=== i2c_cmd_scheduler ===
==> i2c_cmd_scheduler/layer_met1.png <==
(4 px per micron) Supply wires on this layer in grey.
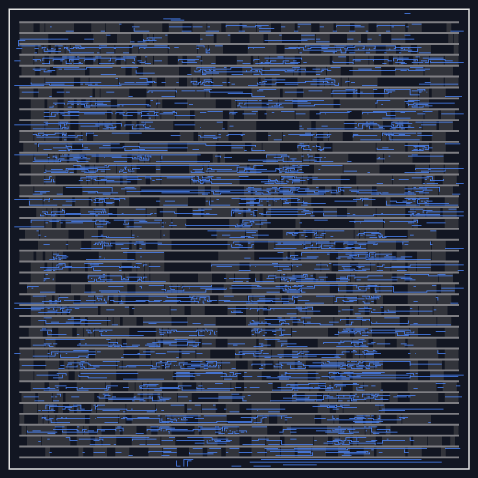
==> i2c_cmd_scheduler/layer_met2.png <==
(4 px per micron)
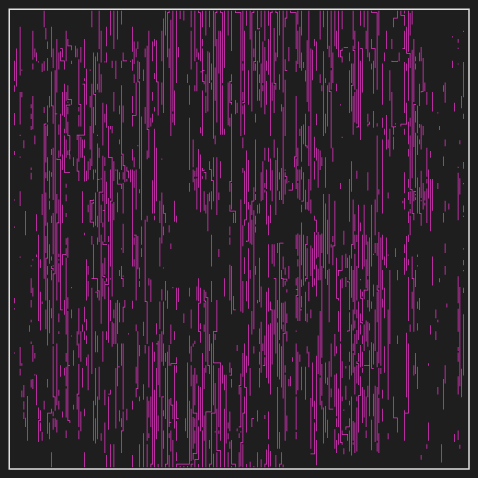
==> i2c_cmd_scheduler/layer_met3.png <==
(4 px per micron)
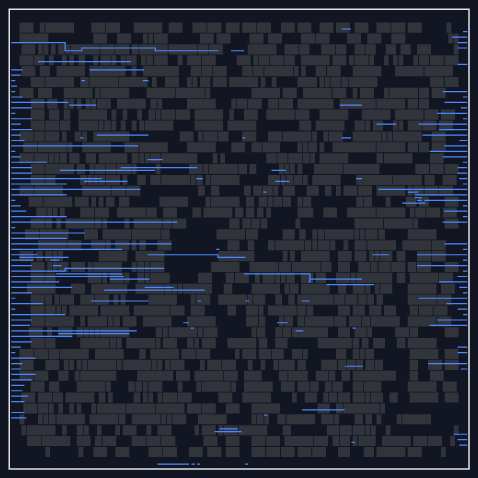
File: src/rtl/i2c_cmd_scheduler.sv
// Single-command scheduler in front of module_i2c: round-robin arbitration of two
// requesters, TX FIFO push / RX FIFO pop, core mode control, timeout and error abort.
module i2c_cmd_scheduler #(
  parameter int unsigned DWIDTH = 32,
  parameter int unsigned AWIDTH = 14,
  parameter int unsigned TMO_W  = 16
) (
  input  logic                  PCLK,
  input  logic                  PRESET,
  input  logic [1:0]            req_valid,
  output logic [1:0]            req_ready,
  input  logic [1:0]            req_rw,
  input  logic [2*DWIDTH-1:0]   req_wdata,
  output logic                  rsp_valid,
  input  logic                  rsp_ready,
  output logic                  rsp_id,
  output logic [DWIDTH-1:0]     rsp_rdata,
  output logic [1:0]            rsp_err,
  input  logic [TMO_W-1:0]      tmo_cycles,
  output logic                  fifo_tx_wr_en,
  output logic [DWIDTH-1:0]     fifo_tx_data_in,
  input  logic                  fifo_tx_f_full,
  output logic                  fifo_rx_rd_en,
  input  logic [DWIDTH-1:0]     fifo_rx_data_out,
  input  logic                  RX_EMPTY,
  input  logic                  i2c_idle,
  input  logic                  ERROR,
  output logic [AWIDTH-1:0]     DATA_CONFIG_REG,
  output logic [AWIDTH-1:0]     TIMEOUT_TX,
  output logic                  busy
);

  localparam logic [1:0] ERR_OK   = 2'b00;
  localparam logic [1:0] ERR_TMO  = 2'b01;
  localparam logic [1:0] ERR_CORE = 2'b10;

  typedef enum logic [3:0] {
    S_IDLE, S_PUSH, S_GO_TX, S_WAIT_TX, S_GO_RX, S_WAIT_RX, S_POP, S_CAPTURE, S_RESP
  } state_e;

  state_e              state_q, state_d;
  logic                ptr_q, ptr_d;
  logic [TMO_W-1:0]    cnt_q, cnt_d;
  logic                started_q, started_d;
  logic [DWIDTH-1:0]   wdata_q, wdata_d;
  logic                id_q, id_d;
  logic                rsp_valid_q, rsp_valid_d;
  logic                rsp_id_q, rsp_id_d;
  logic [DWIDTH-1:0]   rsp_rdata_q, rsp_rdata_d;
  logic [1:0]          rsp_err_q, rsp_err_d;
  logic [1:0]          cfg_q, cfg_d;
  logic                wr_en_q, wr_en_d;
  logic [DWIDTH-1:0]   tx_data_q, tx_data_d;
  logic                rd_en_q, rd_en_d;
  logic [AWIDTH-1:0]   tmo_reg_q;
  logic                busy_q, busy_d;

  logic                grant_c;
  logic                counting_c;
  logic                tmo_hit_c;
  logic                err_abort_c;
  logic                tmo_abort_c;

  assign grant_c     = req_valid[ptr_q] ? ptr_q : ~ptr_q;
  assign counting_c  = (state_q == S_PUSH) || (state_q == S_WAIT_TX) || (state_q == S_WAIT_RX);
  assign tmo_hit_c   = (tmo_cycles != '0) && (cnt_q == tmo_cycles - TMO_W'(1));
  assign err_abort_c = ERROR && (state_q != S_IDLE) && (state_q != S_RESP);

  // Next-state and registered-output decode
  always_comb begin
    state_d     = state_q;
    ptr_d       = ptr_q;
    cnt_d       = cnt_q;
    started_d   = started_q;
    wdata_d     = wdata_q;
    id_d        = id_q;
    rsp_valid_d = rsp_valid_q;
    rsp_id_d    = rsp_id_q;
    rsp_rdata_d = rsp_rdata_q;
    rsp_err_d   = rsp_err_q;
    cfg_d       = cfg_q;
    wr_en_d     = 1'b0;
    tx_data_d   = tx_data_q;
    rd_en_d     = 1'b0;
    req_ready   = 2'b00;
    tmo_abort_c = 1'b0;

    if (counting_c) cnt_d = cnt_q + TMO_W'(1);

    case (state_q)
      S_IDLE: begin
        req_ready = (grant_c ? 2'b10 : 2'b01) & req_valid;
        if (req_valid[grant_c]) begin
          wdata_d   = grant_c ? req_wdata[2*DWIDTH-1:DWIDTH] : req_wdata[DWIDTH-1:0];
          id_d      = grant_c;
          ptr_d     = ~grant_c;
          cnt_d     = '0;
          started_d = 1'b0;
          state_d   = req_rw[grant_c] ? S_GO_RX : S_PUSH;
        end
      end
      S_PUSH: begin
        if (!fifo_tx_f_full) begin
          wr_en_d   = 1'b1;
          tx_data_d = wdata_q;
          state_d   = S_GO_TX;
        end else if (tmo_hit_c) begin
          tmo_abort_c = 1'b1;
        end
      end
      S_GO_TX: begin
        cfg_d   = 2'b01;
        state_d = S_WAIT_TX;
      end
      S_WAIT_TX: begin
        // Completion needs the core to have left IDLE at least once
        if (started_q && i2c_idle) begin
          cfg_d       = 2'b00;
          rsp_valid_d = 1'b1;
          rsp_id_d    = id_q;
          rsp_rdata_d = '0;
          rsp_err_d   = ERR_OK;
          state_d     = S_RESP;
        end else if (tmo_hit_c) begin
          tmo_abort_c = 1'b1;
        end else if (!i2c_idle) begin
          started_d = 1'b1;
        end
      end
      S_GO_RX: begin
        cfg_d   = 2'b10;
        state_d = S_WAIT_RX;
      end
      S_WAIT_RX: begin
        if (!RX_EMPTY) begin
          rd_en_d = 1'b1;
          state_d = S_POP;
        end else if (tmo_hit_c) begin
          tmo_abort_c = 1'b1;
        end
      end
      S_POP: begin
        state_d = S_CAPTURE;
      end
      S_CAPTURE: begin
        cfg_d       = 2'b00;
        rsp_valid_d = 1'b1;
        rsp_id_d    = id_q;
        rsp_rdata_d = fifo_rx_data_out;
        rsp_err_d   = ERR_OK;
        state_d     = S_RESP;
      end
      S_RESP: begin
        if (rsp_ready) begin
          rsp_valid_d = 1'b0;
          state_d     = S_IDLE;
        end
      end
      default: state_d = S_IDLE;
    endcase

    // Abort path; a core error overrides timeout and completion
    if (tmo_abort_c || err_abort_c) begin
      cfg_d       = 2'b00;
      wr_en_d     = 1'b0;
      rd_en_d     = 1'b0;
      rsp_valid_d = 1'b1;
      rsp_id_d    = id_q;
      rsp_rdata_d = '0;
      rsp_err_d   = err_abort_c ? ERR_CORE : ERR_TMO;
      state_d     = S_RESP;
    end

    busy_d = (state_d != S_IDLE);
  end

  always_ff @(posedge PCLK) begin
    if (PRESET) begin
      state_q     <= S_IDLE;
      ptr_q       <= 1'b0;
      cnt_q       <= '0;
      started_q   <= 1'b0;
      wdata_q     <= '0;
      id_q        <= 1'b0;
      rsp_valid_q <= 1'b0;
      rsp_id_q    <= 1'b0;
      rsp_rdata_q <= '0;
      rsp_err_q   <= 2'b00;
      cfg_q       <= 2'b00;
      wr_en_q     <= 1'b0;
      tx_data_q   <= '0;
      rd_en_q     <= 1'b0;
      tmo_reg_q   <= '0;
      busy_q      <= 1'b0;
    end else begin
      state_q     <= state_d;
      ptr_q       <= ptr_d;
      cnt_q       <= cnt_d;
      started_q   <= started_d;
      wdata_q     <= wdata_d;
      id_q        <= id_d;
      rsp_valid_q <= rsp_valid_d;
      rsp_id_q    <= rsp_id_d;
      rsp_rdata_q <= rsp_rdata_d;
      rsp_err_q   <= rsp_err_d;
      cfg_q       <= cfg_d;
      wr_en_q     <= wr_en_d;
      tx_data_q   <= tx_data_d;
      rd_en_q     <= rd_en_d;
      tmo_reg_q   <= AWIDTH'(tmo_cycles);
      busy_q      <= busy_d;
    end
  end

  assign rsp_valid       = rsp_valid_q;
  assign rsp_id          = rsp_id_q;
  assign rsp_rdata       = rsp_rdata_q;
  assign rsp_err         = rsp_err_q;
  assign fifo_tx_wr_en   = wr_en_q;
  assign fifo_tx_data_in = tx_data_q;
  assign fifo_rx_rd_en   = rd_en_q;
  assign DATA_CONFIG_REG = {{(AWIDTH-2){1'b0}}, cfg_q};
  assign TIMEOUT_TX      = tmo_reg_q;
  assign busy            = busy_q;

endmodule

File: config.mk
export PLATFORM = sky130hd
export DESIGN_NAME = i2c_cmd_scheduler
export DESIGN_NICKNAME = d
export VERILOG_FILES = /design/src/rtl/i2c_cmd_scheduler.sv
export SDC_FILE = /design/constraint.sdc
export NUM_CORES = 1
export LEC_CHECK = 0
export CORE_MARGIN = 2
export CORE_UTILIZATION = 48
export DETAILED_ROUTE_END_ITERATION = 8
export GPL_ROUTABILITY_DRIVEN = 0
export HOLD_SLACK_MARGIN = 0.03
export PLACE_DENSITY_LB_ADDON = 0.05
export SYNTH_ARGS = -nofsm -noshare
export SYNTH_HDL_FRONTEND = slang
export SYNTH_SLANG_ARGS = --single-unit
File: constraint.sdc
create_clock -name PCLK -period 8.2 [get_ports PCLK]
set_clock_uncertainty 0.2 [all_clocks]
set_input_delay 1.64 -clock PCLK [delete_from_list [all_inputs] [get_ports PCLK]]
set_output_delay 1.64 -clock PCLK [all_outputs]
set_load 0.02 [all_outputs]
==> metrics.cfg <==
[run]
warnings = 27

[synthesis]
synth.distinct_cells = 55
netlist_instances = 684
synthAdderAreaFrac_pct = 0.6397
ys_seq_share_pct = 48.44
edf_count = 0
synth_area_sq_um = 5868
top_cell_area_share_pct = 48.44
top_logic_kind = simple AND/OR/NAND/NOR gates

[final_layout]
fin_nets = 995
num-nonclk-buffers = 219
stdcell_count = 1029

[clock_network]
cts_tree = done
cts_resized = 0
ctsHtreeMaxLevel = 4
clk_latency_ns = 0.41
cts_max_path_buffers = 2
post-cts-setup-buffer-count = 0

[floorplanning]
ios = 224
taps = 147

[worst_hold_path]
holdPathEnd = wdata_q[8]
min_path_type = flop to flop
hold_start = wdata_q[8]

[run_status]
status = completed

[drt]
met1_length_microns = 6436

[final_timing]
min_period_over_period_pct = 65.72
post-route-min-period_ns = 5.389

[worst_setup_path]
crit_buf_inv = 2
reg2reg_depth = 8

About i2c_cmd_scheduler/layer_met1.png:
longest straight run	47.8 microns
main direction	horizontal
wire length on this layer	6440 microns
nets with wire on the layer	888
share of all routed wire	41%
Post-Route WL: 15850 microns
routing usage on met1: 28.76%

About i2c_cmd_scheduler/layer_met2.png:
wire length on this layer	7690 microns
main direction	vertical
share of all routed wire	49%
longest straight run	50.8 microns
nets with wire on the layer	858
routed via count: 5564
met2 Track Usage GR: 39.33%

About i2c_cmd_scheduler/layer_met3.png:
wire length on this layer	1250 microns
longest straight run	41.2 microns


=== gray_counter_flat ===
==> gray_counter_flat/layer_met1.png <==
(12 px per micron) Supply wires on this layer in grey.
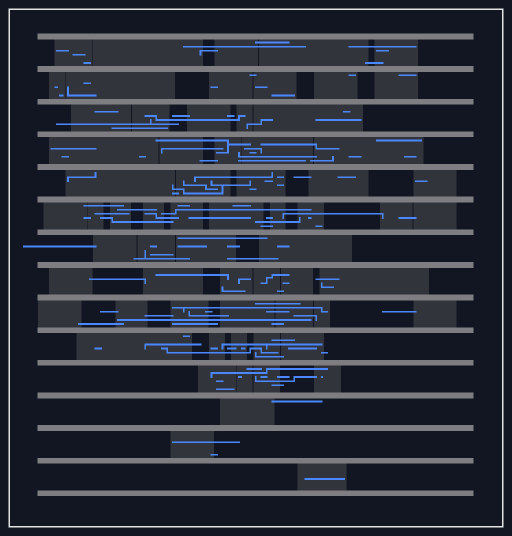
==> gray_counter_flat/clk_routes.png <==
(6 px per micron)
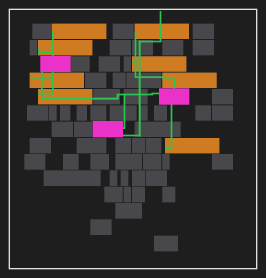
==> gray_counter_flat/congestion.png <==
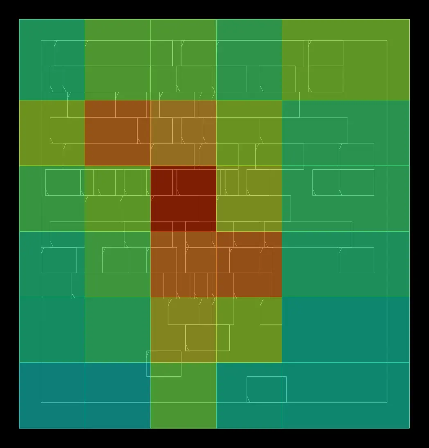
===== config.mk =====
export PLATFORM = sky130hd
export DESIGN_NAME = gray_counter_flat
export DESIGN_NICKNAME = d
export VERILOG_FILES = /design/src/rtl/gray_counter_if.sv /design/src/rtl/gray_counter.sv /design/src/flat_wrapper.sv
export SDC_FILE = /design/constraint.sdc
export NUM_CORES = 1
export LEC_CHECK = 0
export CAP_MARGIN = 20
export CORE_AREA = 2 2 39 41
export CTS_BUF_LIST = sky130_fd_sc_hd__clkbuf_8 sky130_fd_sc_hd__clkbuf_16
export CTS_CLUSTER_DIAMETER = 50
export CTS_CLUSTER_SIZE = 20
export DETAILED_ROUTE_END_ITERATION = 7
export DIE_AREA = 0 0 41 43
export GPL_TIMING_DRIVEN = 0
export MAX_ROUTING_LAYER = met4
export PLACE_DENSITY = 0.82
export SLEW_MARGIN = 20
export SYNTH_ARGS = -nofsm -noshare
export SYNTH_HDL_FRONTEND = slang
export SYNTH_SLANG_ARGS = --single-unit

===== constraint.sdc =====
create_clock -name clk -period 3.3 [get_ports clk]
set_input_delay 0.495 -clock clk [delete_from_list [all_inputs] [get_ports clk]]
set_output_delay 0.495 -clock clk [all_outputs]
set_load 0.02 [all_outputs]

===== src/rtl/gray_counter_if.sv =====
// Control/status bundle between a gray_counter and whatever drives it.
// The master drives the count controls and observes the registered outputs.
interface gray_counter_if #(
  parameter int WIDTH = 4
);
  logic             en;
  logic             up_dn;
  logic             load;
  logic [WIDTH-1:0] load_bin;
  logic [WIDTH-1:0] gray_out;
  logic [WIDTH-1:0] bin_out;
  logic             tc;

  modport master (
    output en, up_dn, load, load_bin,
    input  gray_out, bin_out, tc
  );

  modport slave (
    input  en, up_dn, load, load_bin,
    output gray_out, bin_out, tc
  );
endinterface


===== src/rtl/gray_counter.sv =====
// Up/down counter with a registered reflected-Gray output and a binary shadow
// count. WRAP selects modulo wrap-around or saturation at the end values.
module gray_counter #(
  parameter int WIDTH = 4,
  parameter bit WRAP  = 1'b1
) (
  input logic          clk,
  input logic          rst_n,
  gray_counter_if.slave bus
);

  localparam logic [WIDTH-1:0] CNT_MAX = {WIDTH{1'b1}};
  localparam logic [WIDTH-1:0] CNT_MIN = {WIDTH{1'b0}};
  localparam logic [WIDTH-1:0] CNT_ONE = {{(WIDTH-1){1'b0}}, 1'b1};

  logic [WIDTH-1:0] bin_q;
  logic [WIDTH-1:0] bin_d;
  logic [WIDTH-1:0] gray_q;
  logic [WIDTH-1:0] gray_d;
  logic             tc_q;
  logic             tc_d;

  logic at_max;
  logic at_min;
  logic step_up;
  logic step_dn;
  logic edge_hit;

  assign at_max   = (bin_q == CNT_MAX);
  assign at_min   = (bin_q == CNT_MIN);
  assign step_up  = !bus.load && bus.en &&  bus.up_dn;
  assign step_dn  = !bus.load && bus.en && !bus.up_dn;
  // An attempted step past either end: wraps when WRAP=1, is blocked otherwise.
  assign edge_hit = (step_up && at_max) || (step_dn && at_min);

  always_comb begin
    bin_d = bin_q;
    tc_d  = 1'b0;
    if (bus.load) begin
      bin_d = bus.load_bin;
    end else if (edge_hit) begin
      tc_d = 1'b1;
      if (WRAP) begin
        bin_d = step_up ? CNT_MIN : CNT_MAX;
      end
    end else if (step_up) begin
      bin_d = bin_q + CNT_ONE;
    end else if (step_dn) begin
      bin_d = bin_q - CNT_ONE;
    end
  end

  // Gray is derived from the next binary value so both registers load on the
  // same edge and the output never passes through a decoded intermediate.
  assign gray_d = bin_d ^ (bin_d >> 1);

  always_ff @(posedge clk or negedge rst_n) begin
    if (!rst_n) begin
      bin_q  <= CNT_MIN;
      gray_q <= CNT_MIN;
      tc_q   <= 1'b0;
    end else begin
      bin_q  <= bin_d;
      gray_q <= gray_d;
      tc_q   <= tc_d;
    end
  end

  assign bus.bin_out  = bin_q;
  assign bus.gray_out = gray_q;
  assign bus.tc       = tc_q;

endmodule

===== src/flat_wrapper.sv =====
// flat-port wrapper written by rule: the top's interface ports become plain ports
module gray_counter_flat 
#(
  parameter int WIDTH = 4,
  parameter bit WRAP  = 1'b1
)
  (clk, rst_n, bus_en, bus_up_dn, bus_load, bus_load_bin, bus_gray_out, bus_bin_out, bus_tc);
  gray_counter_if #(.WIDTH(WIDTH)) bus_i ();
  input logic clk;
  input logic rst_n;
  input wire logic [$bits(bus_i.en)-1:0] bus_en;
  input wire logic [$bits(bus_i.up_dn)-1:0] bus_up_dn;
  input wire logic [$bits(bus_i.load)-1:0] bus_load;
  input wire logic [$bits(bus_i.load_bin)-1:0] bus_load_bin;
  output wire logic [$bits(bus_i.gray_out)-1:0] bus_gray_out;
  output wire logic [$bits(bus_i.bin_out)-1:0] bus_bin_out;
  output wire logic [$bits(bus_i.tc)-1:0] bus_tc;
  assign bus_i.en = bus_en;
  assign bus_i.up_dn = bus_up_dn;
  assign bus_i.load = bus_load;
  assign bus_i.load_bin = bus_load_bin;
  assign bus_gray_out = bus_i.gray_out;
  assign bus_bin_out = bus_i.bin_out;
  assign bus_tc = bus_i.tc;
  gray_counter #(.WIDTH(WIDTH), .WRAP(WRAP)) u_core (.clk(clk), .rst_n(rst_n), .bus(bus_i));
endmodule

==> metrics.cfg <==
[final_layout]
inv_count = 4
clkCellAreaFrac_pct = 5.509
area_growth_pct = 41.94
stdcell_area_sq_um = 749.5

[synthesis]
synth_area_sq_um = 528.0
netlist_instances = 46
synth_top_flop_cell = dfrtp_1
fp_nets = 58
xor_share_pct = 11.37
top_cell_area_share_pct = 37.91

[final_timing]
min_period_over_period_pct = 65.15
whs_ns = 0.5450
post-route-min-period_ns = 2.150

[drt]
met3_length_microns = 59
met1_length_microns = 379
drt_iter0_drc = 11

[floorplanning]
die_h_microns = 43
taps = 16
dieArea_sq_um = 1763

[place]
hpwl_microns = 783.9
place.gp.congestion = 0.7722

[worst_setup_path]
cpPeakStageDelay_ns = 0.56
critPathRequiredTime_ns = 3.40
reg2reg_setup_slack_ns = 1.46

[power_and_ir_drop]
cellLeakagePower_nw = 0.3338

[run_status]
status = completed

[run]
warnings = 28

[worst_hold_path]
min_path_type = input pin to asynchronous set/reset pin

[clock_network]
cts_resized = 0

About gray_counter_flat/layer_met1.png:
main direction	horizontal
wire length on this layer	379 microns
nets with wire on the layer	67
share of all routed wire	38%
routing usage on met1: 18.06%
Post-Route WL: 1006 microns

About gray_counter_flat/clk_routes.png:
[clock wires] green | length: 117 microns
[flip-flops] orange | count: 8
[clock drivers] magenta | count: 3
routed clock nets	4
Clock Skews: 0.001542 ns
Clk network pwr share: 31.0%
clk pwr: 0.113 mW
Latency at later pin: 0.22 ns

About gray_counter_flat/congestion.png:
GRT Util Overall: 14.90%
routed len/inst: 12.42 microns
met2 Track Usage GR: 21.25%
Finished Core Util: 54.16%
GR Util met3: 6.283%


=== bresenham_line_engine ===
==> bresenham_line_engine/layer_met1.png <==
(4 px per micron) Supply wires on this layer in grey.
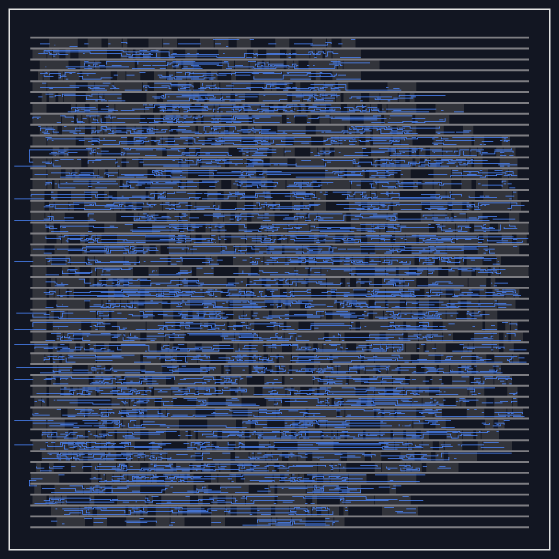
==> bresenham_line_engine/layer_met2.png <==
(4 px per micron)
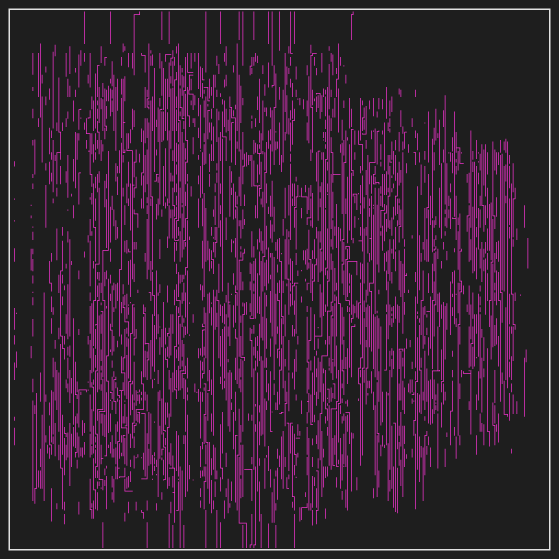
==> bresenham_line_engine/layer_met3.png <==
(4 px per micron)
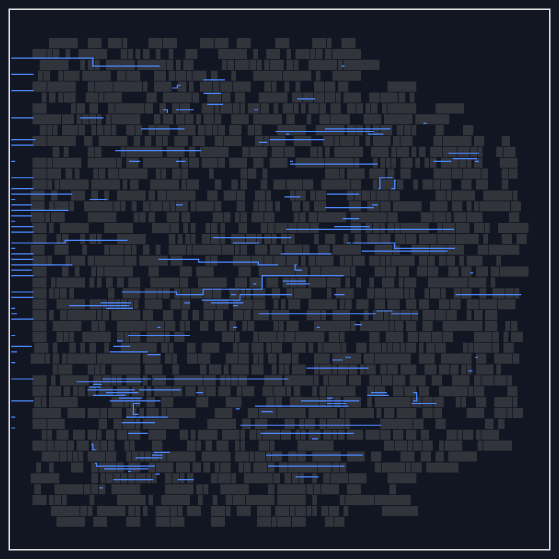
===== src/rtl/bresenham_line_engine.sv =====
// -----------------------------------------------------------------------------
// bresenham_line_engine
//
// All-octant integer Bresenham line rasteriser. One line command is taken per
// cmd_valid/cmd_ready handshake. Every pixel of the line, both endpoints
// included, is then streamed over a back-pressured pixel interface. Each pixel
// carries a dash-pattern bit and a last flag. Only signed error-term
// arithmetic is used; there is no divider and no fractional gradient.
//
// Parameters
//   XW : x coordinate width
//   YW : y coordinate width
//   PW : dash pattern length
//
// Ports
//   clk          clock, rising edge
//   n_rst        synchronous active-low reset
//   cmd_valid    command present
//   cmd_ready    engine idle and able to take a command
//   cmd_x0/y0    start point
//   cmd_x1/y1    end point
//   cmd_pattern  dash mask, bit i applies to pixels i, i+PW, ...
//   abort        cancel the line in progress (ignored while idle)
//   pix_valid    pixel fields valid
//   pix_ready    downstream accepts the pixel
//   pix_x/pix_y  pixel coordinate
//   pix_on       dash bit for this pixel
//   pix_last     pixel is the end point
//   busy         line setup or drawing in progress
//   done         one-cycle pulse after the end point is accepted
// -----------------------------------------------------------------------------
module bresenham_line_engine #(
    parameter int XW = 9,
    parameter int YW = 8,
    parameter int PW = 8
) (
    input  logic          clk,
    input  logic          n_rst,
    input  logic          cmd_valid,
    output logic          cmd_ready,
    input  logic [XW-1:0] cmd_x0,
    input  logic [YW-1:0] cmd_y0,
    input  logic [XW-1:0] cmd_x1,
    input  logic [YW-1:0] cmd_y1,
    input  logic [PW-1:0] cmd_pattern,
    input  logic          abort,
    output logic          pix_valid,
    input  logic          pix_ready,
    output logic [XW-1:0] pix_x,
    output logic [YW-1:0] pix_y,
    output logic          pix_on,
    output logic          pix_last,
    output logic          busy,
    output logic          done
);

    // Two guard bits above the widest coordinate keep 2*err in range:
    // err stays within [-dy, dx], so 2*err fits in a signed EW-bit word.
    localparam int EW = ((XW > YW) ? XW : YW) + 2;
    localparam int IW = (PW > 1) ? $clog2(PW) : 1;

    typedef enum logic [1:0] {
        IDLE  = 2'd0,
        SETUP = 2'd1,
        DRAW  = 2'd2
    } state_t;

    state_t state;

    // Latched command
    logic [XW-1:0] x0_r, x1_r;
    logic [YW-1:0] y0_r, y1_r;
    logic [PW-1:0] pattern_r;

    // Line stepping state; the current point lives in pix_x/pix_y
    logic signed [EW-1:0] dx, dy, err;
    logic                 sx_neg, sy_neg;
    logic [IW-1:0]        idx;

    // Zero-extend a coordinate into the signed error domain
    function automatic logic signed [EW-1:0] ext_x(input logic [XW-1:0] v);
        return $signed({{(EW-XW){1'b0}}, v});
    endfunction

    function automatic logic signed [EW-1:0] ext_y(input logic [YW-1:0] v);
        return $signed({{(EW-YW){1'b0}}, v});
    endfunction

    function automatic logic signed [EW-1:0] abs_ew(input logic signed [EW-1:0] v);
        return v[EW-1] ? -v : v;
    endfunction

    // Setup values derived from the latched endpoints
    logic signed [EW-1:0] setup_dx, setup_dy;

    always_comb begin
        setup_dx = abs_ew(ext_x(x1_r) - ext_x(x0_r));
        setup_dy = abs_ew(ext_y(y1_r) - ext_y(y0_r));
    end

    // Next pixel: both tests use the old error term, and both steps may
    // fire in the same cycle (diagonal move).
    logic signed [EW-1:0] e2, nxt_err;
    logic                 step_x, step_y;
    logic [XW-1:0]        nxt_x;
    logic [YW-1:0]        nxt_y;
    logic [IW-1:0]        nxt_idx;

    always_comb begin
        e2      = err <<< 1;
        step_x  = (e2 > -dy);
        step_y  = (e2 < dx);
        nxt_err = err;
        nxt_x   = pix_x;
        nxt_y   = pix_y;
        if (step_x) begin
            nxt_err = nxt_err - dy;
            nxt_x   = sx_neg ? (pix_x - XW'(1)) : (pix_x + XW'(1));
        end
        if (step_y) begin
            nxt_err = nxt_err + dx;
            nxt_y   = sy_neg ? (pix_y - YW'(1)) : (pix_y + YW'(1));
        end
        nxt_idx = (idx == IW'(PW-1)) ? '0 : (idx + IW'(1));
    end

    always_ff @(posedge clk) begin
        if (!n_rst) begin
            state     <= IDLE;
            cmd_ready <= 1'b0;
            pix_valid <= 1'b0;
            pix_x     <= '0;
            pix_y     <= '0;
            pix_on    <= 1'b0;
            pix_last  <= 1'b0;
            busy      <= 1'b0;
            done      <= 1'b0;
            err       <= '0;
            idx       <= '0;
            dx        <= '0;
            dy        <= '0;
            sx_neg    <= 1'b0;
            sy_neg    <= 1'b0;
            x0_r      <= '0;
            y0_r      <= '0;
            x1_r      <= '0;
            y1_r      <= '0;
            pattern_r <= '0;
        end else begin
            done <= 1'b0;
            case (state)
                IDLE: begin
                    cmd_ready <= 1'b1;
                    if (cmd_valid && cmd_ready) begin
                        x0_r      <= cmd_x0;
                        y0_r      <= cmd_y0;
                        x1_r      <= cmd_x1;
                        y1_r      <= cmd_y1;
                        pattern_r <= cmd_pattern;
                        cmd_ready <= 1'b0;
                        busy      <= 1'b1;
                        state     <= SETUP;
                    end
                end

                SETUP: begin
                    if (abort) begin
                        state     <= IDLE;
                        busy      <= 1'b0;
                        cmd_ready <= 1'b1;
                    end else begin
                        dx        <= setup_dx;
                        dy        <= setup_dy;
                        err       <= setup_dx - setup_dy;
                        sx_neg    <= (x1_r < x0_r);
                        sy_neg    <= (y1_r < y0_r);
                        idx       <= '0;
                        pix_x     <= x0_r;
                        pix_y     <= y0_r;
                        pix_on    <= pattern_r[0];
                        pix_last  <= (x0_r == x1_r) && (y0_r == y1_r);
                        pix_valid <= 1'b1;
                        state     <= DRAW;
                    end
                end

                DRAW: begin
                    // Abort beats a simultaneous final handshake: no done.
                    if (abort) begin
                        state     <= IDLE;
                        pix_valid <= 1'b0;
                        busy      <= 1'b0;
                        cmd_ready <= 1'b1;
                    end else if (pix_ready) begin
                        if (pix_last) begin
                            state     <= IDLE;
                            pix_valid <= 1'b0;
                            busy      <= 1'b0;
                            cmd_ready <= 1'b1;
                            done      <= 1'b1;
                        end else begin
                            err      <= nxt_err;
                            idx      <= nxt_idx;
                            pix_x    <= nxt_x;
                            pix_y    <= nxt_y;
                            pix_on   <= pattern_r[nxt_idx];
                            pix_last <= (nxt_x == x1_r) && (nxt_y == y1_r);
                        end
                    end
                end

                default: begin
                    state     <= IDLE;
                    pix_valid <= 1'b0;
                    busy      <= 1'b0;
                    cmd_ready <= 1'b0;
                end
            endcase
        end
    end

endmodule


===== config.mk =====
export PLATFORM = sky130hd
export DESIGN_NAME = bresenham_line_engine
export DESIGN_NICKNAME = d
export VERILOG_FILES = /design/src/rtl/bresenham_line_engine.sv
export SDC_FILE = /design/constraint.sdc
export NUM_CORES = 1
export LEC_CHECK = 0
export CAP_MARGIN = 0
export CORE_MARGIN = 5
export CORE_UTILIZATION = 54
export DETAILED_ROUTE_END_ITERATION = 12
export PLACE_DENSITY = 0.77
export REMOVE_ABC_BUFFERS = 1
export SYNTH_ARGS = -nofsm -noshare
export SYNTH_HDL_FRONTEND = slang
export SYNTH_SLANG_ARGS = --single-unit

===== constraint.sdc =====
create_clock -name clk -period 4.65 [get_ports clk]
set_input_delay 0.465 -clock clk [delete_from_list [all_inputs] [get_ports clk]]
set_output_delay 0.465 -clock clk [all_outputs]
set_load 0.01 [all_outputs]

==> metrics.cfg <==
[worst_hold_path]
hold_start = dx[10]
min_path_type = flop to flop

[power_and_ir_drop]
powerSeq_mw = 1.03
peakVddDrop_uv = 344.5
pwr-share-clk_pct = 14.8

[synthesis]
ys_seq_share_pct = 24.77
synth_area_per_cell_sq_um = 7.544
yosys.cell_count.top_type = nand2_1
area_leaders = dfxtp_1, ha_1, nand2_1

[final_timing]
min_period_over_period_pct = 101.6
setup_tns_ns = -0.1016
setup_violations = 2
hold_violations = 0
worst_slack_ns = -0.07406

[final_layout]
fin_nets = 1373
combGateArea_sq_um = 6011
largest_class = logic gates
largest_registers = dx x11, dy x11, err x10

[run_status]
status = finished, violations left
violations = setup timing

[floorplanning]
fp-row-count = 45
fp-utilization_pct = 55.08

[clock_network]
ctsHoldBuffers = 0
clk_pin_slew_ns = 0.07
cts_buffers = 9

[global_route]
use_met1_pct = 34.76

[place]
dpl-instance-area_sq_um = 9661

[worst_setup_path]
r2r-end = err[6]

[run]
warnings = 29

[drt]
dr_wl_met2_microns = 11750

Notes on bresenham_line_engine/layer_met1.png above:
main direction	horizontal
longest straight run	42.3 microns
nets with wire on the layer	1287

Notes on bresenham_line_engine/layer_met2.png above:
wire length on this layer	11700 microns
share of all routed wire	47%
Post-Route WL: 24870 microns
routed via count: 8424
met2 Track Usage GR: 44.41%

Notes on bresenham_line_engine/layer_met3.png above:
longest straight run	41.6 microns
wire length on this layer	1240 microns
nets with wire on the layer	115


=== gamepad_pmod_rx_flat ===
==> gamepad_pmod_rx_flat/layer_met2.png <==
(4 px per micron)
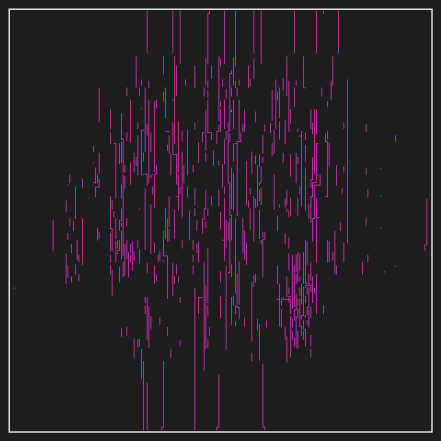
File: src/rtl/gamepad_pmod_rx_pkg.sv
// Purpose : shared types and constants for the gamepad PMOD receiver.
// Contents: frame/pad widths, pad_buttons_t (same field order as btn_p1), rx_state_t,
//           and unpack_pad(), which turns 12 shifted bits into a button word.
package gamepad_pkg;

  localparam int PAD_BITS   = 12;
  localparam int FRAME_BITS = 24;
  localparam int CNT_W      = 5;

  // MSB first: {R,L,X,A,Right,Left,Down,Up,Start,Select,Y,B}, so b lands in bit 0.
  typedef struct packed {
    logic r;
    logic l;
    logic x;
    logic a;
    logic right;
    logic left;
    logic down;
    logic up;
    logic start;
    logic select;
    logic y;
    logic b;
  } pad_buttons_t;

  typedef enum logic {WAIT_SYNC, RECEIVE} rx_state_t;

  // The shifter moves bits toward the MSB, so the first bit shifted for a pad ends up
  // in the top position of its 12-bit slice. The pad protocol sends B (bit 0) first,
  // so the slice is bit-reversed to make that first bit land in bit 0.
  function automatic pad_buttons_t unpack_pad(input logic [PAD_BITS-1:0] slice);
    logic [PAD_BITS-1:0] v;
    for (int i = 0; i < PAD_BITS; i++) begin
      v[i] = slice[PAD_BITS-1-i];
    end
    return pad_buttons_t'(v);
  endfunction

endpackage

File: src/rtl/gamepad_pmod_rx_if.sv
// Purpose : bundles the three PMOD pins with the decoded button/status outputs.
// Ports   : master = receiver (pins in, buttons/status out); slave = consumer/driver side.
// Latency/backpressure: n/a (wires only); outputs are never stalled.
interface gamepad_pmod_rx_if;
  import gamepad_pkg::*;

  logic         pmod_latch;
  logic         pmod_clk;
  logic         pmod_data;
  pad_buttons_t btn_p1;
  pad_buttons_t btn_p2;
  logic         frame_valid;
  logic         frame_err;
  logic         present;

  modport master (
    input  pmod_latch, pmod_clk, pmod_data,
    output btn_p1, btn_p2, frame_valid, frame_err, present
  );

  modport slave (
    output pmod_latch, pmod_clk, pmod_data,
    input  btn_p1, btn_p2, frame_valid, frame_err, present
  );

endinterface

File: src/rtl/gamepad_pmod_rx_pin_sync.sv
// Purpose : synchronises one asynchronous pin into clk and flags its rising edges.
// Ports   : clk, rst_n (sync, active low), pin in; level (synced) and rise (1-cycle) out.
// Latency : pin edge seen by a clk consumer SYNC_STAGES+1 clk later; no backpressure.
module pin_sync #(
  parameter int SYNC_STAGES = 2
) (
  input  logic clk,
  input  logic rst_n,
  input  logic pin,
  output logic level,
  output logic rise
);

  logic [SYNC_STAGES-1:0] chain;
  logic                   prev;

  always_ff @(posedge clk) begin
    if (!rst_n) begin
      chain <= '0;
      prev  <= 1'b0;
    end else begin
      chain <= {chain[SYNC_STAGES-2:0], pin};
      prev  <= chain[SYNC_STAGES-1];
    end
  end

  assign level = chain[SYNC_STAGES-1];
  assign rise  = level & ~prev;

endmodule

File: src/rtl/gamepad_pmod_rx.sv
// Purpose : gamepad PMOD receiver; shifts 24 bits per latch frame into two SNES button words.
// Ports   : clk, rst_n (sync, active low), bus (gamepad_pmod_rx_if.master: pins in,
//           btn_p1/btn_p2/frame_valid/frame_err/present out).
// Latency : latch pin edge to button update ~SYNC_STAGES+2 clk; no backpressure, outputs free-run.
// Option  : GAMEPAD_TIMEOUT_EN clears buttons/present after TIMEOUT_CYCLES without a valid frame.
module gamepad_pmod_rx
  import gamepad_pkg::*;
#(
  parameter int SYNC_STAGES    = 2,
  parameter int TIMEOUT_CYCLES = 1048576
) (
  input  logic              clk,
  input  logic              rst_n,
  gamepad_pmod_rx_if.master bus
);

  localparam logic [CNT_W-1:0] CNT_FULL = CNT_W'(FRAME_BITS);
  localparam logic [CNT_W-1:0] CNT_SAT  = CNT_W'(FRAME_BITS + 1);

  logic latch_level, latch_rise;
  logic clk_level, clk_rise;
  logic data_level, data_rise;

  pin_sync #(.SYNC_STAGES(SYNC_STAGES)) u_sync_latch (
    .clk(clk), .rst_n(rst_n), .pin(bus.pmod_latch), .level(latch_level), .rise(latch_rise)
  );
  pin_sync #(.SYNC_STAGES(SYNC_STAGES)) u_sync_clk (
    .clk(clk), .rst_n(rst_n), .pin(bus.pmod_clk), .level(clk_level), .rise(clk_rise)
  );
  pin_sync #(.SYNC_STAGES(SYNC_STAGES)) u_sync_data (
    .clk(clk), .rst_n(rst_n), .pin(bus.pmod_data), .level(data_level), .rise(data_rise)
  );

  logic unused_sync;
  assign unused_sync = latch_level ^ clk_level ^ data_rise;

  rx_state_t             state;
  logic [FRAME_BITS-1:0] shift;
  logic [CNT_W-1:0]      count;

`ifdef GAMEPAD_TIMEOUT_EN
  localparam int             TW     = $clog2(TIMEOUT_CYCLES);
  localparam logic [TW-1:0] T_LAST = TW'(TIMEOUT_CYCLES - 1);
  localparam logic [TW-1:0] T_PRE  = TW'(TIMEOUT_CYCLES - 2);

  logic [TW-1:0] timer;
  logic          frame_ok;

  assign frame_ok = (state == RECEIVE) && latch_rise && (count == CNT_FULL);
`endif

  always_ff @(posedge clk) begin
    if (!rst_n) begin
      state           <= WAIT_SYNC;
      shift           <= '0;
      count           <= '0;
      bus.btn_p1      <= '0;
      bus.btn_p2      <= '0;
      bus.frame_valid <= 1'b0;
      bus.frame_err   <= 1'b0;
      bus.present     <= 1'b0;
`ifdef GAMEPAD_TIMEOUT_EN
      timer           <= '0;
`endif
    end else begin
      bus.frame_valid <= 1'b0;
      bus.frame_err   <= 1'b0;

      // Latch has priority: a clk edge landing in the same synced cycle is dropped.
      if (latch_rise) begin
        count <= '0;
        if (state == WAIT_SYNC) begin
          state <= RECEIVE;
        end else if (count == CNT_FULL) begin
          bus.btn_p1      <= unpack_pad(shift[FRAME_BITS-1:PAD_BITS]);
          bus.btn_p2      <= unpack_pad(shift[PAD_BITS-1:0]);
          bus.frame_valid <= 1'b1;
          bus.present     <= 1'b1;
        end else begin
          bus.frame_err <= 1'b1;
        end
      end else if (state == RECEIVE && clk_rise) begin
        shift <= {shift[FRAME_BITS-2:0], data_level};
        if (count != CNT_SAT) count <= count + CNT_W'(1);
      end

`ifdef GAMEPAD_TIMEOUT_EN
      // Only runs while a pad is believed present, so the clear happens once and the
      // receiver can resync afterwards; the timer parks at T_LAST until the next frame.
      if (frame_ok) begin
        timer <= '0;
      end else if (bus.present && timer != T_LAST) begin
        timer <= timer + TW'(1);
        if (timer == T_PRE) begin
          bus.btn_p1  <= '0;
          bus.btn_p2  <= '0;
          bus.present <= 1'b0;
          state       <= WAIT_SYNC;
        end
      end
`endif
    end
  end

endmodule
File: src/flat_wrapper.sv
// flat-port wrapper written by rule: the top's interface ports become plain ports
module gamepad_pmod_rx_flat import gamepad_pkg::*;
#(
  parameter int SYNC_STAGES    = 2,
  parameter int TIMEOUT_CYCLES = 1048576
)
  (clk, rst_n, bus_pmod_latch, bus_pmod_clk, bus_pmod_data, bus_btn_p1, bus_btn_p2, bus_frame_valid, bus_frame_err, bus_present);
  gamepad_pmod_rx_if bus_i ();
  input  logic clk;
  input  logic rst_n;
  input wire logic [$bits(bus_i.pmod_latch)-1:0] bus_pmod_latch;
  input wire logic [$bits(bus_i.pmod_clk)-1:0] bus_pmod_clk;
  input wire logic [$bits(bus_i.pmod_data)-1:0] bus_pmod_data;
  output wire logic [$bits(bus_i.btn_p1)-1:0] bus_btn_p1;
  output wire logic [$bits(bus_i.btn_p2)-1:0] bus_btn_p2;
  output wire logic [$bits(bus_i.frame_valid)-1:0] bus_frame_valid;
  output wire logic [$bits(bus_i.frame_err)-1:0] bus_frame_err;
  output wire logic [$bits(bus_i.present)-1:0] bus_present;
  assign bus_i.pmod_latch = bus_pmod_latch;
  assign bus_i.pmod_clk = bus_pmod_clk;
  assign bus_i.pmod_data = bus_pmod_data;
  assign bus_btn_p1 = bus_i.btn_p1;
  assign bus_btn_p2 = bus_i.btn_p2;
  assign bus_frame_valid = bus_i.frame_valid;
  assign bus_frame_err = bus_i.frame_err;
  assign bus_present = bus_i.present;
  gamepad_pmod_rx #(.SYNC_STAGES(SYNC_STAGES), .TIMEOUT_CYCLES(TIMEOUT_CYCLES)) u_core (.clk(clk), .rst_n(rst_n), .bus(bus_i));
endmodule
File: config.mk
export PLATFORM = sky130hd
export DESIGN_NAME = gamepad_pmod_rx_flat
export DESIGN_NICKNAME = d
export VERILOG_FILES = /design/src/rtl/gamepad_pmod_rx_pkg.sv /design/src/rtl/gamepad_pmod_rx_if.sv /design/src/rtl/gamepad_pmod_rx_pin_sync.sv /design/src/rtl/gamepad_pmod_rx.sv /design/src/flat_wrapper.sv
export SDC_FILE = /design/constraint.sdc
export NUM_CORES = 1
export LEC_CHECK = 0
export ABC_AREA = 1
export CORE_MARGIN = 10
export CORE_UTILIZATION = 35
export CTS_BUF_LIST = sky130_fd_sc_hd__clkbuf_8
export CTS_CLUSTER_DIAMETER = 40
export DETAILED_ROUTE_END_ITERATION = 10
export SLEW_MARGIN = 20
export SYNTH_ARGS = -nofsm -noshare
export SYNTH_HDL_FRONTEND = slang
export SYNTH_SLANG_ARGS = --single-unit
File: constraint.sdc
create_clock -name clk -period 1.7 [get_ports clk]
set_input_delay 0.34 -clock clk [delete_from_list [all_inputs] [get_ports clk]]
set_output_delay 0.34 -clock clk [all_outputs]
set_load 0.005 [all_outputs]
==> metrics.cfg <==
[worst_setup_path]
cp.depth = 1
rr_startpoint = u_core.count[0]
reg2reg_depth = 8
r2r-end = u_core.bus.btn_p2[11]

[global_route]
grt_pass1_vias = 1908
grt_pass1_wl_microns = 8825
grt-ovfl-total = 0

[worst_hold_path]
holdPathEnd = u_core.bus.frame_valid
min_path_type = input pin to flop

[final_layout]
fin_nets = 370
inv_count = 20
lay_top_cells = nor2_1, dfxtp_1, nand2_1, clkdlybuf4s50_1, nand3b_1
drive_gt1_share_pct = 8.992
buf_share_pct = 11.68
largest_class = registers
clock_buffer_count = 13
stdcell_area_sq_um = 3128

[place]
hpwl_microns = 3452

[clock_network]
cts_resized = 0
cts_root_buffer = clkbuf_8

[synthesis]
synth_area_sq_um = 2547

[floorplanning]
core_area_sq_um = 7176
ios = 32
fp-utilization_pct = 35.50

[power_and_ir_drop]
p_int_mw = 2.255

[run_status]
status = completed

[drt]
drc_errors = 0

## Picture notes: gamepad_pmod_rx_flat/layer_met2.png
wire length on this layer	2310 microns
nets with wire on the layer	267
longest straight run	40.8 microns
main direction	vertical
share of all routed wire	45%
met2 Track Usage GR: 14.71%
routed via count: 2054


=== alu_issue_stage ===
==> alu_issue_stage/layer_met1.png <==
(4 px per micron) Supply wires on this layer in grey.
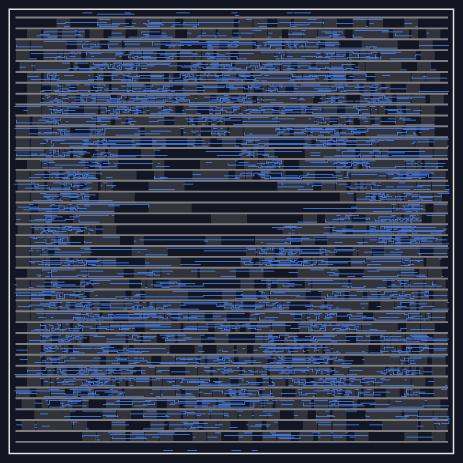
==> alu_issue_stage/layer_met2.png <==
(4 px per micron)
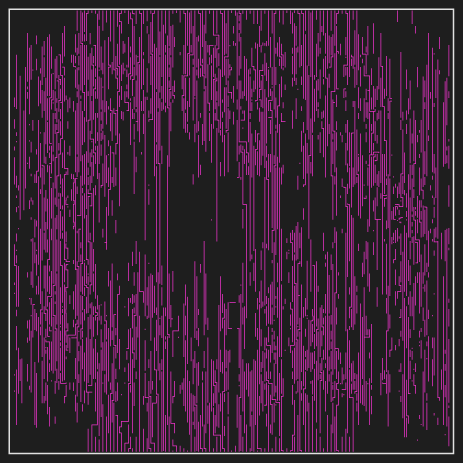
File: src/rtl/alu_issue_stage.sv
// ID/EX issue stage feeding the 32-bit ALU: decode, operand forwarding
// and a single-entry valid/ready output register.
module alu_issue_stage #(
   parameter int XLEN    = 32,
   parameter int SHAMT_W = 5
) (
   input  logic            clk,
   input  logic            rst,
   input  logic            in_valid,
   output logic            in_ready,
   input  logic [6:0]      opcode,
   input  logic [2:0]      funct3,
   input  logic [6:0]      funct7,
   input  logic [4:0]      rs1_addr,
   input  logic [4:0]      rs2_addr,
   input  logic [4:0]      rd_addr,
   input  logic [XLEN-1:0] rs1_data,
   input  logic [XLEN-1:0] rs2_data,
   input  logic [XLEN-1:0] imm,
   input  logic            exmem_wr_en,
   input  logic [4:0]      exmem_rd,
   input  logic [XLEN-1:0] exmem_result,
   input  logic            memwb_wr_en,
   input  logic [4:0]      memwb_rd,
   input  logic [XLEN-1:0] memwb_result,
   input  logic            flush,
   output logic            out_valid,
   input  logic            out_ready,
   output logic [XLEN-1:0] alu_in1,
   output logic [XLEN-1:0] alu_in2,
   output logic [3:0]      alu_control,
   output logic [4:0]      rd_out,
   output logic            reg_write,
   output logic            illegal
);

   localparam logic [3:0] ALU_AND  = 4'b0000;
   localparam logic [3:0] ALU_OR   = 4'b0001;
   localparam logic [3:0] ALU_ADD  = 4'b0010;
   localparam logic [3:0] ALU_SLL  = 4'b0011;
   localparam logic [3:0] ALU_SUB  = 4'b0100;
   localparam logic [3:0] ALU_SRL  = 4'b0101;
   localparam logic [3:0] ALU_MUL  = 4'b0110;
   localparam logic [3:0] ALU_XOR  = 4'b0111;
   localparam logic [3:0] ALU_SLTU = 4'b1000;

   logic            r_op, i_op;
   logic            f7_zero, f7_sub, f7_mul;
   logic            legal, use_imm, is_shift;
   logic [3:0]      ctl;
   logic [XLEN-1:0] fwd1, fwd2, op2_sel, op2;
   logic            accept;

   assign r_op    = (opcode == 7'b0110011);
   assign i_op    = (opcode == 7'b0010011);
   assign f7_zero = (funct7 == 7'b0000000);
   assign f7_sub  = (funct7 == 7'b0100000);
   assign f7_mul  = (funct7 == 7'b0000001);

   always_comb begin
      ctl      = ALU_ADD;
      legal    = 1'b0;
      use_imm  = 1'b0;
      is_shift = 1'b0;
      unique case (1'b1)
         r_op: begin
            case (funct3)
               3'b000: begin
                  legal = f7_zero | f7_sub | f7_mul;
                  ctl   = f7_sub ? ALU_SUB : (f7_mul ? ALU_MUL : ALU_ADD);
               end
               3'b001: begin legal = f7_zero; ctl = ALU_SLL; is_shift = 1'b1; end
               3'b011: begin legal = f7_zero; ctl = ALU_SLTU; end
               3'b100: begin legal = f7_zero; ctl = ALU_XOR; end
               3'b101: begin legal = f7_zero; ctl = ALU_SRL; is_shift = 1'b1; end
               3'b110: begin legal = f7_zero; ctl = ALU_OR; end
               3'b111: begin legal = f7_zero; ctl = ALU_AND; end
               default: ;
            endcase
         end
         i_op: begin
            use_imm = 1'b1;
            case (funct3)
               3'b000: begin legal = 1'b1; ctl = ALU_ADD; end
               3'b001: begin legal = f7_zero; ctl = ALU_SLL; is_shift = 1'b1; end
               3'b011: begin legal = 1'b1; ctl = ALU_SLTU; end
               3'b100: begin legal = 1'b1; ctl = ALU_XOR; end
               3'b101: begin legal = f7_zero; ctl = ALU_SRL; is_shift = 1'b1; end
               3'b110: begin legal = 1'b1; ctl = ALU_OR; end
               3'b111: begin legal = 1'b1; ctl = ALU_AND; end
               default: ;
            endcase
         end
         default: ;
      endcase
      if (!legal) ctl = ALU_ADD;
   end

   // EX/MEM beats MEM/WB; x0 is hardwired zero and never forwarded
   always_comb begin
      fwd1 = rs1_data;
      if (exmem_wr_en && exmem_rd == rs1_addr && exmem_rd != 5'd0)
         fwd1 = exmem_result;
      else if (memwb_wr_en && memwb_rd == rs1_addr && memwb_rd != 5'd0)
         fwd1 = memwb_result;
   end

   always_comb begin
      fwd2 = rs2_data;
      if (exmem_wr_en && exmem_rd == rs2_addr && exmem_rd != 5'd0)
         fwd2 = exmem_result;
      else if (memwb_wr_en && memwb_rd == rs2_addr && memwb_rd != 5'd0)
         fwd2 = memwb_result;
   end

   assign op2_sel = use_imm ? imm : fwd2;
   assign op2     = (legal && is_shift)
                  ? {{(XLEN-SHAMT_W){1'b0}}, op2_sel[SHAMT_W-1:0]}
                  : op2_sel;

   assign in_ready = !out_valid || out_ready;
   assign accept   = in_valid && in_ready;

   always_ff @(posedge clk or posedge rst) begin
      if (rst) begin
         out_valid   <= 1'b0;
         alu_in1     <= '0;
         alu_in2     <= '0;
         alu_control <= 4'b0000;
         rd_out      <= 5'd0;
         reg_write   <= 1'b0;
         illegal     <= 1'b0;
      end else if (flush) begin
         out_valid <= 1'b0;
         reg_write <= 1'b0;
      end else if (accept) begin
         out_valid   <= 1'b1;
         alu_in1     <= fwd1;
         alu_in2     <= op2;
         alu_control <= ctl;
         rd_out      <= rd_addr;
         reg_write   <= legal && (rd_addr != 5'd0);
         illegal     <= !legal;
      end else if (out_ready) begin
         out_valid <= 1'b0;
      end
   end

endmodule

File: config.mk
export PLATFORM = sky130hd
export DESIGN_NAME = alu_issue_stage
export DESIGN_NICKNAME = d
export VERILOG_FILES = /design/src/rtl/alu_issue_stage.sv
export SDC_FILE = /design/constraint.sdc
export NUM_CORES = 1
export LEC_CHECK = 0
export CORE_MARGIN = 1
export CORE_UTILIZATION = 42
export CTS_CLUSTER_SIZE = 8
export DETAILED_ROUTE_END_ITERATION = 16
export PLACE_DENSITY = 0.89
export SLEW_MARGIN = 40
export SYNTH_ARGS = -nofsm -noshare
export SYNTH_HDL_FRONTEND = slang
export SYNTH_SLANG_ARGS = --single-unit
File: constraint.sdc
create_clock -name clk -period 8.5 [get_ports clk]
set_input_delay 2.55 -clock clk [delete_from_list [all_inputs] [get_ports clk]]
set_output_delay 2.55 -clock clk [all_outputs]
set_load 0.05 [all_outputs]
==> metrics.cfg <==
[clock_network]
clk_latency_ns = 0.34
ctsHtreeMaxLevel = 3

[synthesis]
synth_chip_area_sq_um = 4961
xor_share_pct = 3.707
fp_nets = 805

[worst_hold_path]
holdPathEnd = alu_in1[0]

[worst_setup_path]
critPathSlowestCell = clkdlybuf4s50_1
worstSetupEndpointType = output pin

[final_layout]
seq_area_share_pct = 23.15
stdcell_count = 998
buf_share_pct = 36.04

[drt]
drt_iter0_drc = 652
ant_nets = 0

[run]
warnings = 26

[run_status]
status = completed

[floorplanning]
ios = 286
die_h_microns = 110.7
die_w_microns = 110.7

[final_timing]
clock.fmax_ghz = 0.1526
grt_setup_unrepaired = no

[power_and_ir_drop]
powerSeq_mw = 0.448

## Picture notes: alu_issue_stage/layer_met1.png
share of all routed wire	37%
nets with wire on the layer	915
Post-Route WL: 21530 microns
routing usage on met1: 41.36%
routed via count: 6280

## Picture notes: alu_issue_stage/layer_met2.png
nets with wire on the layer	915
share of all routed wire	50%
wire length on this layer	10700 microns
longest straight run	49.3 microns
met2 Track Usage GR: 59.75%


=== pipe_chain ===
==> pipe_chain/layer_met1.png <==
(10 px per micron) Supply wires on this layer in grey.
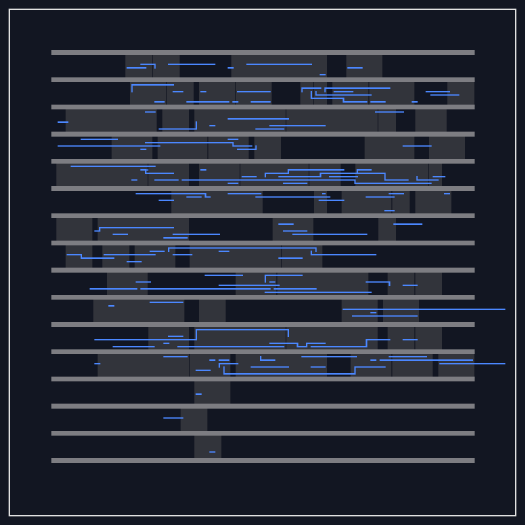
==> pipe_chain/layer_met2.png <==
(10 px per micron)
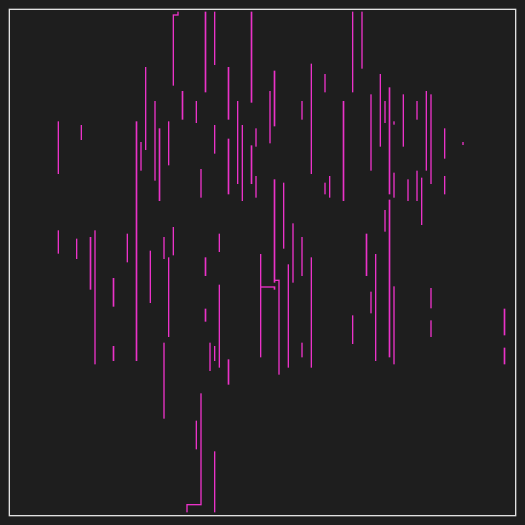
==> pipe_chain/layer_met3.png <==
(12 px per micron)
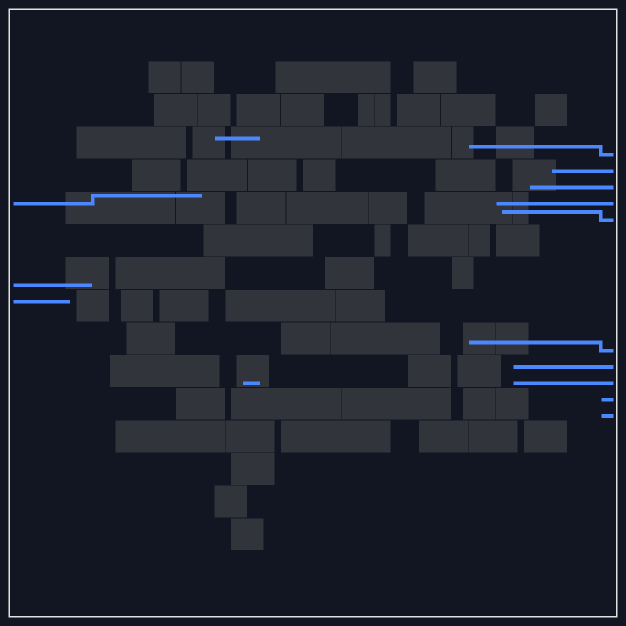
## src/rtl/pipe_chain.sv

```systemverilog
// Elastic register pipeline with valid/ready handshake, synchronous flush and an
// optional bit reversal of the low data field on the output.
module pipe_chain #(
    parameter int unsigned WIDTH  = 6,
    parameter int unsigned DEPTH  = 2,
    parameter int unsigned LO_W   = 3,
    parameter int unsigned REV_LO = 1
) (
    input  logic                         clk,
    input  logic                         rst_l,
    input  logic                         in_vld,
    output logic                         in_rdy,
    input  logic [WIDTH-1:0]             in_data,
    input  logic                         flush,
    output logic                         out_vld,
    input  logic                         out_rdy,
    output logic [WIDTH-1:0]             out_data,
    output logic [$clog2(DEPTH+1)-1:0]   occ
);

    localparam int unsigned OCC_W = $clog2(DEPTH + 1);

    logic [DEPTH-1:0] vld_q;
    logic [WIDTH-1:0] dat_q   [DEPTH];
    logic [DEPTH:0]   rdy;
    logic [DEPTH-1:0] src_vld;
    logic [WIDTH-1:0] src_dat [DEPTH];
    logic [WIDTH-1:0] last;

    // Ready ripples back from the output; a stage may load when empty or draining.
    always_comb begin
        rdy[DEPTH] = out_rdy;
        for (int k = DEPTH - 1; k >= 0; k--) begin
            rdy[k] = !vld_q[k] | rdy[k+1];
        end
    end

    assign in_rdy = rdy[0] & !flush & rst_l;

    always_comb begin
        src_vld[0] = in_vld & in_rdy;
        src_dat[0] = in_data;
        for (int k = 1; k < DEPTH; k++) begin
            src_vld[k] = vld_q[k-1];
            src_dat[k] = dat_q[k-1];
        end
    end

    always_ff @(posedge clk or negedge rst_l) begin
        if (!rst_l) begin
            vld_q <= '0;
            for (int k = 0; k < DEPTH; k++) begin
                dat_q[k] <= '0;
            end
        end else begin
            for (int k = 0; k < DEPTH; k++) begin
                if (flush) begin
                    vld_q[k] <= 1'b0;
                end else if (rdy[k]) begin
                    vld_q[k] <= src_vld[k];
                end
                // Data only moves with a valid word, so empty stages never toggle.
                if (rdy[k] && src_vld[k] && !flush) begin
                    dat_q[k] <= src_dat[k];
                end
            end
        end
    end

    assign last    = dat_q[DEPTH-1];
    assign out_vld = vld_q[DEPTH-1];

    always_comb begin
        out_data = last;
        if (REV_LO != 0) begin
            for (int i = 0; i < int'(LO_W); i++) begin
                out_data[i] = last[int'(LO_W) - 1 - i];
            end
        end
    end

    always_comb begin
        occ = '0;
        for (int k = 0; k < DEPTH; k++) begin
            occ = occ + OCC_W'(vld_q[k]);
        end
    end

endmodule

```

## config.mk

```make
export PLATFORM = sky130hd
export DESIGN_NAME = pipe_chain
export DESIGN_NICKNAME = d
export VERILOG_FILES = /design/src/rtl/pipe_chain.sv
export SDC_FILE = /design/constraint.sdc
export NUM_CORES = 1
export LEC_CHECK = 0
export CAP_MARGIN = 10
export CORE_MARGIN = 4
export CORE_UTILIZATION = 35
export DETAILED_ROUTE_END_ITERATION = 12
export GPL_TIMING_DRIVEN = 0
export PLACE_DENSITY_LB_ADDON = 0.25
export SLEW_MARGIN = 20
export SYNTH_ARGS = -nofsm -noshare
export SYNTH_HDL_FRONTEND = slang
export SYNTH_SLANG_ARGS = --single-unit
export TNS_END_PERCENT = 20
```

## constraint.sdc

```tcl
create_clock -name clk -period 1.5 [get_ports clk]
set_input_delay 0.15 -clock clk [delete_from_list [all_inputs] [get_ports clk]]
set_output_delay 0.15 -clock clk [all_outputs]
set_load 0.02 [all_outputs]
```

==> metrics.cfg <==
[run_status]
status = completed

[worst_setup_path]
crit_buf_inv = 2
reg2reg_depth = 4
crit_path_start = last[3]

[power_and_ir_drop]
pwr-share-clk_pct = 22.4

[global_route]
grt.met3_usage_pct = 2.967

[floorplanning]
core_area_sq_um = 1727
taps = 25

[drt]
dr.max_layer_used = met4

[synthesis]
yosys.area.top_type = dfrtp_1
synth_top_flop_cell = dfrtp_1

[final_layout]
largest_class = registers

[clock_network]
cts_max_path_buffers = 2

[worst_hold_path]
hold_path_depth = 2

[final_timing]
worst_slack_ns = 0.04288

[place]
place_inst = 88

Notes on pipe_chain/layer_met1.png above:
share of all routed wire	45%
nets with wire on the layer	67
main direction	horizontal
longest straight run	17.2 microns
wire length on this layer	485 microns
routed via count: 400
routing usage on met1: 12.85%
Post-Route WL: 1080 microns

Notes on pipe_chain/layer_met2.png above:
main direction	vertical
longest straight run	23.8 microns
wire length on this layer	470 microns
nets with wire on the layer	72
share of all routed wire	44%
met2 Track Usage GR: 12.17%

Notes on pipe_chain/layer_met3.png above:
longest straight run	10.8 microns
wire length on this layer	104 microns


=== mem_arbiter ===
<file path="src/rtl/mem_arbiter_pkg.sv">
// Shared types for the memory arbiter.
//   arb_state_t : bus owner state (IDLE, IMEM fetch, DMEM data access)
package mem_arbiter_pkg;

    typedef enum logic [1:0] {
        IDLE = 2'd0,
        IMEM = 2'd1,
        DMEM = 2'd2
    } arb_state_t;

endpackage

</file>
<file path="src/rtl/mem_arbiter_port_hold.sv">
// Per-port completion tracking for mem_arbiter.
// Remembers that a port's access finished while the pipeline was stalled, so
// the arbiter does not issue it again. Also keeps the returned data stable
// until the pipeline advances.
//   clk, reset      : clock, synchronous active-high reset
//   pipe_enable     : pipeline advances this cycle (clears done)
//   req             : port request
//   ack_this_port   : bus ack for a transaction owned by this port
//   bus_rdata       : slave read data
//   done            : access finished, waiting for the pipeline to advance
//   port_wait       : port stall to the hazard unit
//   rdata           : read data presented to the core
module mem_port_hold #(
    parameter int DATA_WIDTH = 32
) (
    input  logic                  clk,
    input  logic                  reset,
    input  logic                  pipe_enable,
    input  logic                  req,
    input  logic                  ack_this_port,
    input  logic [DATA_WIDTH-1:0] bus_rdata,
    output logic                  done,
    output logic                  port_wait,
    output logic [DATA_WIDTH-1:0] rdata
);

    logic [DATA_WIDTH-1:0] hold_reg;

    // A pipeline advance always clears done, even in the same cycle as an ack:
    // the core consumes bus_rdata directly in that case.
    always_ff @(posedge clk) begin
        if (reset) begin
            done     <= 1'b0;
            hold_reg <= '0;
        end else if (pipe_enable) begin
            done     <= 1'b0;
        end else if (ack_this_port) begin
            done     <= 1'b1;
            hold_reg <= bus_rdata;
        end
    end

    assign port_wait = req && !done && !ack_this_port;
    assign rdata     = done ? hold_reg : bus_rdata;

endmodule

</file>
<file path="src/rtl/mem_arbiter.sv">
// Arbitrates a single-ported memory bus between instruction fetch and data
// access. Data accesses win when both are pending in IDLE. A running fetch is
// never preempted. Bus request fields are registered when a transaction starts
// and stay stable until the slave acks.
//   clk, reset                  : clock, synchronous active-high reset
//   pipe_enable                 : pipeline advances this cycle
//   imem_req/addr, imem_rdata/wait : fetch port
//   dmem_req/we/be/addr/wdata, dmem_rdata/wait : data port
//   bus_req/we/be/addr/wdata    : registered request to the slave
//   bus_ack, bus_rdata          : slave completion and read data
module mem_arbiter
    import mem_arbiter_pkg::*;
#(
    parameter int ADDR_WIDTH = 32,
    parameter int DATA_WIDTH = 32
) (
    input  logic                    clk,
    input  logic                    reset,
    input  logic                    pipe_enable,
    input  logic                    imem_req,
    input  logic [ADDR_WIDTH-1:0]   imem_addr,
    output logic [DATA_WIDTH-1:0]   imem_rdata,
    output logic                    imem_wait,
    input  logic                    dmem_req,
    input  logic                    dmem_we,
    input  logic [DATA_WIDTH/8-1:0] dmem_be,
    input  logic [ADDR_WIDTH-1:0]   dmem_addr,
    input  logic [DATA_WIDTH-1:0]   dmem_wdata,
    output logic [DATA_WIDTH-1:0]   dmem_rdata,
    output logic                    dmem_wait,
    output logic                    bus_req,
    output logic                    bus_we,
    output logic [DATA_WIDTH/8-1:0] bus_be,
    output logic [ADDR_WIDTH-1:0]   bus_addr,
    output logic [DATA_WIDTH-1:0]   bus_wdata,
    input  logic                    bus_ack,
    input  logic [DATA_WIDTH-1:0]   bus_rdata
);

    arb_state_t state_q, state_d;
    logic       load_i, load_d;
    logic       imem_done, dmem_done;
    logic       imem_pend, dmem_pend;
    logic       imem_ack, dmem_ack;

    assign imem_ack  = (state_q == IMEM) && bus_ack;
    assign dmem_ack  = (state_q == DMEM) && bus_ack;
    assign imem_pend = imem_req && !imem_done;
    assign dmem_pend = dmem_req && !dmem_done;
    assign bus_req   = (state_q != IDLE);

    mem_port_hold #(.DATA_WIDTH(DATA_WIDTH)) u_imem_hold (
        .clk           (clk),
        .reset         (reset),
        .pipe_enable   (pipe_enable),
        .req           (imem_req),
        .ack_this_port (imem_ack),
        .bus_rdata     (bus_rdata),
        .done          (imem_done),
        .port_wait     (imem_wait),
        .rdata         (imem_rdata)
    );

    mem_port_hold #(.DATA_WIDTH(DATA_WIDTH)) u_dmem_hold (
        .clk           (clk),
        .reset         (reset),
        .pipe_enable   (pipe_enable),
        .req           (dmem_req),
        .ack_this_port (dmem_ack),
        .bus_rdata     (bus_rdata),
        .done          (dmem_done),
        .port_wait     (dmem_wait),
        .rdata         (dmem_rdata)
    );

    // On ack the bus hands over directly to the other port, so back-to-back
    // accesses have no idle cycle between them.
    always_comb begin
        state_d = state_q;
        load_i  = 1'b0;
        load_d  = 1'b0;
        case (state_q)
            IDLE: begin
                if (dmem_pend) begin
                    state_d = DMEM;
                    load_d  = 1'b1;
                end else if (imem_pend) begin
                    state_d = IMEM;
                    load_i  = 1'b1;
                end
            end
            IMEM: begin
                if (bus_ack) begin
                    if (dmem_pend) begin
                        state_d = DMEM;
                        load_d  = 1'b1;
                    end else begin
                        state_d = IDLE;
                    end
                end
            end
            DMEM: begin
                if (bus_ack) begin
                    if (imem_pend) begin
                        state_d = IMEM;
                        load_i  = 1'b1;
                    end else begin
                        state_d = IDLE;
                    end
                end
            end
            default: state_d = IDLE;
        endcase
    end

    always_ff @(posedge clk) begin
        if (reset) begin
            state_q   <= IDLE;
            bus_we    <= 1'b0;
            bus_be    <= '0;
            bus_addr  <= '0;
            bus_wdata <= '0;
        end else begin
            state_q <= state_d;
            if (load_d) begin
                bus_we    <= dmem_we;
                bus_be    <= dmem_be;
                bus_addr  <= dmem_addr;
                bus_wdata <= dmem_wdata;
            end else if (load_i) begin
                bus_we    <= 1'b0;
                bus_be    <= '1;
                bus_addr  <= imem_addr;
                bus_wdata <= '0;
            end
        end
    end

    // A port must keep its request up until its own transaction is acked.
    a_imem_req_held: assert property (@(posedge clk) disable iff (reset)
        (state_q == IMEM) |-> imem_req);
    a_dmem_req_held: assert property (@(posedge clk) disable iff (reset)
        (state_q == DMEM) |-> dmem_req);

endmodule

</file>
<file path="config.mk">
export PLATFORM = sky130hd
export DESIGN_NAME = mem_arbiter
export DESIGN_NICKNAME = d
export VERILOG_FILES = /design/src/rtl/mem_arbiter_pkg.sv /design/src/rtl/mem_arbiter_port_hold.sv /design/src/rtl/mem_arbiter.sv
export SDC_FILE = /design/constraint.sdc
export NUM_CORES = 1
export LEC_CHECK = 0
export CORE_MARGIN = 2
export CORE_UTILIZATION = 44
export CTS_CLUSTER_DIAMETER = 80
export DETAILED_ROUTE_END_ITERATION = 8
export HOLD_SLACK_MARGIN = 0.05
export PLACE_DENSITY_LB_ADDON = 0.15
export SLEW_MARGIN = 30
export SYNTH_ARGS = -nofsm -noshare
export SYNTH_HDL_FRONTEND = slang
export SYNTH_HIERARCHICAL = 1
export SYNTH_SLANG_ARGS = --single-unit
</file>
<file path="constraint.sdc">
create_clock -name clk -period 1.7 [get_ports clk]
set_clock_uncertainty 0.05 [all_clocks]
set_input_delay 0.255 -clock clk [delete_from_list [all_inputs] [get_ports clk]]
set_output_delay 0.255 -clock clk [all_outputs]
set_load 0.005 [all_outputs]
</file>
==> mem_arbiter/layer_met1.png <==
(4 px per micron) Supply wires on this layer in grey.
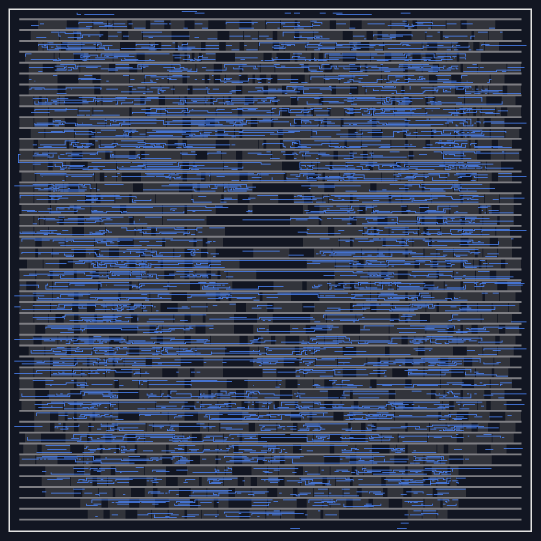
main direction	horizontal
share of all routed wire	41%
wire length on this layer	11000 microns

==> metrics.cfg <==
[run_status]
status = finished, violations left
violations = setup timing

[clock_network]
cts.sinks = 137
cts_root_buffer = clkbuf_16

[final_timing]
setup_violations = 135
worst_slack_ns = -0.2645

[worst_setup_path]
crit_path_start = u_imem_hold/done
critPathMaxFanout = 9
critPathRequiredTime_ns = 1.95
cp-endpoint = bus_wdata[27]

[synthesis]
ys_async_sr_fraction_pct = 0
synth_area_per_cell_sq_um = 9.944
compound_area_share_pct = 19.57
netlist_instances = 704
yosys.cell_count.top_type = dfxtp_1
ys_top_cells_by_count = dfxtp_1, nand2b_1, nand4bb_1, o21ai_1, mux2_2

[power_and_ir_drop]
seq_power_share_pct = 35.0

[final_layout]
nFillCells = 992
area_growth_pct = 76.28
largest_class = buffers
buf_share_pct = 35.11
drive_gt1_share_pct = 35.89
mostFrequentLayoutCell = clkdlybuf4s50_1

[drt]
ant_nets = 0

[global_route]
grt.met3_usage_pct = 5.576
top_usage_layer = met2

[run]
cap_violations = 0

==> mem_arbiter/layer_met2.png <==
(4 px per micron)
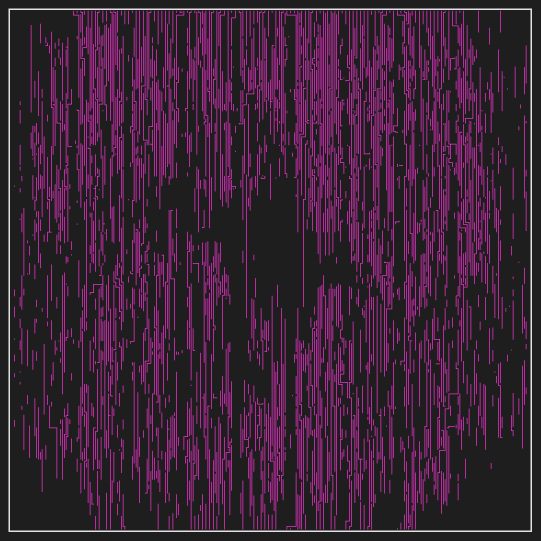
wire length on this layer	13200 microns
main direction	vertical
longest straight run	50.3 microns
nets with wire on the layer	1083
Post-Route WL: 26760 microns
routed via count: 7183
met2 Track Usage GR: 46.63%


=== stall_controller ===
==> stall_controller/layer_met3.png <==
(12 px per micron)
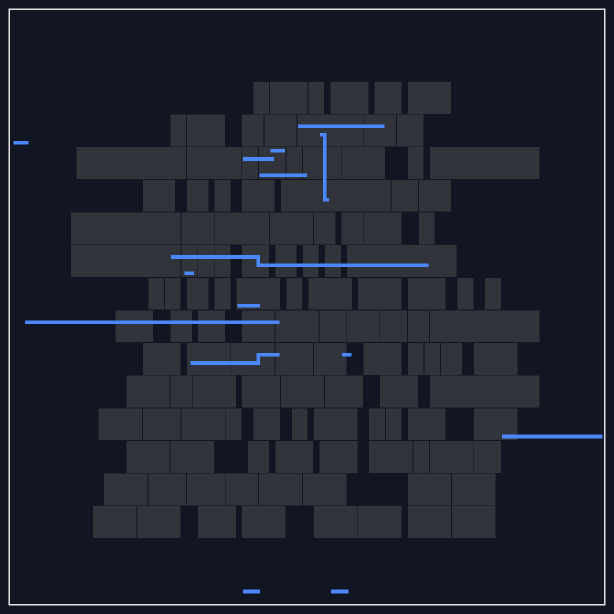
==> stall_controller/layer_met1.png <==
(10 px per micron) Supply wires on this layer in grey.
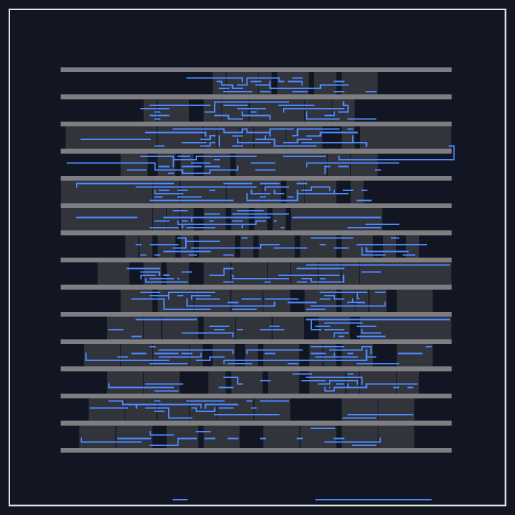
## src/rtl/stall_controller_pkg.sv

```systemverilog
// Shared definitions for the stall controller: mul/div FSM state encoding,
// default unit latencies and the countdown width.
package stall_controller_pkg;

  typedef enum logic [1:0] {
    ST_IDLE    = 2'd0,
    ST_MUL_RUN = 2'd1,
    ST_DIV_RUN = 2'd2
  } md_state_t;

  localparam int DEF_MUL_LAT = 4;
  localparam int DEF_DIV_LAT = 32;
  localparam int CNT_W       = 6;

endpackage

```

## src/rtl/stall_controller_md_latency_counter.sv

```systemverilog
// Mul/div occupancy countdown: load a start value, decrement to zero, and
// report when the terminal count has been reached.
module md_latency_counter
  import stall_controller_pkg::*;
(
  input  logic             clk,
  input  logic             rst,
  input  logic             i_load,
  input  logic [CNT_W-1:0] i_value,
  input  logic             i_dec,
  output logic             o_zero
);

  logic [CNT_W-1:0] r_count;

  // Load has priority; decrement saturates at zero.
  always_ff @(posedge clk or posedge rst) begin
    if (rst)
      r_count <= '0;
    else if (i_load)
      r_count <= i_value;
    else if (i_dec && (r_count != '0))
      r_count <= r_count - 1'b1;
  end

  assign o_zero = (r_count == '0);

endmodule

```

## src/rtl/stall_controller.sv

```systemverilog
// Pipeline stall/flush controller with a mul/div occupancy tracker.
// Optional macro STALL_PERF_CNT_EN adds a 32-bit stall_cycles counter port.
//
// state   | meaning
// IDLE    | mul/div unit free
// MUL_RUN | multiply in flight, counter holds remaining cycles - 1
// DIV_RUN | divide in flight, counter holds remaining cycles - 1
module stall_controller
  import stall_controller_pkg::*;
#(
  parameter int MUL_LAT = DEF_MUL_LAT,
  parameter int DIV_LAT = DEF_DIV_LAT
) (
  input  logic        clk,
  input  logic        rst,
  input  logic        id_ex_memread,
  input  logic [4:0]  id_ex_rt,
  input  logic [4:0]  if_id_rs,
  input  logic [4:0]  if_id_rt,
  input  logic        id_md_start,
  input  logic        id_md_is_div,
  input  logic        id_hilo_read,
  input  logic        ex_branch_taken,
  output logic        pc_write,
  output logic        if_id_write,
  output logic        ctrl_bubble,
  output logic        if_id_flush,
  output logic        md_go,
  output logic        md_busy,
  output logic        md_done
`ifdef STALL_PERF_CNT_EN
  ,
  output logic [31:0] stall_cycles
`endif
);

  localparam logic [CNT_W-1:0] MUL_LOAD = CNT_W'(MUL_LAT - 1);
  localparam logic [CNT_W-1:0] DIV_LOAD = CNT_W'(DIV_LAT - 1);

  md_state_t r_state, w_next_state;
  logic      w_cnt_zero;
  logic      w_load_use;
  logic      w_busy_blocking;
  logic      w_struct_stall;
  logic      w_stall;
  logic      w_launch;

  // Hazard detection; a unit on its final cycle no longer blocks ID.
  always_comb begin
    w_load_use      = id_ex_memread && (id_ex_rt != 5'd0) &&
                      ((id_ex_rt == if_id_rs) || (id_ex_rt == if_id_rt));
    w_busy_blocking = md_busy && !w_cnt_zero;
    w_struct_stall  = w_busy_blocking && (id_md_start || id_hilo_read);
    w_stall         = w_load_use || w_struct_stall;
    w_launch        = id_md_start && !w_busy_blocking && !w_load_use &&
                      !ex_branch_taken && !rst;
  end

  // FSM state register.
  always_ff @(posedge clk or posedge rst) begin
    if (rst)
      r_state <= ST_IDLE;
    else
      r_state <= w_next_state;
  end

  // Next state plus pipeline control; a taken branch overrides any stall.
  always_comb begin
    w_next_state = r_state;
    pc_write     = 1'b1;
    if_id_write  = 1'b1;
    ctrl_bubble  = 1'b0;
    if_id_flush  = 1'b0;
    md_busy      = (r_state != ST_IDLE);
    md_done      = (r_state != ST_IDLE) && w_cnt_zero;
    md_go        = w_launch;

    if (w_launch)
      w_next_state = id_md_is_div ? ST_DIV_RUN : ST_MUL_RUN;
    else if (md_done)
      w_next_state = ST_IDLE;

    if (ex_branch_taken) begin
      if_id_flush = 1'b1;
      ctrl_bubble = 1'b1;
    end else if (w_stall) begin
      pc_write    = 1'b0;
      if_id_write = 1'b0;
      ctrl_bubble = 1'b1;
    end
  end

  md_latency_counter u_md_cnt (
    .clk     (clk),
    .rst     (rst),
    .i_load  (w_launch),
    .i_value (id_md_is_div ? DIV_LOAD : MUL_LOAD),
    .i_dec   (md_busy),
    .o_zero  (w_cnt_zero)
  );

`ifdef STALL_PERF_CNT_EN
  logic [31:0] r_stall_cycles;

  // Counts cycles where the pipeline is actually held (branch cycles excluded).
  always_ff @(posedge clk or posedge rst) begin
    if (rst)
      r_stall_cycles <= '0;
    else if (w_stall && !ex_branch_taken)
      r_stall_cycles <= r_stall_cycles + 32'd1;
  end

  assign stall_cycles = r_stall_cycles;
`endif

endmodule

```

## config.mk

```make
export PLATFORM = sky130hd
export DESIGN_NAME = stall_controller
export DESIGN_NICKNAME = d
export VERILOG_FILES = /design/src/rtl/stall_controller_pkg.sv /design/src/rtl/stall_controller_md_latency_counter.sv /design/src/rtl/stall_controller.sv
export SDC_FILE = /design/constraint.sdc
export NUM_CORES = 1
export LEC_CHECK = 0
export CORE_MARGIN = 5
export CORE_UTILIZATION = 48
export CTS_BUF_LIST = sky130_fd_sc_hd__clkbuf_4
export DETAILED_ROUTE_END_ITERATION = 6
export PLACE_DENSITY = 0.89
export SYNTH_ARGS = -nofsm -noshare
export SYNTH_HDL_FRONTEND = slang
export SYNTH_HIERARCHICAL = 1
export SYNTH_SLANG_ARGS = --single-unit
```

## constraint.sdc

```tcl
create_clock -name clk -period 7.9 [get_ports clk]
set_clock_uncertainty 0.2 [all_clocks]
set_input_delay 1.58 -clock clk [delete_from_list [all_inputs] [get_ports clk]]
set_output_delay 1.58 -clock clk [all_outputs]
set_load 0.03 [all_outputs]
```

==> metrics.cfg <==
[run_status]
status = completed

[global_route]
grt_max_degree = 12
grtUsageMet2_pct = 29.83
grt_pass1_wl_microns = 3284

[synthesis]
top_cell_area_share_pct = 26.76
yosys.cell_count.top_type = xnor2_1
synthMuxAreaShare_pct = 0
xor_share_pct = 11.71

[clock_network]
cts_root_buffer = clkbuf_4
ctsHtreeMaxLevel = 1
cts_resized = 0

[drt]
drc_errors = 0
drt_iter0_drc = 28

[final_layout]
stdcell_area_sq_um = 1056
seq_area_share_pct = 18.96
stdcell_count = 137
fin_nets = 147

[floorplanning]
dieArea_sq_um = 2448

[power_and_ir_drop]
p_comb_mw = 0.170

[place]
post-place-ws_ns = 2.180

[final_timing]
worst_slack_ns = 2.173
grt_setup_unrepaired = no
setup_tns_ns = 0
slew_viol_final = 0

[worst_setup_path]
cp-endpoint = md_go

About stall_controller/layer_met3.png:
main direction	horizontal
longest straight run	20.9 microns
wire length on this layer	83.6 microns
share of all routed wire	4.0%
nets with wire on the layer	10

About stall_controller/layer_met1.png:
wire length on this layer	818 microns
share of all routed wire	39%
longest straight run	14.3 microns
main direction	horizontal
nets with wire on the layer	133
routing usage on met1: 17.69%
routed via count: 779
Post-Route WL: 2088 microns


=== mem_port_arbiter ===
==> mem_port_arbiter/layer_met1.png <==
(4 px per micron) Supply wires on this layer in grey.
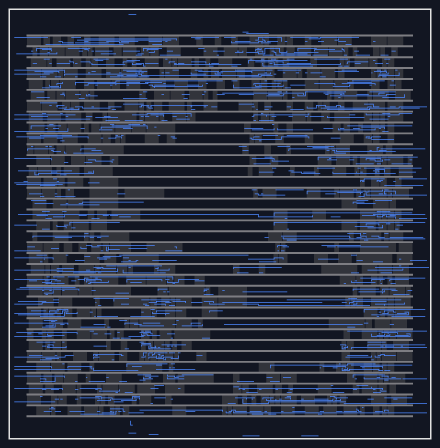
==> mem_port_arbiter/layer_met2.png <==
(4 px per micron)
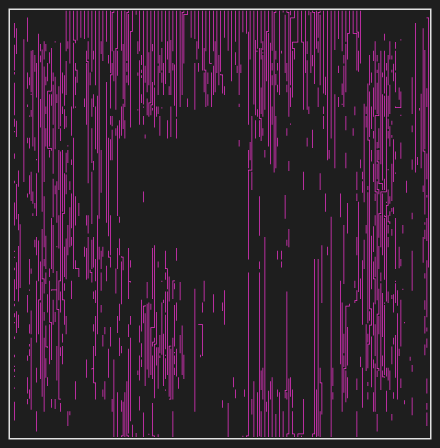
**config.mk**
```make
export PLATFORM = sky130hd
export DESIGN_NAME = mem_port_arbiter
export DESIGN_NICKNAME = d
export VERILOG_FILES = /design/src/rtl/mem_port_arbiter.sv
export SDC_FILE = /design/constraint.sdc
export NUM_CORES = 1
export LEC_CHECK = 0
export ABC_AREA = 1
export CAP_MARGIN = 20
export CORE_AREA = 4 4 101 103
export DETAILED_ROUTE_END_ITERATION = 8
export DIE_AREA = 0 0 105 107
export MAX_ROUTING_LAYER = met4
export PLACE_DENSITY = 0.69
export SYNTH_ARGS = -nofsm -noshare
export SYNTH_HDL_FRONTEND = slang
export SYNTH_SLANG_ARGS = --single-unit
```
**constraint.sdc**
```tcl
create_clock -name clk -period 1.75 [get_ports clk]
set_clock_uncertainty 0.05 [all_clocks]
set_input_delay 0.35 -clock clk [delete_from_list [all_inputs] [get_ports clk]]
set_output_delay 0.35 -clock clk [all_outputs]
set_load 0.01 [all_outputs]
```
**src/rtl/mem_port_arbiter.sv**
```systemverilog
// mem_port_arbiter
// Shares one single-port memory between the instruction-fetch requester and
// the load/store requester. It issues one access per grant and, for reads,
// counts the fixed memory latency before returning data to the issuing port.
//
// state  | meaning
// -------+---------------------------------------------------------------
// S_IDLE | arbitrating; stores complete in the grant cycle, reads go WAIT
// S_WAIT | read in flight; lat_cnt counts up to MEM_LAT, then rvalid
module mem_port_arbiter #(
  parameter int ADDR_W  = 32,
  parameter int DATA_W  = 32,
  parameter int MEM_LAT = 2    // legal range 1..15
) (
  input  logic              clk,
  input  logic              reset,
  input  logic              if_req,
  input  logic [ADDR_W-1:0] if_addr,
  output logic              if_gnt,
  output logic              if_rvalid,
  output logic [DATA_W-1:0] if_rdata,
  input  logic              d_req,
  input  logic              d_we,
  input  logic [ADDR_W-1:0] d_addr,
  input  logic [DATA_W-1:0] d_wdata,
  output logic              d_gnt,
  output logic              d_rvalid,
  output logic [DATA_W-1:0] d_rdata,
  output logic              mem_en,
  output logic              mem_we,
  output logic [ADDR_W-1:0] mem_addr,
  output logic [DATA_W-1:0] mem_wdata,
  input  logic [DATA_W-1:0] mem_rdata
);

  typedef enum logic {
    S_IDLE = 1'b0,
    S_WAIT = 1'b1
  } state_t;

  localparam logic [3:0] LAT_LAST = 4'(MEM_LAT);

  state_t     state;
  logic [3:0] lat_cnt;
  logic       owner;   // 0 = fetch, 1 = data
  logic       prio;    // 1 = data wins a tie
  logic       active;  // low while reset is asserted, so no grant can leak out
  logic       gnt_f;
  logic       gnt_d;
  logic       rd_done;

  // Arbitrate only in IDLE; data wins a tie when prio is set, otherwise fetch.
  always_comb begin
    gnt_f = 1'b0;
    gnt_d = 1'b0;
    if (active && (state == S_IDLE)) begin
      gnt_d = d_req && (!if_req || prio);
      gnt_f = if_req && !gnt_d;
    end
  end

  assign rd_done = (state == S_WAIT) && (lat_cnt == LAT_LAST);

  assign if_gnt    = gnt_f;
  assign d_gnt     = gnt_d;
  assign mem_en    = gnt_f | gnt_d;
  assign mem_we    = gnt_d & d_we;
  assign mem_addr  = gnt_d ? d_addr : (gnt_f ? if_addr : '0);
  assign mem_wdata = gnt_d ? d_wdata : '0;

  assign if_rvalid = rd_done & ~owner;
  assign d_rvalid  = rd_done & owner;
  assign if_rdata  = if_rvalid ? mem_rdata : '0;
  assign d_rdata   = d_rvalid ? mem_rdata : '0;

  // Sequencing: grant bookkeeping in IDLE, latency count in WAIT.
  // active clears asynchronously, dropping all grant outputs mid-cycle.
  always_ff @(posedge clk or negedge reset) begin
    if (!reset) begin
      state   <= S_IDLE;
      lat_cnt <= 4'd0;
      owner   <= 1'b0;
      prio    <= 1'b1;
      active  <= 1'b0;
    end else begin
      active <= 1'b1;
      case (state)
        S_IDLE: begin
          if (gnt_f || gnt_d) begin
            // favour the port that did not win this time
            prio <= gnt_f;
            if (gnt_f || !d_we) begin
              state   <= S_WAIT;
              lat_cnt <= 4'd1;
              owner   <= gnt_d;
            end
          end
        end
        S_WAIT: begin
          if (lat_cnt == LAT_LAST) begin
            state   <= S_IDLE;
            lat_cnt <= 4'd0;
          end else begin
            lat_cnt <= lat_cnt + 4'd1;
          end
        end
        default: begin
          state   <= S_IDLE;
          lat_cnt <= 4'd0;
        end
      endcase
    end
  end

endmodule

```
==> metrics.cfg <==
[drt]
met3_length_microns = 938

[global_route]
antenna_found_initial = 1
grt-ovfl-total = 0

[place]
place.gp.congestion = 0.8533
portBuffers = 266
hpwl_microns = 8577

[worst_setup_path]
crit_buf_inv = 3
cp-endpoint = d_rdata[10]
critPathSlowestCell = dfrtp_1

[run_status]
violations = setup timing
status = finished, violations left

[floorplanning]
dieArea_sq_um = 11240

[clock_network]
cts_tree = done
cts_resized = 544
cts.sinks = 8

[synthesis]
edf_count = 0
top_logic_kind = simple AND/OR/NAND/NOR gates

[final_layout]
nMultiInputCombCells = 230

[final_timing]
grt_setup_unrepaired = yes
worst_slack_ns = -0.2607
whs_ns = 0.3568
setup_violations = 133
setup_tns_ns = -22.42

About mem_port_arbiter/layer_met1.png:
main direction	horizontal
share of all routed wire	35%
wire length on this layer	3990 microns
longest straight run	60.0 microns

About mem_port_arbiter/layer_met2.png:
main direction	vertical
longest straight run	62.4 microns
wire length on this layer	6160 microns
share of all routed wire	55%
Post-Route WL: 11300 microns
met2 Track Usage GR: 33.73%


=== pseudo_spi_xfer ===
**src/rtl/pseudo_spi_xfer.sv**
```systemverilog
// pseudo_spi_xfer: streams DATA_LEN words read from SRAM out to an analog scan
// chain one bit at a time on two non-overlapping shift clocks, then strobes LAT.
// Optionally captures SPI_SI during the shift and writes the captured words back.
//
// Ports:
//   CLK, RST_N        system clock (rising edge), asynchronous active-low reset
//   START             1-cycle request, ignored while BUSY
//   ADDR_BGN          first source address
//   RB_ADDR_BGN       first readback destination address
//   DATA_LEN          number of words to transfer (0 = no transfer, just DONE)
//   FREQ_DIV          each clock phase lasts FREQ_DIV+1 cycles
//   MSB_FIRST         bit order of both SPI_SO and the SPI_SI capture
//   RD_EN             enable readback capture and SRAM write-back
//   SPI_SI            serial data from device
//   PI                SRAM read data (valid one cycle after the read request)
//   SCLK1, SCLK2      non-overlapping shift clocks
//   LAT               latch strobe, 2*(FREQ_DIV+1) cycles after the last word
//   SPI_SO            serial data to device
//   A, CEN, D_WE, DO  SRAM address, enable (low), write enable (low), write data
//   BUSY, DONE        transfer in progress, 1-cycle completion pulse
module pseudo_spi_xfer #(
  parameter int unsigned MEMORY_DATA_WIDTH = 8,
  parameter int unsigned MEMORY_ADDR_WIDTH = 9,
  parameter int unsigned RESERVED_DATA_LEN = 8,
  parameter int unsigned DIV_WIDTH         = 8
) (
  input  logic                         CLK,
  input  logic                         RST_N,
  input  logic                         START,
  input  logic [MEMORY_ADDR_WIDTH-1:0] ADDR_BGN,
  input  logic [MEMORY_ADDR_WIDTH-1:0] RB_ADDR_BGN,
  input  logic [RESERVED_DATA_LEN-1:0] DATA_LEN,
  input  logic [DIV_WIDTH-1:0]         FREQ_DIV,
  input  logic                         MSB_FIRST,
  input  logic                         RD_EN,
  input  logic                         SPI_SI,
  input  logic [MEMORY_DATA_WIDTH-1:0] PI,
  output logic                         SCLK1,
  output logic                         SCLK2,
  output logic                         LAT,
  output logic                         SPI_SO,
  output logic [MEMORY_ADDR_WIDTH-1:0] A,
  output logic                         CEN,
  output logic                         D_WE,
  output logic [MEMORY_DATA_WIDTH-1:0] DO,
  output logic                         BUSY,
  output logic                         DONE
);

  localparam int unsigned DW = MEMORY_DATA_WIDTH;
  localparam int unsigned AW = MEMORY_ADDR_WIDTH;
  localparam int unsigned LW = RESERVED_DATA_LEN;
  localparam int unsigned VW = DIV_WIDTH;
  localparam int unsigned BW = (DW > 1) ? $clog2(DW) : 1;

  localparam logic [BW-1:0] LastBit = BW'(DW - 1);
  localparam logic [LW-1:0] LenOne  = LW'(1);

  localparam logic [2:0] StIdle  = 3'd0;
  localparam logic [2:0] StRdReq = 3'd1;
  localparam logic [2:0] StRdCap = 3'd2;
  localparam logic [2:0] StShift = 3'd3;
  localparam logic [2:0] StWr    = 3'd4;
  localparam logic [2:0] StNext  = 3'd5;
  localparam logic [2:0] StLatch = 3'd6;
  localparam logic [2:0] StDone  = 3'd7;

  logic [2:0]    state_q, state_d;
  logic [AW-1:0] rd_addr_q, rd_addr_d;
  logic [AW-1:0] wb_addr_q, wb_addr_d;
  logic [LW-1:0] remaining_q, remaining_d;
  logic [VW-1:0] div_q, div_d;
  logic          msb_q, msb_d;
  logic          rd_en_q, rd_en_d;
  logic [DW-1:0] shreg_q, shreg_d;
  logic [DW-1:0] cap_q, cap_d;
  logic [1:0]    phase_q, phase_d;
  logic [BW-1:0] bit_cnt_q, bit_cnt_d;
  // One bit wider than FREQ_DIV so the LATCH phase can count 2*(FREQ_DIV+1).
  logic [VW:0]   tick_q, tick_d;

  logic          sclk1_q, sclk1_d, sclk2_q, sclk2_d, lat_q, lat_d, so_q, so_d;
  logic          cen_q, cen_d, we_q, we_d, busy_q, busy_d, done_q, done_d;
  logic [AW-1:0] a_q, a_d;
  logic [DW-1:0] do_q, do_d;

  always_comb begin
    state_d     = state_q;
    rd_addr_d   = rd_addr_q;
    wb_addr_d   = wb_addr_q;
    remaining_d = remaining_q;
    div_d       = div_q;
    msb_d       = msb_q;
    rd_en_d     = rd_en_q;
    shreg_d     = shreg_q;
    cap_d       = cap_q;
    phase_d     = phase_q;
    bit_cnt_d   = bit_cnt_q;
    tick_d      = tick_q;

    case (state_q)
      StIdle: begin
        if (START) begin
          rd_addr_d   = ADDR_BGN;
          wb_addr_d   = RB_ADDR_BGN;
          remaining_d = DATA_LEN;
          div_d       = FREQ_DIV;
          msb_d       = MSB_FIRST;
          rd_en_d     = RD_EN;
          state_d     = (DATA_LEN == '0) ? StDone : StRdReq;
        end
      end
      StRdReq: state_d = StRdCap;
      StRdCap: begin
        shreg_d   = PI;
        phase_d   = 2'd0;
        tick_d    = '0;
        bit_cnt_d = '0;
        state_d   = StShift;
      end
      StShift: begin
        if (tick_q == {1'b0, div_q}) begin
          tick_d  = '0;
          phase_d = phase_q + 2'd1;
          // Capture on the last cycle of the SCLK1 phase, same order as SPI_SO.
          if (phase_q == 2'd1) begin
            cap_d = msb_q ? {cap_q[DW-2:0], SPI_SI} : {SPI_SI, cap_q[DW-1:1]};
          end
          if (phase_q == 2'd3) begin
            shreg_d   = msb_q ? (shreg_q << 1) : (shreg_q >> 1);
            bit_cnt_d = bit_cnt_q + 1'b1;
            if (bit_cnt_q == LastBit) begin
              state_d = rd_en_q ? StWr : StNext;
            end
          end
        end else begin
          tick_d = tick_q + 1'b1;
        end
      end
      StWr: begin
        wb_addr_d = wb_addr_q + 1'b1;
        state_d   = StNext;
      end
      StNext: begin
        rd_addr_d   = rd_addr_q + 1'b1;
        remaining_d = remaining_q - 1'b1;
        tick_d      = '0;
        state_d     = (remaining_q != LenOne) ? StRdReq : StLatch;
      end
      StLatch: begin
        // {div,1} == 2*(div+1)-1: last cycle of the latch pulse.
        if (tick_q == {div_q, 1'b1}) begin
          state_d = StDone;
        end else begin
          tick_d = tick_q + 1'b1;
        end
      end
      StDone:  state_d = StIdle;
      default: state_d = StIdle;
    endcase

    // Outputs are computed from the next state and registered with it, so they
    // change cleanly on the clock edge that enters each state.
    sclk1_d = (state_d == StShift) && (phase_d == 2'd1);
    sclk2_d = (state_d == StShift) && (phase_d == 2'd3);
    so_d    = (state_d == StShift) && (msb_d ? shreg_d[DW-1] : shreg_d[0]);
    lat_d   = (state_d == StLatch);
    cen_d   = !((state_d == StRdReq) || (state_d == StWr));
    we_d    = (state_d != StWr);
    busy_d  = (state_d != StIdle);
    done_d  = (state_d == StDone);
    a_d     = a_q;
    if (state_d == StRdReq) begin
      a_d = rd_addr_d;
    end else if (state_d == StWr) begin
      a_d = wb_addr_d;
    end
    do_d = (state_d == StWr) ? cap_d : do_q;
  end

  always_ff @(posedge CLK or negedge RST_N) begin
    if (!RST_N) begin
      state_q     <= StIdle;
      rd_addr_q   <= '0;
      wb_addr_q   <= '0;
      remaining_q <= '0;
      div_q       <= '0;
      msb_q       <= 1'b0;
      rd_en_q     <= 1'b0;
      shreg_q     <= '0;
      cap_q       <= '0;
      phase_q     <= 2'd0;
      bit_cnt_q   <= '0;
      tick_q      <= '0;
      sclk1_q     <= 1'b0;
      sclk2_q     <= 1'b0;
      lat_q       <= 1'b0;
      so_q        <= 1'b0;
      cen_q       <= 1'b1;
      we_q        <= 1'b1;
      busy_q      <= 1'b0;
      done_q      <= 1'b0;
      a_q         <= '0;
      do_q        <= '0;
    end else begin
      state_q     <= state_d;
      rd_addr_q   <= rd_addr_d;
      wb_addr_q   <= wb_addr_d;
      remaining_q <= remaining_d;
      div_q       <= div_d;
      msb_q       <= msb_d;
      rd_en_q     <= rd_en_d;
      shreg_q     <= shreg_d;
      cap_q       <= cap_d;
      phase_q     <= phase_d;
      bit_cnt_q   <= bit_cnt_d;
      tick_q      <= tick_d;
      sclk1_q     <= sclk1_d;
      sclk2_q     <= sclk2_d;
      lat_q       <= lat_d;
      so_q        <= so_d;
      cen_q       <= cen_d;
      we_q        <= we_d;
      busy_q      <= busy_d;
      done_q      <= done_d;
      a_q         <= a_d;
      do_q        <= do_d;
    end
  end

  assign SCLK1  = sclk1_q;
  assign SCLK2  = sclk2_q;
  assign LAT    = lat_q;
  assign SPI_SO = so_q;
  assign A      = a_q;
  assign CEN    = cen_q;
  assign D_WE   = we_q;
  assign DO     = do_q;
  assign BUSY   = busy_q;
  assign DONE   = done_q;

endmodule
```
**config.mk**
```make
export PLATFORM = sky130hd
export DESIGN_NAME = pseudo_spi_xfer
export DESIGN_NICKNAME = d
export VERILOG_FILES = /design/src/rtl/pseudo_spi_xfer.sv
export SDC_FILE = /design/constraint.sdc
export NUM_CORES = 1
export LEC_CHECK = 0
export CORE_MARGIN = 8
export CORE_UTILIZATION = 50
export DETAILED_ROUTE_END_ITERATION = 16
export GPL_ROUTABILITY_DRIVEN = 0
export PLACE_DENSITY_LB_ADDON = 0.08
export SLEW_MARGIN = 30
export SYNTH_ARGS = -nofsm -noshare
export SYNTH_HDL_FRONTEND = slang
export SYNTH_SLANG_ARGS = --single-unit
export TNS_END_PERCENT = 100
```
**constraint.sdc**
```tcl
create_clock -name CLK -period 4.75 [get_ports CLK]
set_clock_uncertainty 0.15 [all_clocks]
set_input_delay 0.475 -clock CLK [delete_from_list [all_inputs] [get_ports CLK]]
set_output_delay 0.475 -clock CLK [all_outputs]
set_load 0.05 [all_outputs]
```
==> pseudo_spi_xfer/layer_met3.png <==
(4 px per micron)
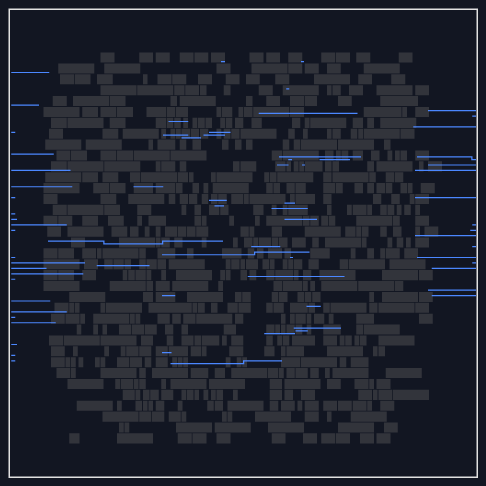
nets with wire on the layer	58
main direction	horizontal
share of all routed wire	4.9%
longest straight run	24.4 microns
wire length on this layer	605 microns
GR Util met3: 3.878%
routed via count: 4222
Post-Route WL: 12430 microns

==> metrics.cfg <==
[power_and_ir_drop]
total_power_mw = 2.819
power_leader = sequential cells

[run]
cap_violations = 0

[drt]
dr_wl_met2_microns = 5676
met3_length_microns = 604

[worst_hold_path]
min_path_type = input pin to asynchronous set/reset pin

[synthesis]
top_cell_area_share_pct = 45.49
yosys_cells = 540
synthMuxAreaShare_pct = 8.727
yosys.cell_count.top_type = dfrtp_1
synth_top_flop_cell = dfrtp_1

[run_status]
status = completed

[final_layout]
post-route-util_pct = 61.58
stdcell_count = 735

[clock_network]
ctsHoldBuffers = 0
post-cts-setup-buffer-count = 0

[final_timing]
slew_headroom_pct = 40.81

==> pseudo_spi_xfer/layer_met1.png <==
(4 px per micron) Supply wires on this layer in grey.
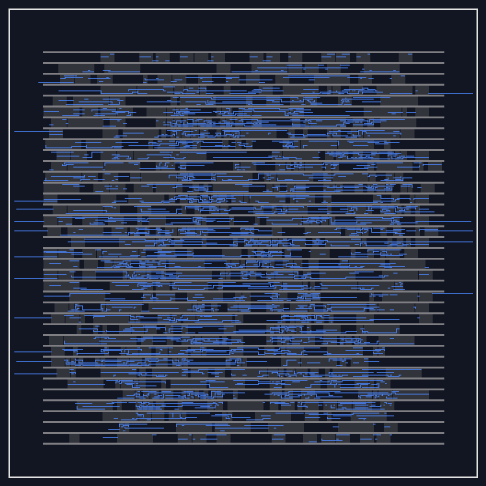
longest straight run	36.3 microns
wire length on this layer	5960 microns


=== vedic_mul_pipe ===
==> vedic_mul_pipe/layer_met4.png <==
(1 px per micron) Supply wires on this layer in grey.
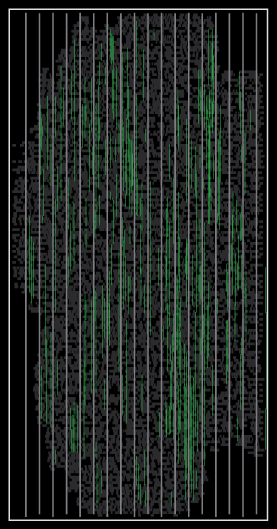
==> vedic_mul_pipe/layer_met1.png <==
(1 px per micron) Supply wires on this layer in grey.
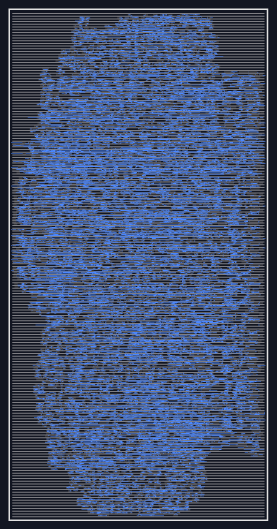
===== src/rtl/vedic_mul_pipe.sv =====
// Three-stage pipelined WIDTHxWIDTH Vedic multiplier with per-operation
// signed/unsigned mode, valid/ready backpressure and a sideband tag.

module vedic_mul #(
    parameter int unsigned N = 16
) (
    input  logic [N-1:0]   a,
    input  logic [N-1:0]   b,
    output logic [2*N-1:0] p
);
    generate
        if (N == 2) begin : g_base
            logic c1, c2, c3, k1, s1, s2, k2;

            assign c1 = a[1] & b[0];
            assign c2 = a[0] & b[1];
            assign c3 = a[1] & b[1];
            assign s1 = c1 ^ c2;
            assign k1 = c1 & c2;
            assign s2 = c3 ^ k1;
            assign k2 = c3 & k1;
            assign p  = {k2, s2, s1, a[0] & b[0]};
        end else begin : g_split
            localparam int unsigned H = N / 2;

            logic [N-1:0] q0, q1, q2, q3;
            logic [N:0]   mid;

            vedic_mul #(.N(H)) u_ll (.a(a[H-1:0]), .b(b[H-1:0]), .p(q0));
            vedic_mul #(.N(H)) u_hl (.a(a[N-1:H]), .b(b[H-1:0]), .p(q1));
            vedic_mul #(.N(H)) u_lh (.a(a[H-1:0]), .b(b[N-1:H]), .p(q2));
            vedic_mul #(.N(H)) u_hh (.a(a[N-1:H]), .b(b[N-1:H]), .p(q3));

            // Cross terms keep their carry (bit N) before the H-bit shift.
            assign mid = {1'b0, q1} + {1'b0, q2};
            assign p   = {q3, q0} + {{(H-1){1'b0}}, mid, {H{1'b0}}};
        end
    endgenerate
endmodule

module vedic_mul_pipe #(
    parameter int unsigned WIDTH = 32,
    parameter int unsigned TAG_W = 4
) (
    input  logic               clk,
    input  logic               rst,
    input  logic               in_valid,
    output logic               in_ready,
    input  logic [WIDTH-1:0]   in_a,
    input  logic [WIDTH-1:0]   in_b,
    input  logic               in_signed,
    input  logic [TAG_W-1:0]   in_tag,
    output logic               out_valid,
    input  logic               out_ready,
    output logic [2*WIDTH-1:0] out_p,
    output logic [TAG_W-1:0]   out_tag
);
    localparam int unsigned H = WIDTH / 2;

    logic en;

    logic [WIDTH-1:0] a_mag, b_mag;
    logic             in_neg;

    logic             s1_valid, s1_neg;
    logic [WIDTH-1:0] s1_a, s1_b;
    logic [TAG_W-1:0] s1_tag;

    logic [WIDTH-1:0] pp_q0, pp_q1, pp_q2, pp_q3;

    logic             s2_valid, s2_neg;
    logic [WIDTH-1:0] s2_q0, s2_q1, s2_q2, s2_q3;
    logic [TAG_W-1:0] s2_tag;

    logic [WIDTH:0]     mid;
    logic [2*WIDTH-1:0] mag, res;

    // Single global stall: the whole pipe moves when the output slot frees.
    assign en       = !out_valid || out_ready;
    assign in_ready = en;

    always_comb begin
        a_mag  = (in_signed && in_a[WIDTH-1]) ? -in_a : in_a;
        b_mag  = (in_signed && in_b[WIDTH-1]) ? -in_b : in_b;
        in_neg = in_signed & (in_a[WIDTH-1] ^ in_b[WIDTH-1]);
    end

    always_ff @(posedge clk or posedge rst) begin
        if (rst) begin
            s1_valid <= 1'b0;
            s1_neg   <= 1'b0;
            s1_a     <= '0;
            s1_b     <= '0;
            s1_tag   <= '0;
        end else if (en) begin
            s1_valid <= in_valid;
            s1_neg   <= in_neg;
            s1_a     <= a_mag;
            s1_b     <= b_mag;
            s1_tag   <= in_tag;
        end
    end

    vedic_mul #(.N(H)) u_q0 (.a(s1_a[H-1:0]),     .b(s1_b[H-1:0]),     .p(pp_q0));
    vedic_mul #(.N(H)) u_q1 (.a(s1_a[WIDTH-1:H]), .b(s1_b[H-1:0]),     .p(pp_q1));
    vedic_mul #(.N(H)) u_q2 (.a(s1_a[H-1:0]),     .b(s1_b[WIDTH-1:H]), .p(pp_q2));
    vedic_mul #(.N(H)) u_q3 (.a(s1_a[WIDTH-1:H]), .b(s1_b[WIDTH-1:H]), .p(pp_q3));

    always_ff @(posedge clk or posedge rst) begin
        if (rst) begin
            s2_valid <= 1'b0;
            s2_neg   <= 1'b0;
            s2_tag   <= '0;
            s2_q0    <= '0;
            s2_q1    <= '0;
            s2_q2    <= '0;
            s2_q3    <= '0;
        end else if (en) begin
            s2_valid <= s1_valid;
            s2_neg   <= s1_neg;
            s2_tag   <= s1_tag;
            s2_q0    <= pp_q0;
            s2_q1    <= pp_q1;
            s2_q2    <= pp_q2;
            s2_q3    <= pp_q3;
        end
    end

    always_comb begin
        mid = {1'b0, s2_q1} + {1'b0, s2_q2};
        mag = {s2_q3, s2_q0} + {{(H-1){1'b0}}, mid, {H{1'b0}}};
        res = s2_neg ? -mag : mag;
    end

    always_ff @(posedge clk or posedge rst) begin
        if (rst) begin
            out_valid <= 1'b0;
            out_p     <= '0;
            out_tag   <= '0;
        end else if (en) begin
            out_valid <= s2_valid;
            out_p     <= res;
            out_tag   <= s2_tag;
        end
    end
endmodule

===== config.mk =====
export PLATFORM = sky130hd
export DESIGN_NAME = vedic_mul_pipe
export DESIGN_NICKNAME = d
export VERILOG_FILES = /design/src/rtl/vedic_mul_pipe.sv
export SDC_FILE = /design/constraint.sdc
export NUM_CORES = 2
export LEC_CHECK = 0
export ABC_CLOCK_PERIOD_IN_PS = 9550
export CAP_MARGIN = 20
export CORE_ASPECT_RATIO = 2
export CORE_MARGIN = 2
export CORE_UTILIZATION = 50
export DETAILED_ROUTE_END_ITERATION = 8
export GPL_TIMING_DRIVEN = 1
export PLACE_DENSITY = 0.66
export SYNTH_ARGS = -nofsm -noshare
export SYNTH_HDL_FRONTEND = slang
export SYNTH_SLANG_ARGS = --single-unit

===== constraint.sdc =====
create_clock -name clk -period 9.55 [get_ports clk]
set_input_delay 0.955 -clock clk [delete_from_list [all_inputs] [get_ports clk]]
set_output_delay 0.955 -clock clk [all_outputs]
set_load 0.02 [all_outputs]

==> metrics.cfg <==
[global_route]
grt_max_degree = 169
grtUsageMet2_pct = 53.16
top_usage_layer = met2

[synthesis]
edf_count = 0
ys_warn_count = 0
synth_area_per_cell_sq_um = 8.246
top_logic_kind = adder cells

[final_layout]
top_register = out_p
inv_count = 631
flop-count = 273
num-nonclk-buffers = 248
clkCellAreaFrac_pct = 1.719

[final_timing]
setup_violations = 0
clock.fmax_ghz = 0.1223
skew_ns = 0.03041

[floorplanning]
taps = 1683
fp-row-count = 185

[clock_network]
cts_tree = done

[run_status]
status = completed

[drt]
drc_errors = 0
drt-pass1-iter-count = 5

[place]
dpl-instance-area_sq_um = 67140

## Picture notes: vedic_mul_pipe/layer_met4.png
nets with wire on the layer	175
main direction	vertical
Post-Route WL: 180500 microns
routed via count: 53.82k

## Picture notes: vedic_mul_pipe/layer_met1.png
share of all routed wire	38%
longest straight run	73.4 microns


=== alu_share_arbiter ===
==> src/rtl/alu_share_arbiter.sv <==
// Shares one combinational ALU between the core datapath (port 0) and the aux/IO unit (port 1).
// Define ALU_ARB_FIXED_PRIO_EN for fixed priority (port 0 wins ties); default is round robin.
module alu_share_arbiter #(
  parameter int DATA_W = 32,
  parameter int OP_W   = 5,
  parameter int SH_W   = 5
) (
  input  logic              clock,
  input  logic              reset,
  input  logic              req_valid_0,
  input  logic              req_valid_1,
  output logic              req_ready_0,
  output logic              req_ready_1,
  input  logic [DATA_W-1:0] req_src_0,
  input  logic [DATA_W-1:0] req_src_1,
  input  logic [DATA_W-1:0] req_tgt_0,
  input  logic [DATA_W-1:0] req_tgt_1,
  input  logic [SH_W-1:0]   req_shamt_0,
  input  logic [SH_W-1:0]   req_shamt_1,
  input  logic [OP_W-1:0]   req_op_0,
  input  logic [OP_W-1:0]   req_op_1,
  output logic              resp_valid_0,
  output logic              resp_valid_1,
  input  logic              resp_ready_0,
  input  logic              resp_ready_1,
  output logic [DATA_W-1:0] resp_data,
  output logic              resp_zero,
  output logic [DATA_W-1:0] alu_src,
  output logic [DATA_W-1:0] alu_tgtImd,
  output logic [SH_W-1:0]   alu_shamt,
  output logic [OP_W-1:0]   alu_opcode,
  input  logic [DATA_W-1:0] alu_data,
  input  logic              alu_zero,
  output logic              busy,
  output logic              grant_id
);

  typedef enum logic [1:0] {
    S_IDLE  = 2'd0,
    S_ISSUE = 2'd1,
    S_RESP  = 2'd2
  } state_t;

  state_t            r_state;
  state_t            w_state_nxt;
  logic              w_win;
  logic              w_accept;
  logic              w_resp_done;
  logic              w_grant_ready;
  logic              r_grant_id;
  logic              r_resp_valid_0;
  logic              r_resp_valid_1;
  logic [DATA_W-1:0] r_resp_data;
  logic              r_resp_zero;
  logic [DATA_W-1:0] r_alu_src;
  logic [DATA_W-1:0] r_alu_tgt;
  logic [SH_W-1:0]   r_alu_shamt;
  logic [OP_W-1:0]   r_alu_opcode;

`ifdef ALU_ARB_FIXED_PRIO_EN
  assign w_win = ~req_valid_0 & req_valid_1;
`else
  logic r_rr_ptr;

  // rr_ptr points away from the port that was just served
  always_ff @(posedge clock or posedge reset) begin
    if (reset) begin
      r_rr_ptr <= 1'b0;
    end else if (w_resp_done) begin
      r_rr_ptr <= ~r_grant_id;
    end
  end

  assign w_win = (req_valid_0 & req_valid_1) ? r_rr_ptr : req_valid_1;
`endif

  // Next-state decode and combinational request-ready
  always_comb begin
    w_state_nxt   = r_state;
    req_ready_0   = 1'b0;
    req_ready_1   = 1'b0;
    w_accept      = 1'b0;
    w_resp_done   = 1'b0;
    w_grant_ready = r_grant_id ? resp_ready_1 : resp_ready_0;
    case (r_state)
      S_IDLE: begin
        if (!reset && (req_valid_0 || req_valid_1)) begin
          w_accept    = 1'b1;
          req_ready_0 = ~w_win;
          req_ready_1 = w_win;
          w_state_nxt = S_ISSUE;
        end else begin
          w_state_nxt = S_IDLE;
        end
      end
      S_ISSUE: w_state_nxt = S_RESP;
      S_RESP: begin
        if (w_grant_ready) begin
          w_resp_done = 1'b1;
          w_state_nxt = S_IDLE;
        end else begin
          w_state_nxt = S_RESP;
        end
      end
      default: w_state_nxt = S_IDLE;
    endcase
  end

  // State register
  always_ff @(posedge clock or posedge reset) begin
    if (reset) begin
      r_state <= S_IDLE;
    end else begin
      r_state <= w_state_nxt;
    end
  end

  // Operand latch on accept, result capture in ISSUE, response handshake in RESP
  always_ff @(posedge clock or posedge reset) begin
    if (reset) begin
      r_grant_id     <= 1'b0;
      r_resp_valid_0 <= 1'b0;
      r_resp_valid_1 <= 1'b0;
      r_resp_data    <= '0;
      r_resp_zero    <= 1'b0;
      r_alu_src      <= '0;
      r_alu_tgt      <= '0;
      r_alu_shamt    <= '0;
      r_alu_opcode   <= '0;
    end else if (w_accept) begin
      r_alu_src    <= w_win ? req_src_1   : req_src_0;
      r_alu_tgt    <= w_win ? req_tgt_1   : req_tgt_0;
      r_alu_shamt  <= w_win ? req_shamt_1 : req_shamt_0;
      r_alu_opcode <= w_win ? req_op_1    : req_op_0;
      r_grant_id   <= w_win;
    end else if (r_state == S_ISSUE) begin
      r_resp_data    <= alu_data;
      r_resp_zero    <= alu_zero;
      r_alu_opcode   <= '0;
      r_resp_valid_0 <= ~r_grant_id;
      r_resp_valid_1 <= r_grant_id;
    end else if (w_resp_done) begin
      r_resp_valid_0 <= 1'b0;
      r_resp_valid_1 <= 1'b0;
    end
  end

  assign busy         = (r_state != S_IDLE);
  assign grant_id     = r_grant_id;
  assign resp_valid_0 = r_resp_valid_0;
  assign resp_valid_1 = r_resp_valid_1;
  assign resp_data    = r_resp_data;
  assign resp_zero    = r_resp_zero;
  assign alu_src      = r_alu_src;
  assign alu_tgtImd   = r_alu_tgt;
  assign alu_shamt    = r_alu_shamt;
  assign alu_opcode   = r_alu_opcode;

endmodule

==> config.mk <==
export PLATFORM = sky130hd
export DESIGN_NAME = alu_share_arbiter
export DESIGN_NICKNAME = d
export VERILOG_FILES = /design/src/rtl/alu_share_arbiter.sv
export SDC_FILE = /design/constraint.sdc
export NUM_CORES = 1
export LEC_CHECK = 0
export CAP_MARGIN = 10
export CORE_MARGIN = 10
export CORE_UTILIZATION = 35
export DETAILED_ROUTE_END_ITERATION = 12
export PLACE_DENSITY = 0.76
export SLEW_MARGIN = 20
export SYNTH_ARGS = -nofsm -noshare
export SYNTH_HDL_FRONTEND = slang
export SYNTH_SLANG_ARGS = --single-unit
export TNS_END_PERCENT = 20
==> constraint.sdc <==
create_clock -name clock -period 4.75 [get_ports clock]
set_input_delay 0.475 -clock clock [delete_from_list [all_inputs] [get_ports clock]]
set_output_delay 0.475 -clock clock [all_outputs]
set_load 0.01 [all_outputs]
==> alu_share_arbiter/layer_met4.png <==
(3 px per micron) Supply wires on this layer in grey.
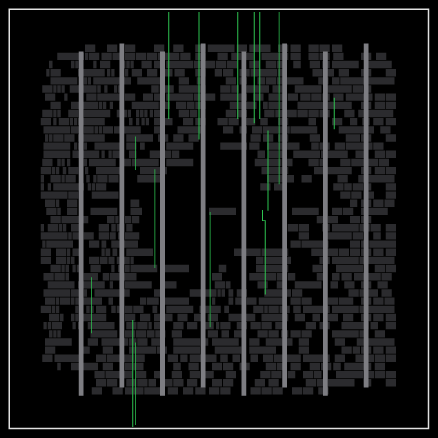
wire length on this layer	470 microns
share of all routed wire	2.3%
nets with wire on the layer	10
longest straight run	57.1 microns
main direction	vertical

==> alu_share_arbiter/layer_met1.png <==
(3 px per micron) Supply wires on this layer in grey.
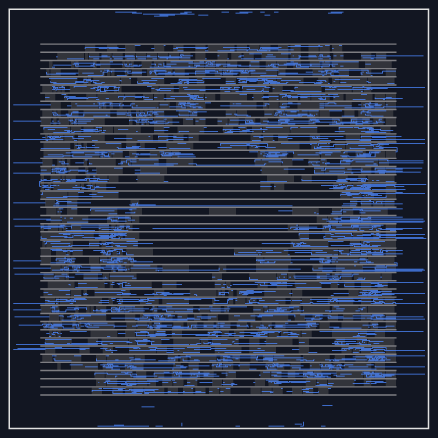
main direction	horizontal
longest straight run	53.8 microns
nets with wire on the layer	817
share of all routed wire	38%
wire length on this layer	7680 microns
Post-Route WL: 20290 microns
routing usage on met1: 22.06%
routed via count: 4835

==> alu_share_arbiter/congestion.png <==
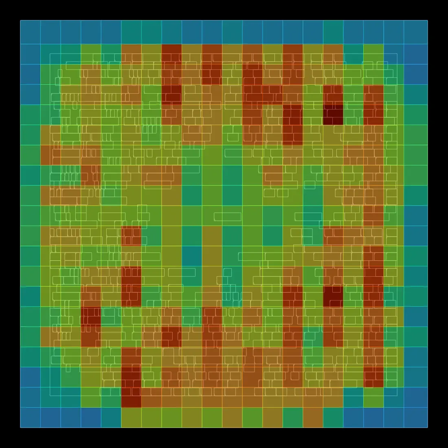
met2 Track Usage GR: 34.46%
Finished Core Util: 61.71%

==> metrics.cfg <==
[place]
portBuffers = 299
post-place-ws_ns = 1.649

[final_layout]
buf_share_pct = 35.47
drive_gt1_share_pct = 5.457
inv_count = 3
regArea_sq_um = 2828

[floorplanning]
dieArea_sq_um = 19380
fp-utilization_pct = 35.84

[worst_hold_path]
min_path_type = flop to flop
hold_start = resp_data[17]

[synthesis]
xor_share_pct = 0
synth.distinct_cells = 22
top_cell_area_share_pct = 56.84

[drt]
routedWlPerCell_microns = 22.20
via_per_inst = 5.290
ant_nets = 0

[worst_setup_path]
worstSetupEndpointType = output pin

[power_and_ir_drop]
p_int_mw = 3.625

[global_route]
grt_use_total_pct = 20.26
grt_pass1_wl_microns = 31060

[run_status]
status = completed

[clock_network]
post-cts-setup-buffer-count = 0

[final_timing]
worstMarginPinSlew_ns = 0.9263
grt_setup_unrepaired = no


=== node_charge_store ===
==> node_charge_store/layer_met1.png <==
(10 px per micron) Supply wires on this layer in grey.
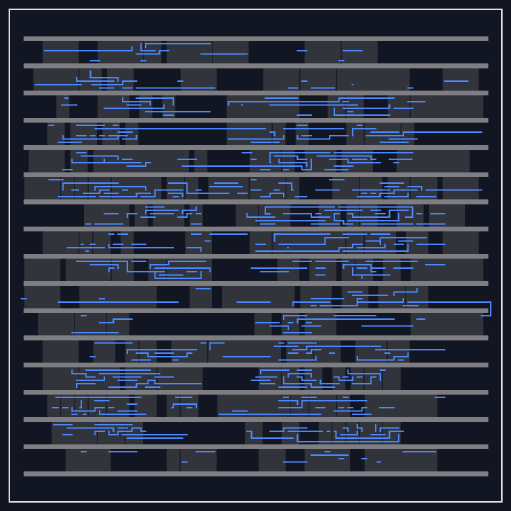
File: src/rtl/node_types_pkg.sv
// Shared encoding for switch-level node words: strength[2:1], level[0].
// Used by the node resolution stage and its max-reduction helper.
package node_types_pkg;

  localparam int W = 3;

  localparam logic [1:0] S_OFF    = 2'b00;
  localparam logic [1:0] S_FLOAT  = 2'b01;
  localparam logic [1:0] S_WEAK   = 2'b10;
  localparam logic [1:0] S_STRONG = 2'b11;

  localparam logic L_HI = 1'b0;
  localparam logic L_LO = 1'b1;

  // Weak or strong drive: the top strength bit is set.
  function automatic logic is_driven(input logic [W-1:0] word);
    return word[2];
  endfunction

  // Logic level seen by a transistor gate: high only when some strength is present.
  function automatic logic level_bit(input logic [W-1:0] word);
    return (word[2:1] != S_OFF) && (word[0] == L_HI);
  endfunction

endpackage

File: src/rtl/node_max_tree.sv
// Combinational unsigned-max reduction over N packed words of width W.
// Word i occupies words[i*W +: W]. With W=1 it degenerates to an OR.
module node_max_tree #(
  parameter int W = 3,
  parameter int N = 4
) (
  input  logic [N*W-1:0] words,
  output logic [W-1:0]   max_word
);

  // Linear scan keeping the largest word seen so far.
  always_comb begin
    // NOTE: blocking assignments here because each iteration must see the
    // running maximum produced by the previous one within the same evaluation.
    max_word = '0;
    for (int i = 0; i < N; i++) begin
      if (words[i*W +: W] > max_word) begin
        max_word = words[i*W +: W];
      end
    end
  end

endmodule

File: src/rtl/node_charge_store.sv
// Net-resolution stage with charge storage for one electrical node.
// All drivers are max-resolved; once released, the node floats at its last
// level and decays to undriven after DECAY_CYCLES evaluation steps
// (0 = never decays).
// Optional: define NODE_CONFLICT_DETECT_EN to flag strong1/strong0 fights.
module node_charge_store
  import node_types_pkg::*;
#(
  parameter int W            = 3,
  parameter int N_DRV        = 4,
  parameter int DECAY_CYCLES = 64,
  parameter int CNT_W        = 7
) (
  input  logic               clk,
  input  logic               rst_n,
  input  logic               eval,
  input  logic [N_DRV*W-1:0] drv_in,
  output logic [W-1:0]       node_out,
  output logic               node_bit,
  output logic               charged,
  output logic               decayed,
  output logic               conflict
);

  localparam logic [CNT_W-1:0] RELOAD =
    (DECAY_CYCLES > 1) ? CNT_W'(DECAY_CYCLES - 1) : '0;

  logic [W-1:0]     res;
  logic [W-1:0]     hold_word;
  logic [W-1:0]     cand;
  logic [W-1:0]     node_nxt;
  logic [CNT_W-1:0] cnt_q;
  logic [CNT_W-1:0] cnt_nxt;
  logic             decayed_nxt;

  node_max_tree #(.W(W), .N(N_DRV)) u_res (
    .words    (drv_in),
    .max_word (res)
  );

  // Held charge competes with any floating input; float0 beats float1.
  assign hold_word = {S_FLOAT, node_out[0]};

  node_max_tree #(.W(W), .N(2)) u_cand (
    .words    ({res, hold_word}),
    .max_word (cand)
  );

  assign node_bit = level_bit(node_out);

  // Next-state selection: driven, rising from undriven, holding, or decaying.
  always_comb begin
    // NOTE: every output gets a default first so no path leaves one unassigned
    // (which would infer a latch).
    node_nxt    = node_out;
    cnt_nxt     = cnt_q;
    decayed_nxt = 1'b0;
    if (is_driven(res)) begin
      node_nxt = res;
      cnt_nxt  = RELOAD;
    end else if (node_out[2:1] == S_OFF) begin
      node_nxt = res;
      cnt_nxt  = (res[2:1] == S_FLOAT) ? RELOAD : '0;
    end else if (cnt_q != '0 || DECAY_CYCLES == 0) begin
      node_nxt = cand;
      cnt_nxt  = (DECAY_CYCLES == 0) ? '0 : cnt_q - 1'b1;
    end else begin
      node_nxt    = '0;
      cnt_nxt     = '0;
      decayed_nxt = 1'b1;
    end
  end

  // State registers; update only on eval, decayed pulse self-clears.
  always_ff @(posedge clk) begin
    // NOTE: non-blocking assignments so every register samples pre-edge values.
    if (!rst_n) begin
      node_out <= '0;
      cnt_q    <= '0;
      charged  <= 1'b0;
      decayed  <= 1'b0;
    end else if (eval) begin
      node_out <= node_nxt;
      cnt_q    <= cnt_nxt;
      charged  <= (node_nxt[2:1] == S_FLOAT);
      decayed  <= decayed_nxt;
    end else begin
      decayed  <= 1'b0;
    end
  end

`ifdef NODE_CONFLICT_DETECT_EN
  logic [N_DRV-1:0] is_s1;
  logic [N_DRV-1:0] is_s0;
  logic             any_s1;
  logic             any_s0;

  // Per-driver strong1/strong0 flags.
  always_comb begin
    is_s1 = '0;
    is_s0 = '0;
    for (int i = 0; i < N_DRV; i++) begin
      is_s1[i] = (drv_in[i*W +: W] == {S_STRONG, L_HI});
      is_s0[i] = (drv_in[i*W +: W] == {S_STRONG, L_LO});
    end
  end

  node_max_tree #(.W(1), .N(N_DRV)) u_any_s1 (
    .words    (is_s1),
    .max_word (any_s1)
  );

  node_max_tree #(.W(1), .N(N_DRV)) u_any_s0 (
    .words    (is_s0),
    .max_word (any_s0)
  );

  // Conflict flag follows the drivers of the last eval edge.
  always_ff @(posedge clk) begin
    if (!rst_n) begin
      conflict <= 1'b0;
    end else if (eval) begin
      conflict <= any_s1 & any_s0;
    end
  end
`else
  assign conflict = 1'b0;
`endif

endmodule
File: config.mk
export PLATFORM = sky130hd
export DESIGN_NAME = node_charge_store
export DESIGN_NICKNAME = d
export VERILOG_FILES = /design/src/rtl/node_types_pkg.sv /design/src/rtl/node_max_tree.sv /design/src/rtl/node_charge_store.sv
export SDC_FILE = /design/constraint.sdc
export NUM_CORES = 1
export LEC_CHECK = 0
export CAP_MARGIN = 10
export CORE_MARGIN = 1
export CORE_UTILIZATION = 49
export CTS_CLUSTER_SIZE = 10
export DETAILED_ROUTE_END_ITERATION = 8
export GPL_ROUTABILITY_DRIVEN = 1
export PLACE_DENSITY = 0.74
export SYNTH_ARGS = -nofsm -noshare
export SYNTH_HDL_FRONTEND = slang
export SYNTH_SLANG_ARGS = --single-unit
File: constraint.sdc
create_clock -name clk -period 9.34 [get_ports clk]
set_clock_uncertainty 0.2 [all_clocks]
set_input_delay 2.335 -clock clk [delete_from_list [all_inputs] [get_ports clk]]
set_output_delay 2.335 -clock clk [all_outputs]
set_load 0.05 [all_outputs]
==> metrics.cfg <==
[run_status]
status = completed

[final_layout]
stdcell_count = 183
stdcell_area_sq_um = 1318
num-nonclk-buffers = 20
combGateArea_sq_um = 787.0
regArea_sq_um = 240.2
nMultiInputCombCells = 112

[clock_network]
clk_pin_slew_ns = 0.08
ctsHoldBuffers = 0

[drt]
vias = 1098
routed_wl_microns = 2323

[final_timing]
grt_setup_unrepaired = no

[run]
cap_violations = 0

[synthesis]
fp_nets = 165
synth_area_sq_um = 1087

[worst_setup_path]
critPathRequiredTime_ns = 9.32
cp.arrival_ns = 6.82
reg2reg_depth = 8
r2r-end = node_out[0]

[global_route]
grt_max_degree = 20

[place]
place_inst = 180

[floorplanning]
fp-utilization_pct = 53.77

## Picture notes: node_charge_store/layer_met1.png
nets with wire on the layer	161
longest straight run	17.0 microns



==> gallery <==
Routing congestion map.
shot_01.png
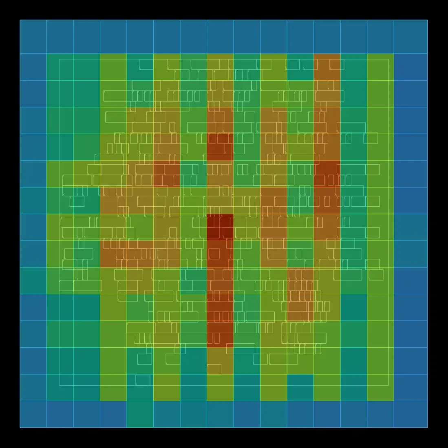
shot_02.png
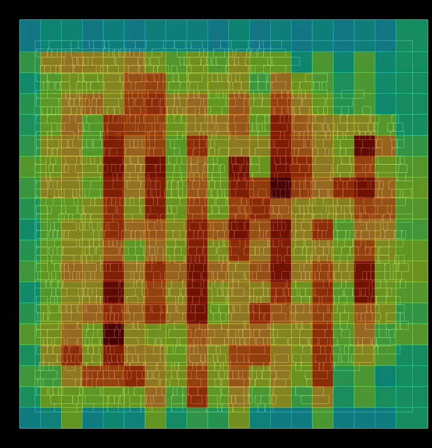
shot_03.png
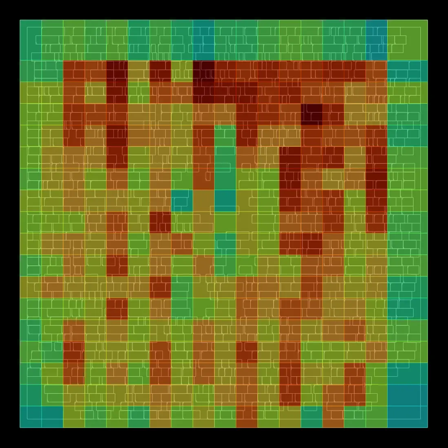
shot_04.png
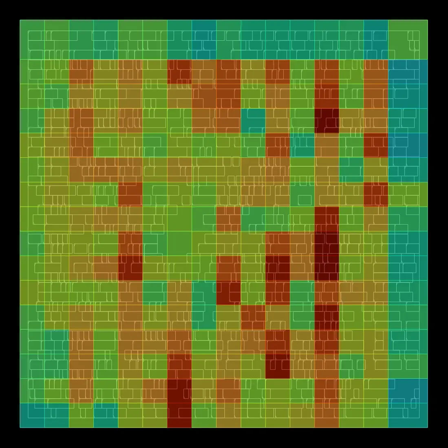
shot_05.png
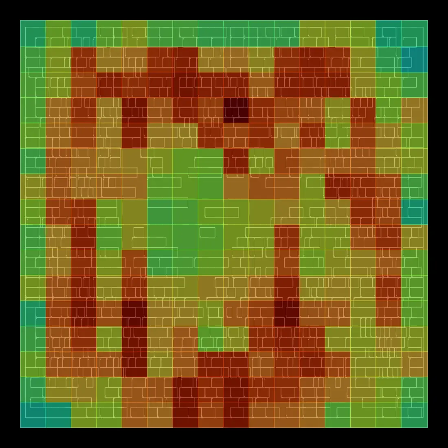
shot_06.png
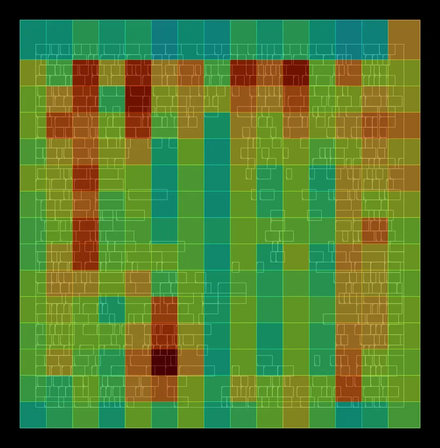
mem_arbiter: shot_03.png
i2c_cmd_scheduler: shot_04.png
bresenham_line_engine: shot_02.png
gamepad_pmod_rx_flat: shot_01.png
mem_port_arbiter: shot_06.png
alu_issue_stage: shot_05.png


==> layout pictures side by side <==
Routing congestion map.
image #1
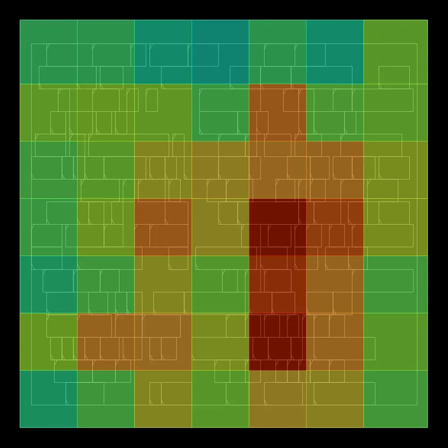
image #2
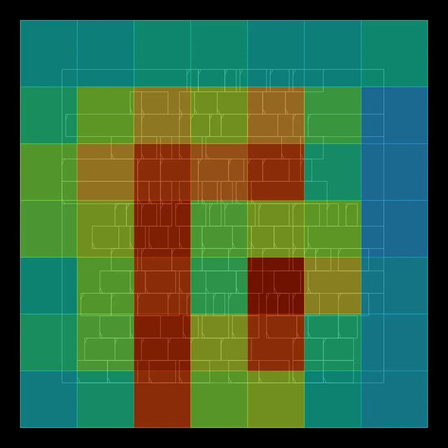
image #3
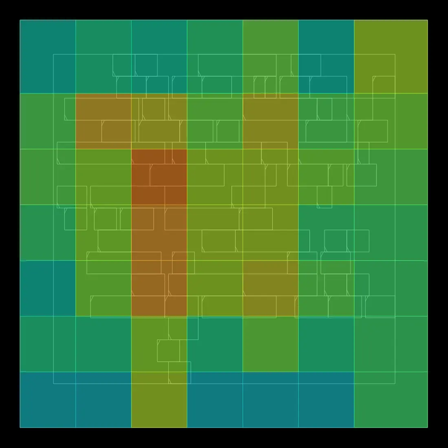
image #4
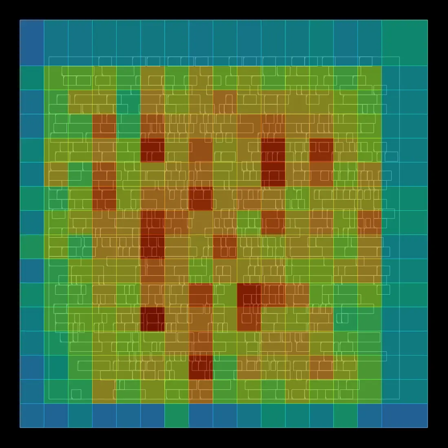
The one with the lowest utilization is image #3.
The one with the lowest track usage is image #3.
image #4: pseudo_spi_xfer
image #2: stall_controller
image #1: node_charge_store
image #3: pipe_chain

No activity file was given, so power comes from the tool's default toggle rates.
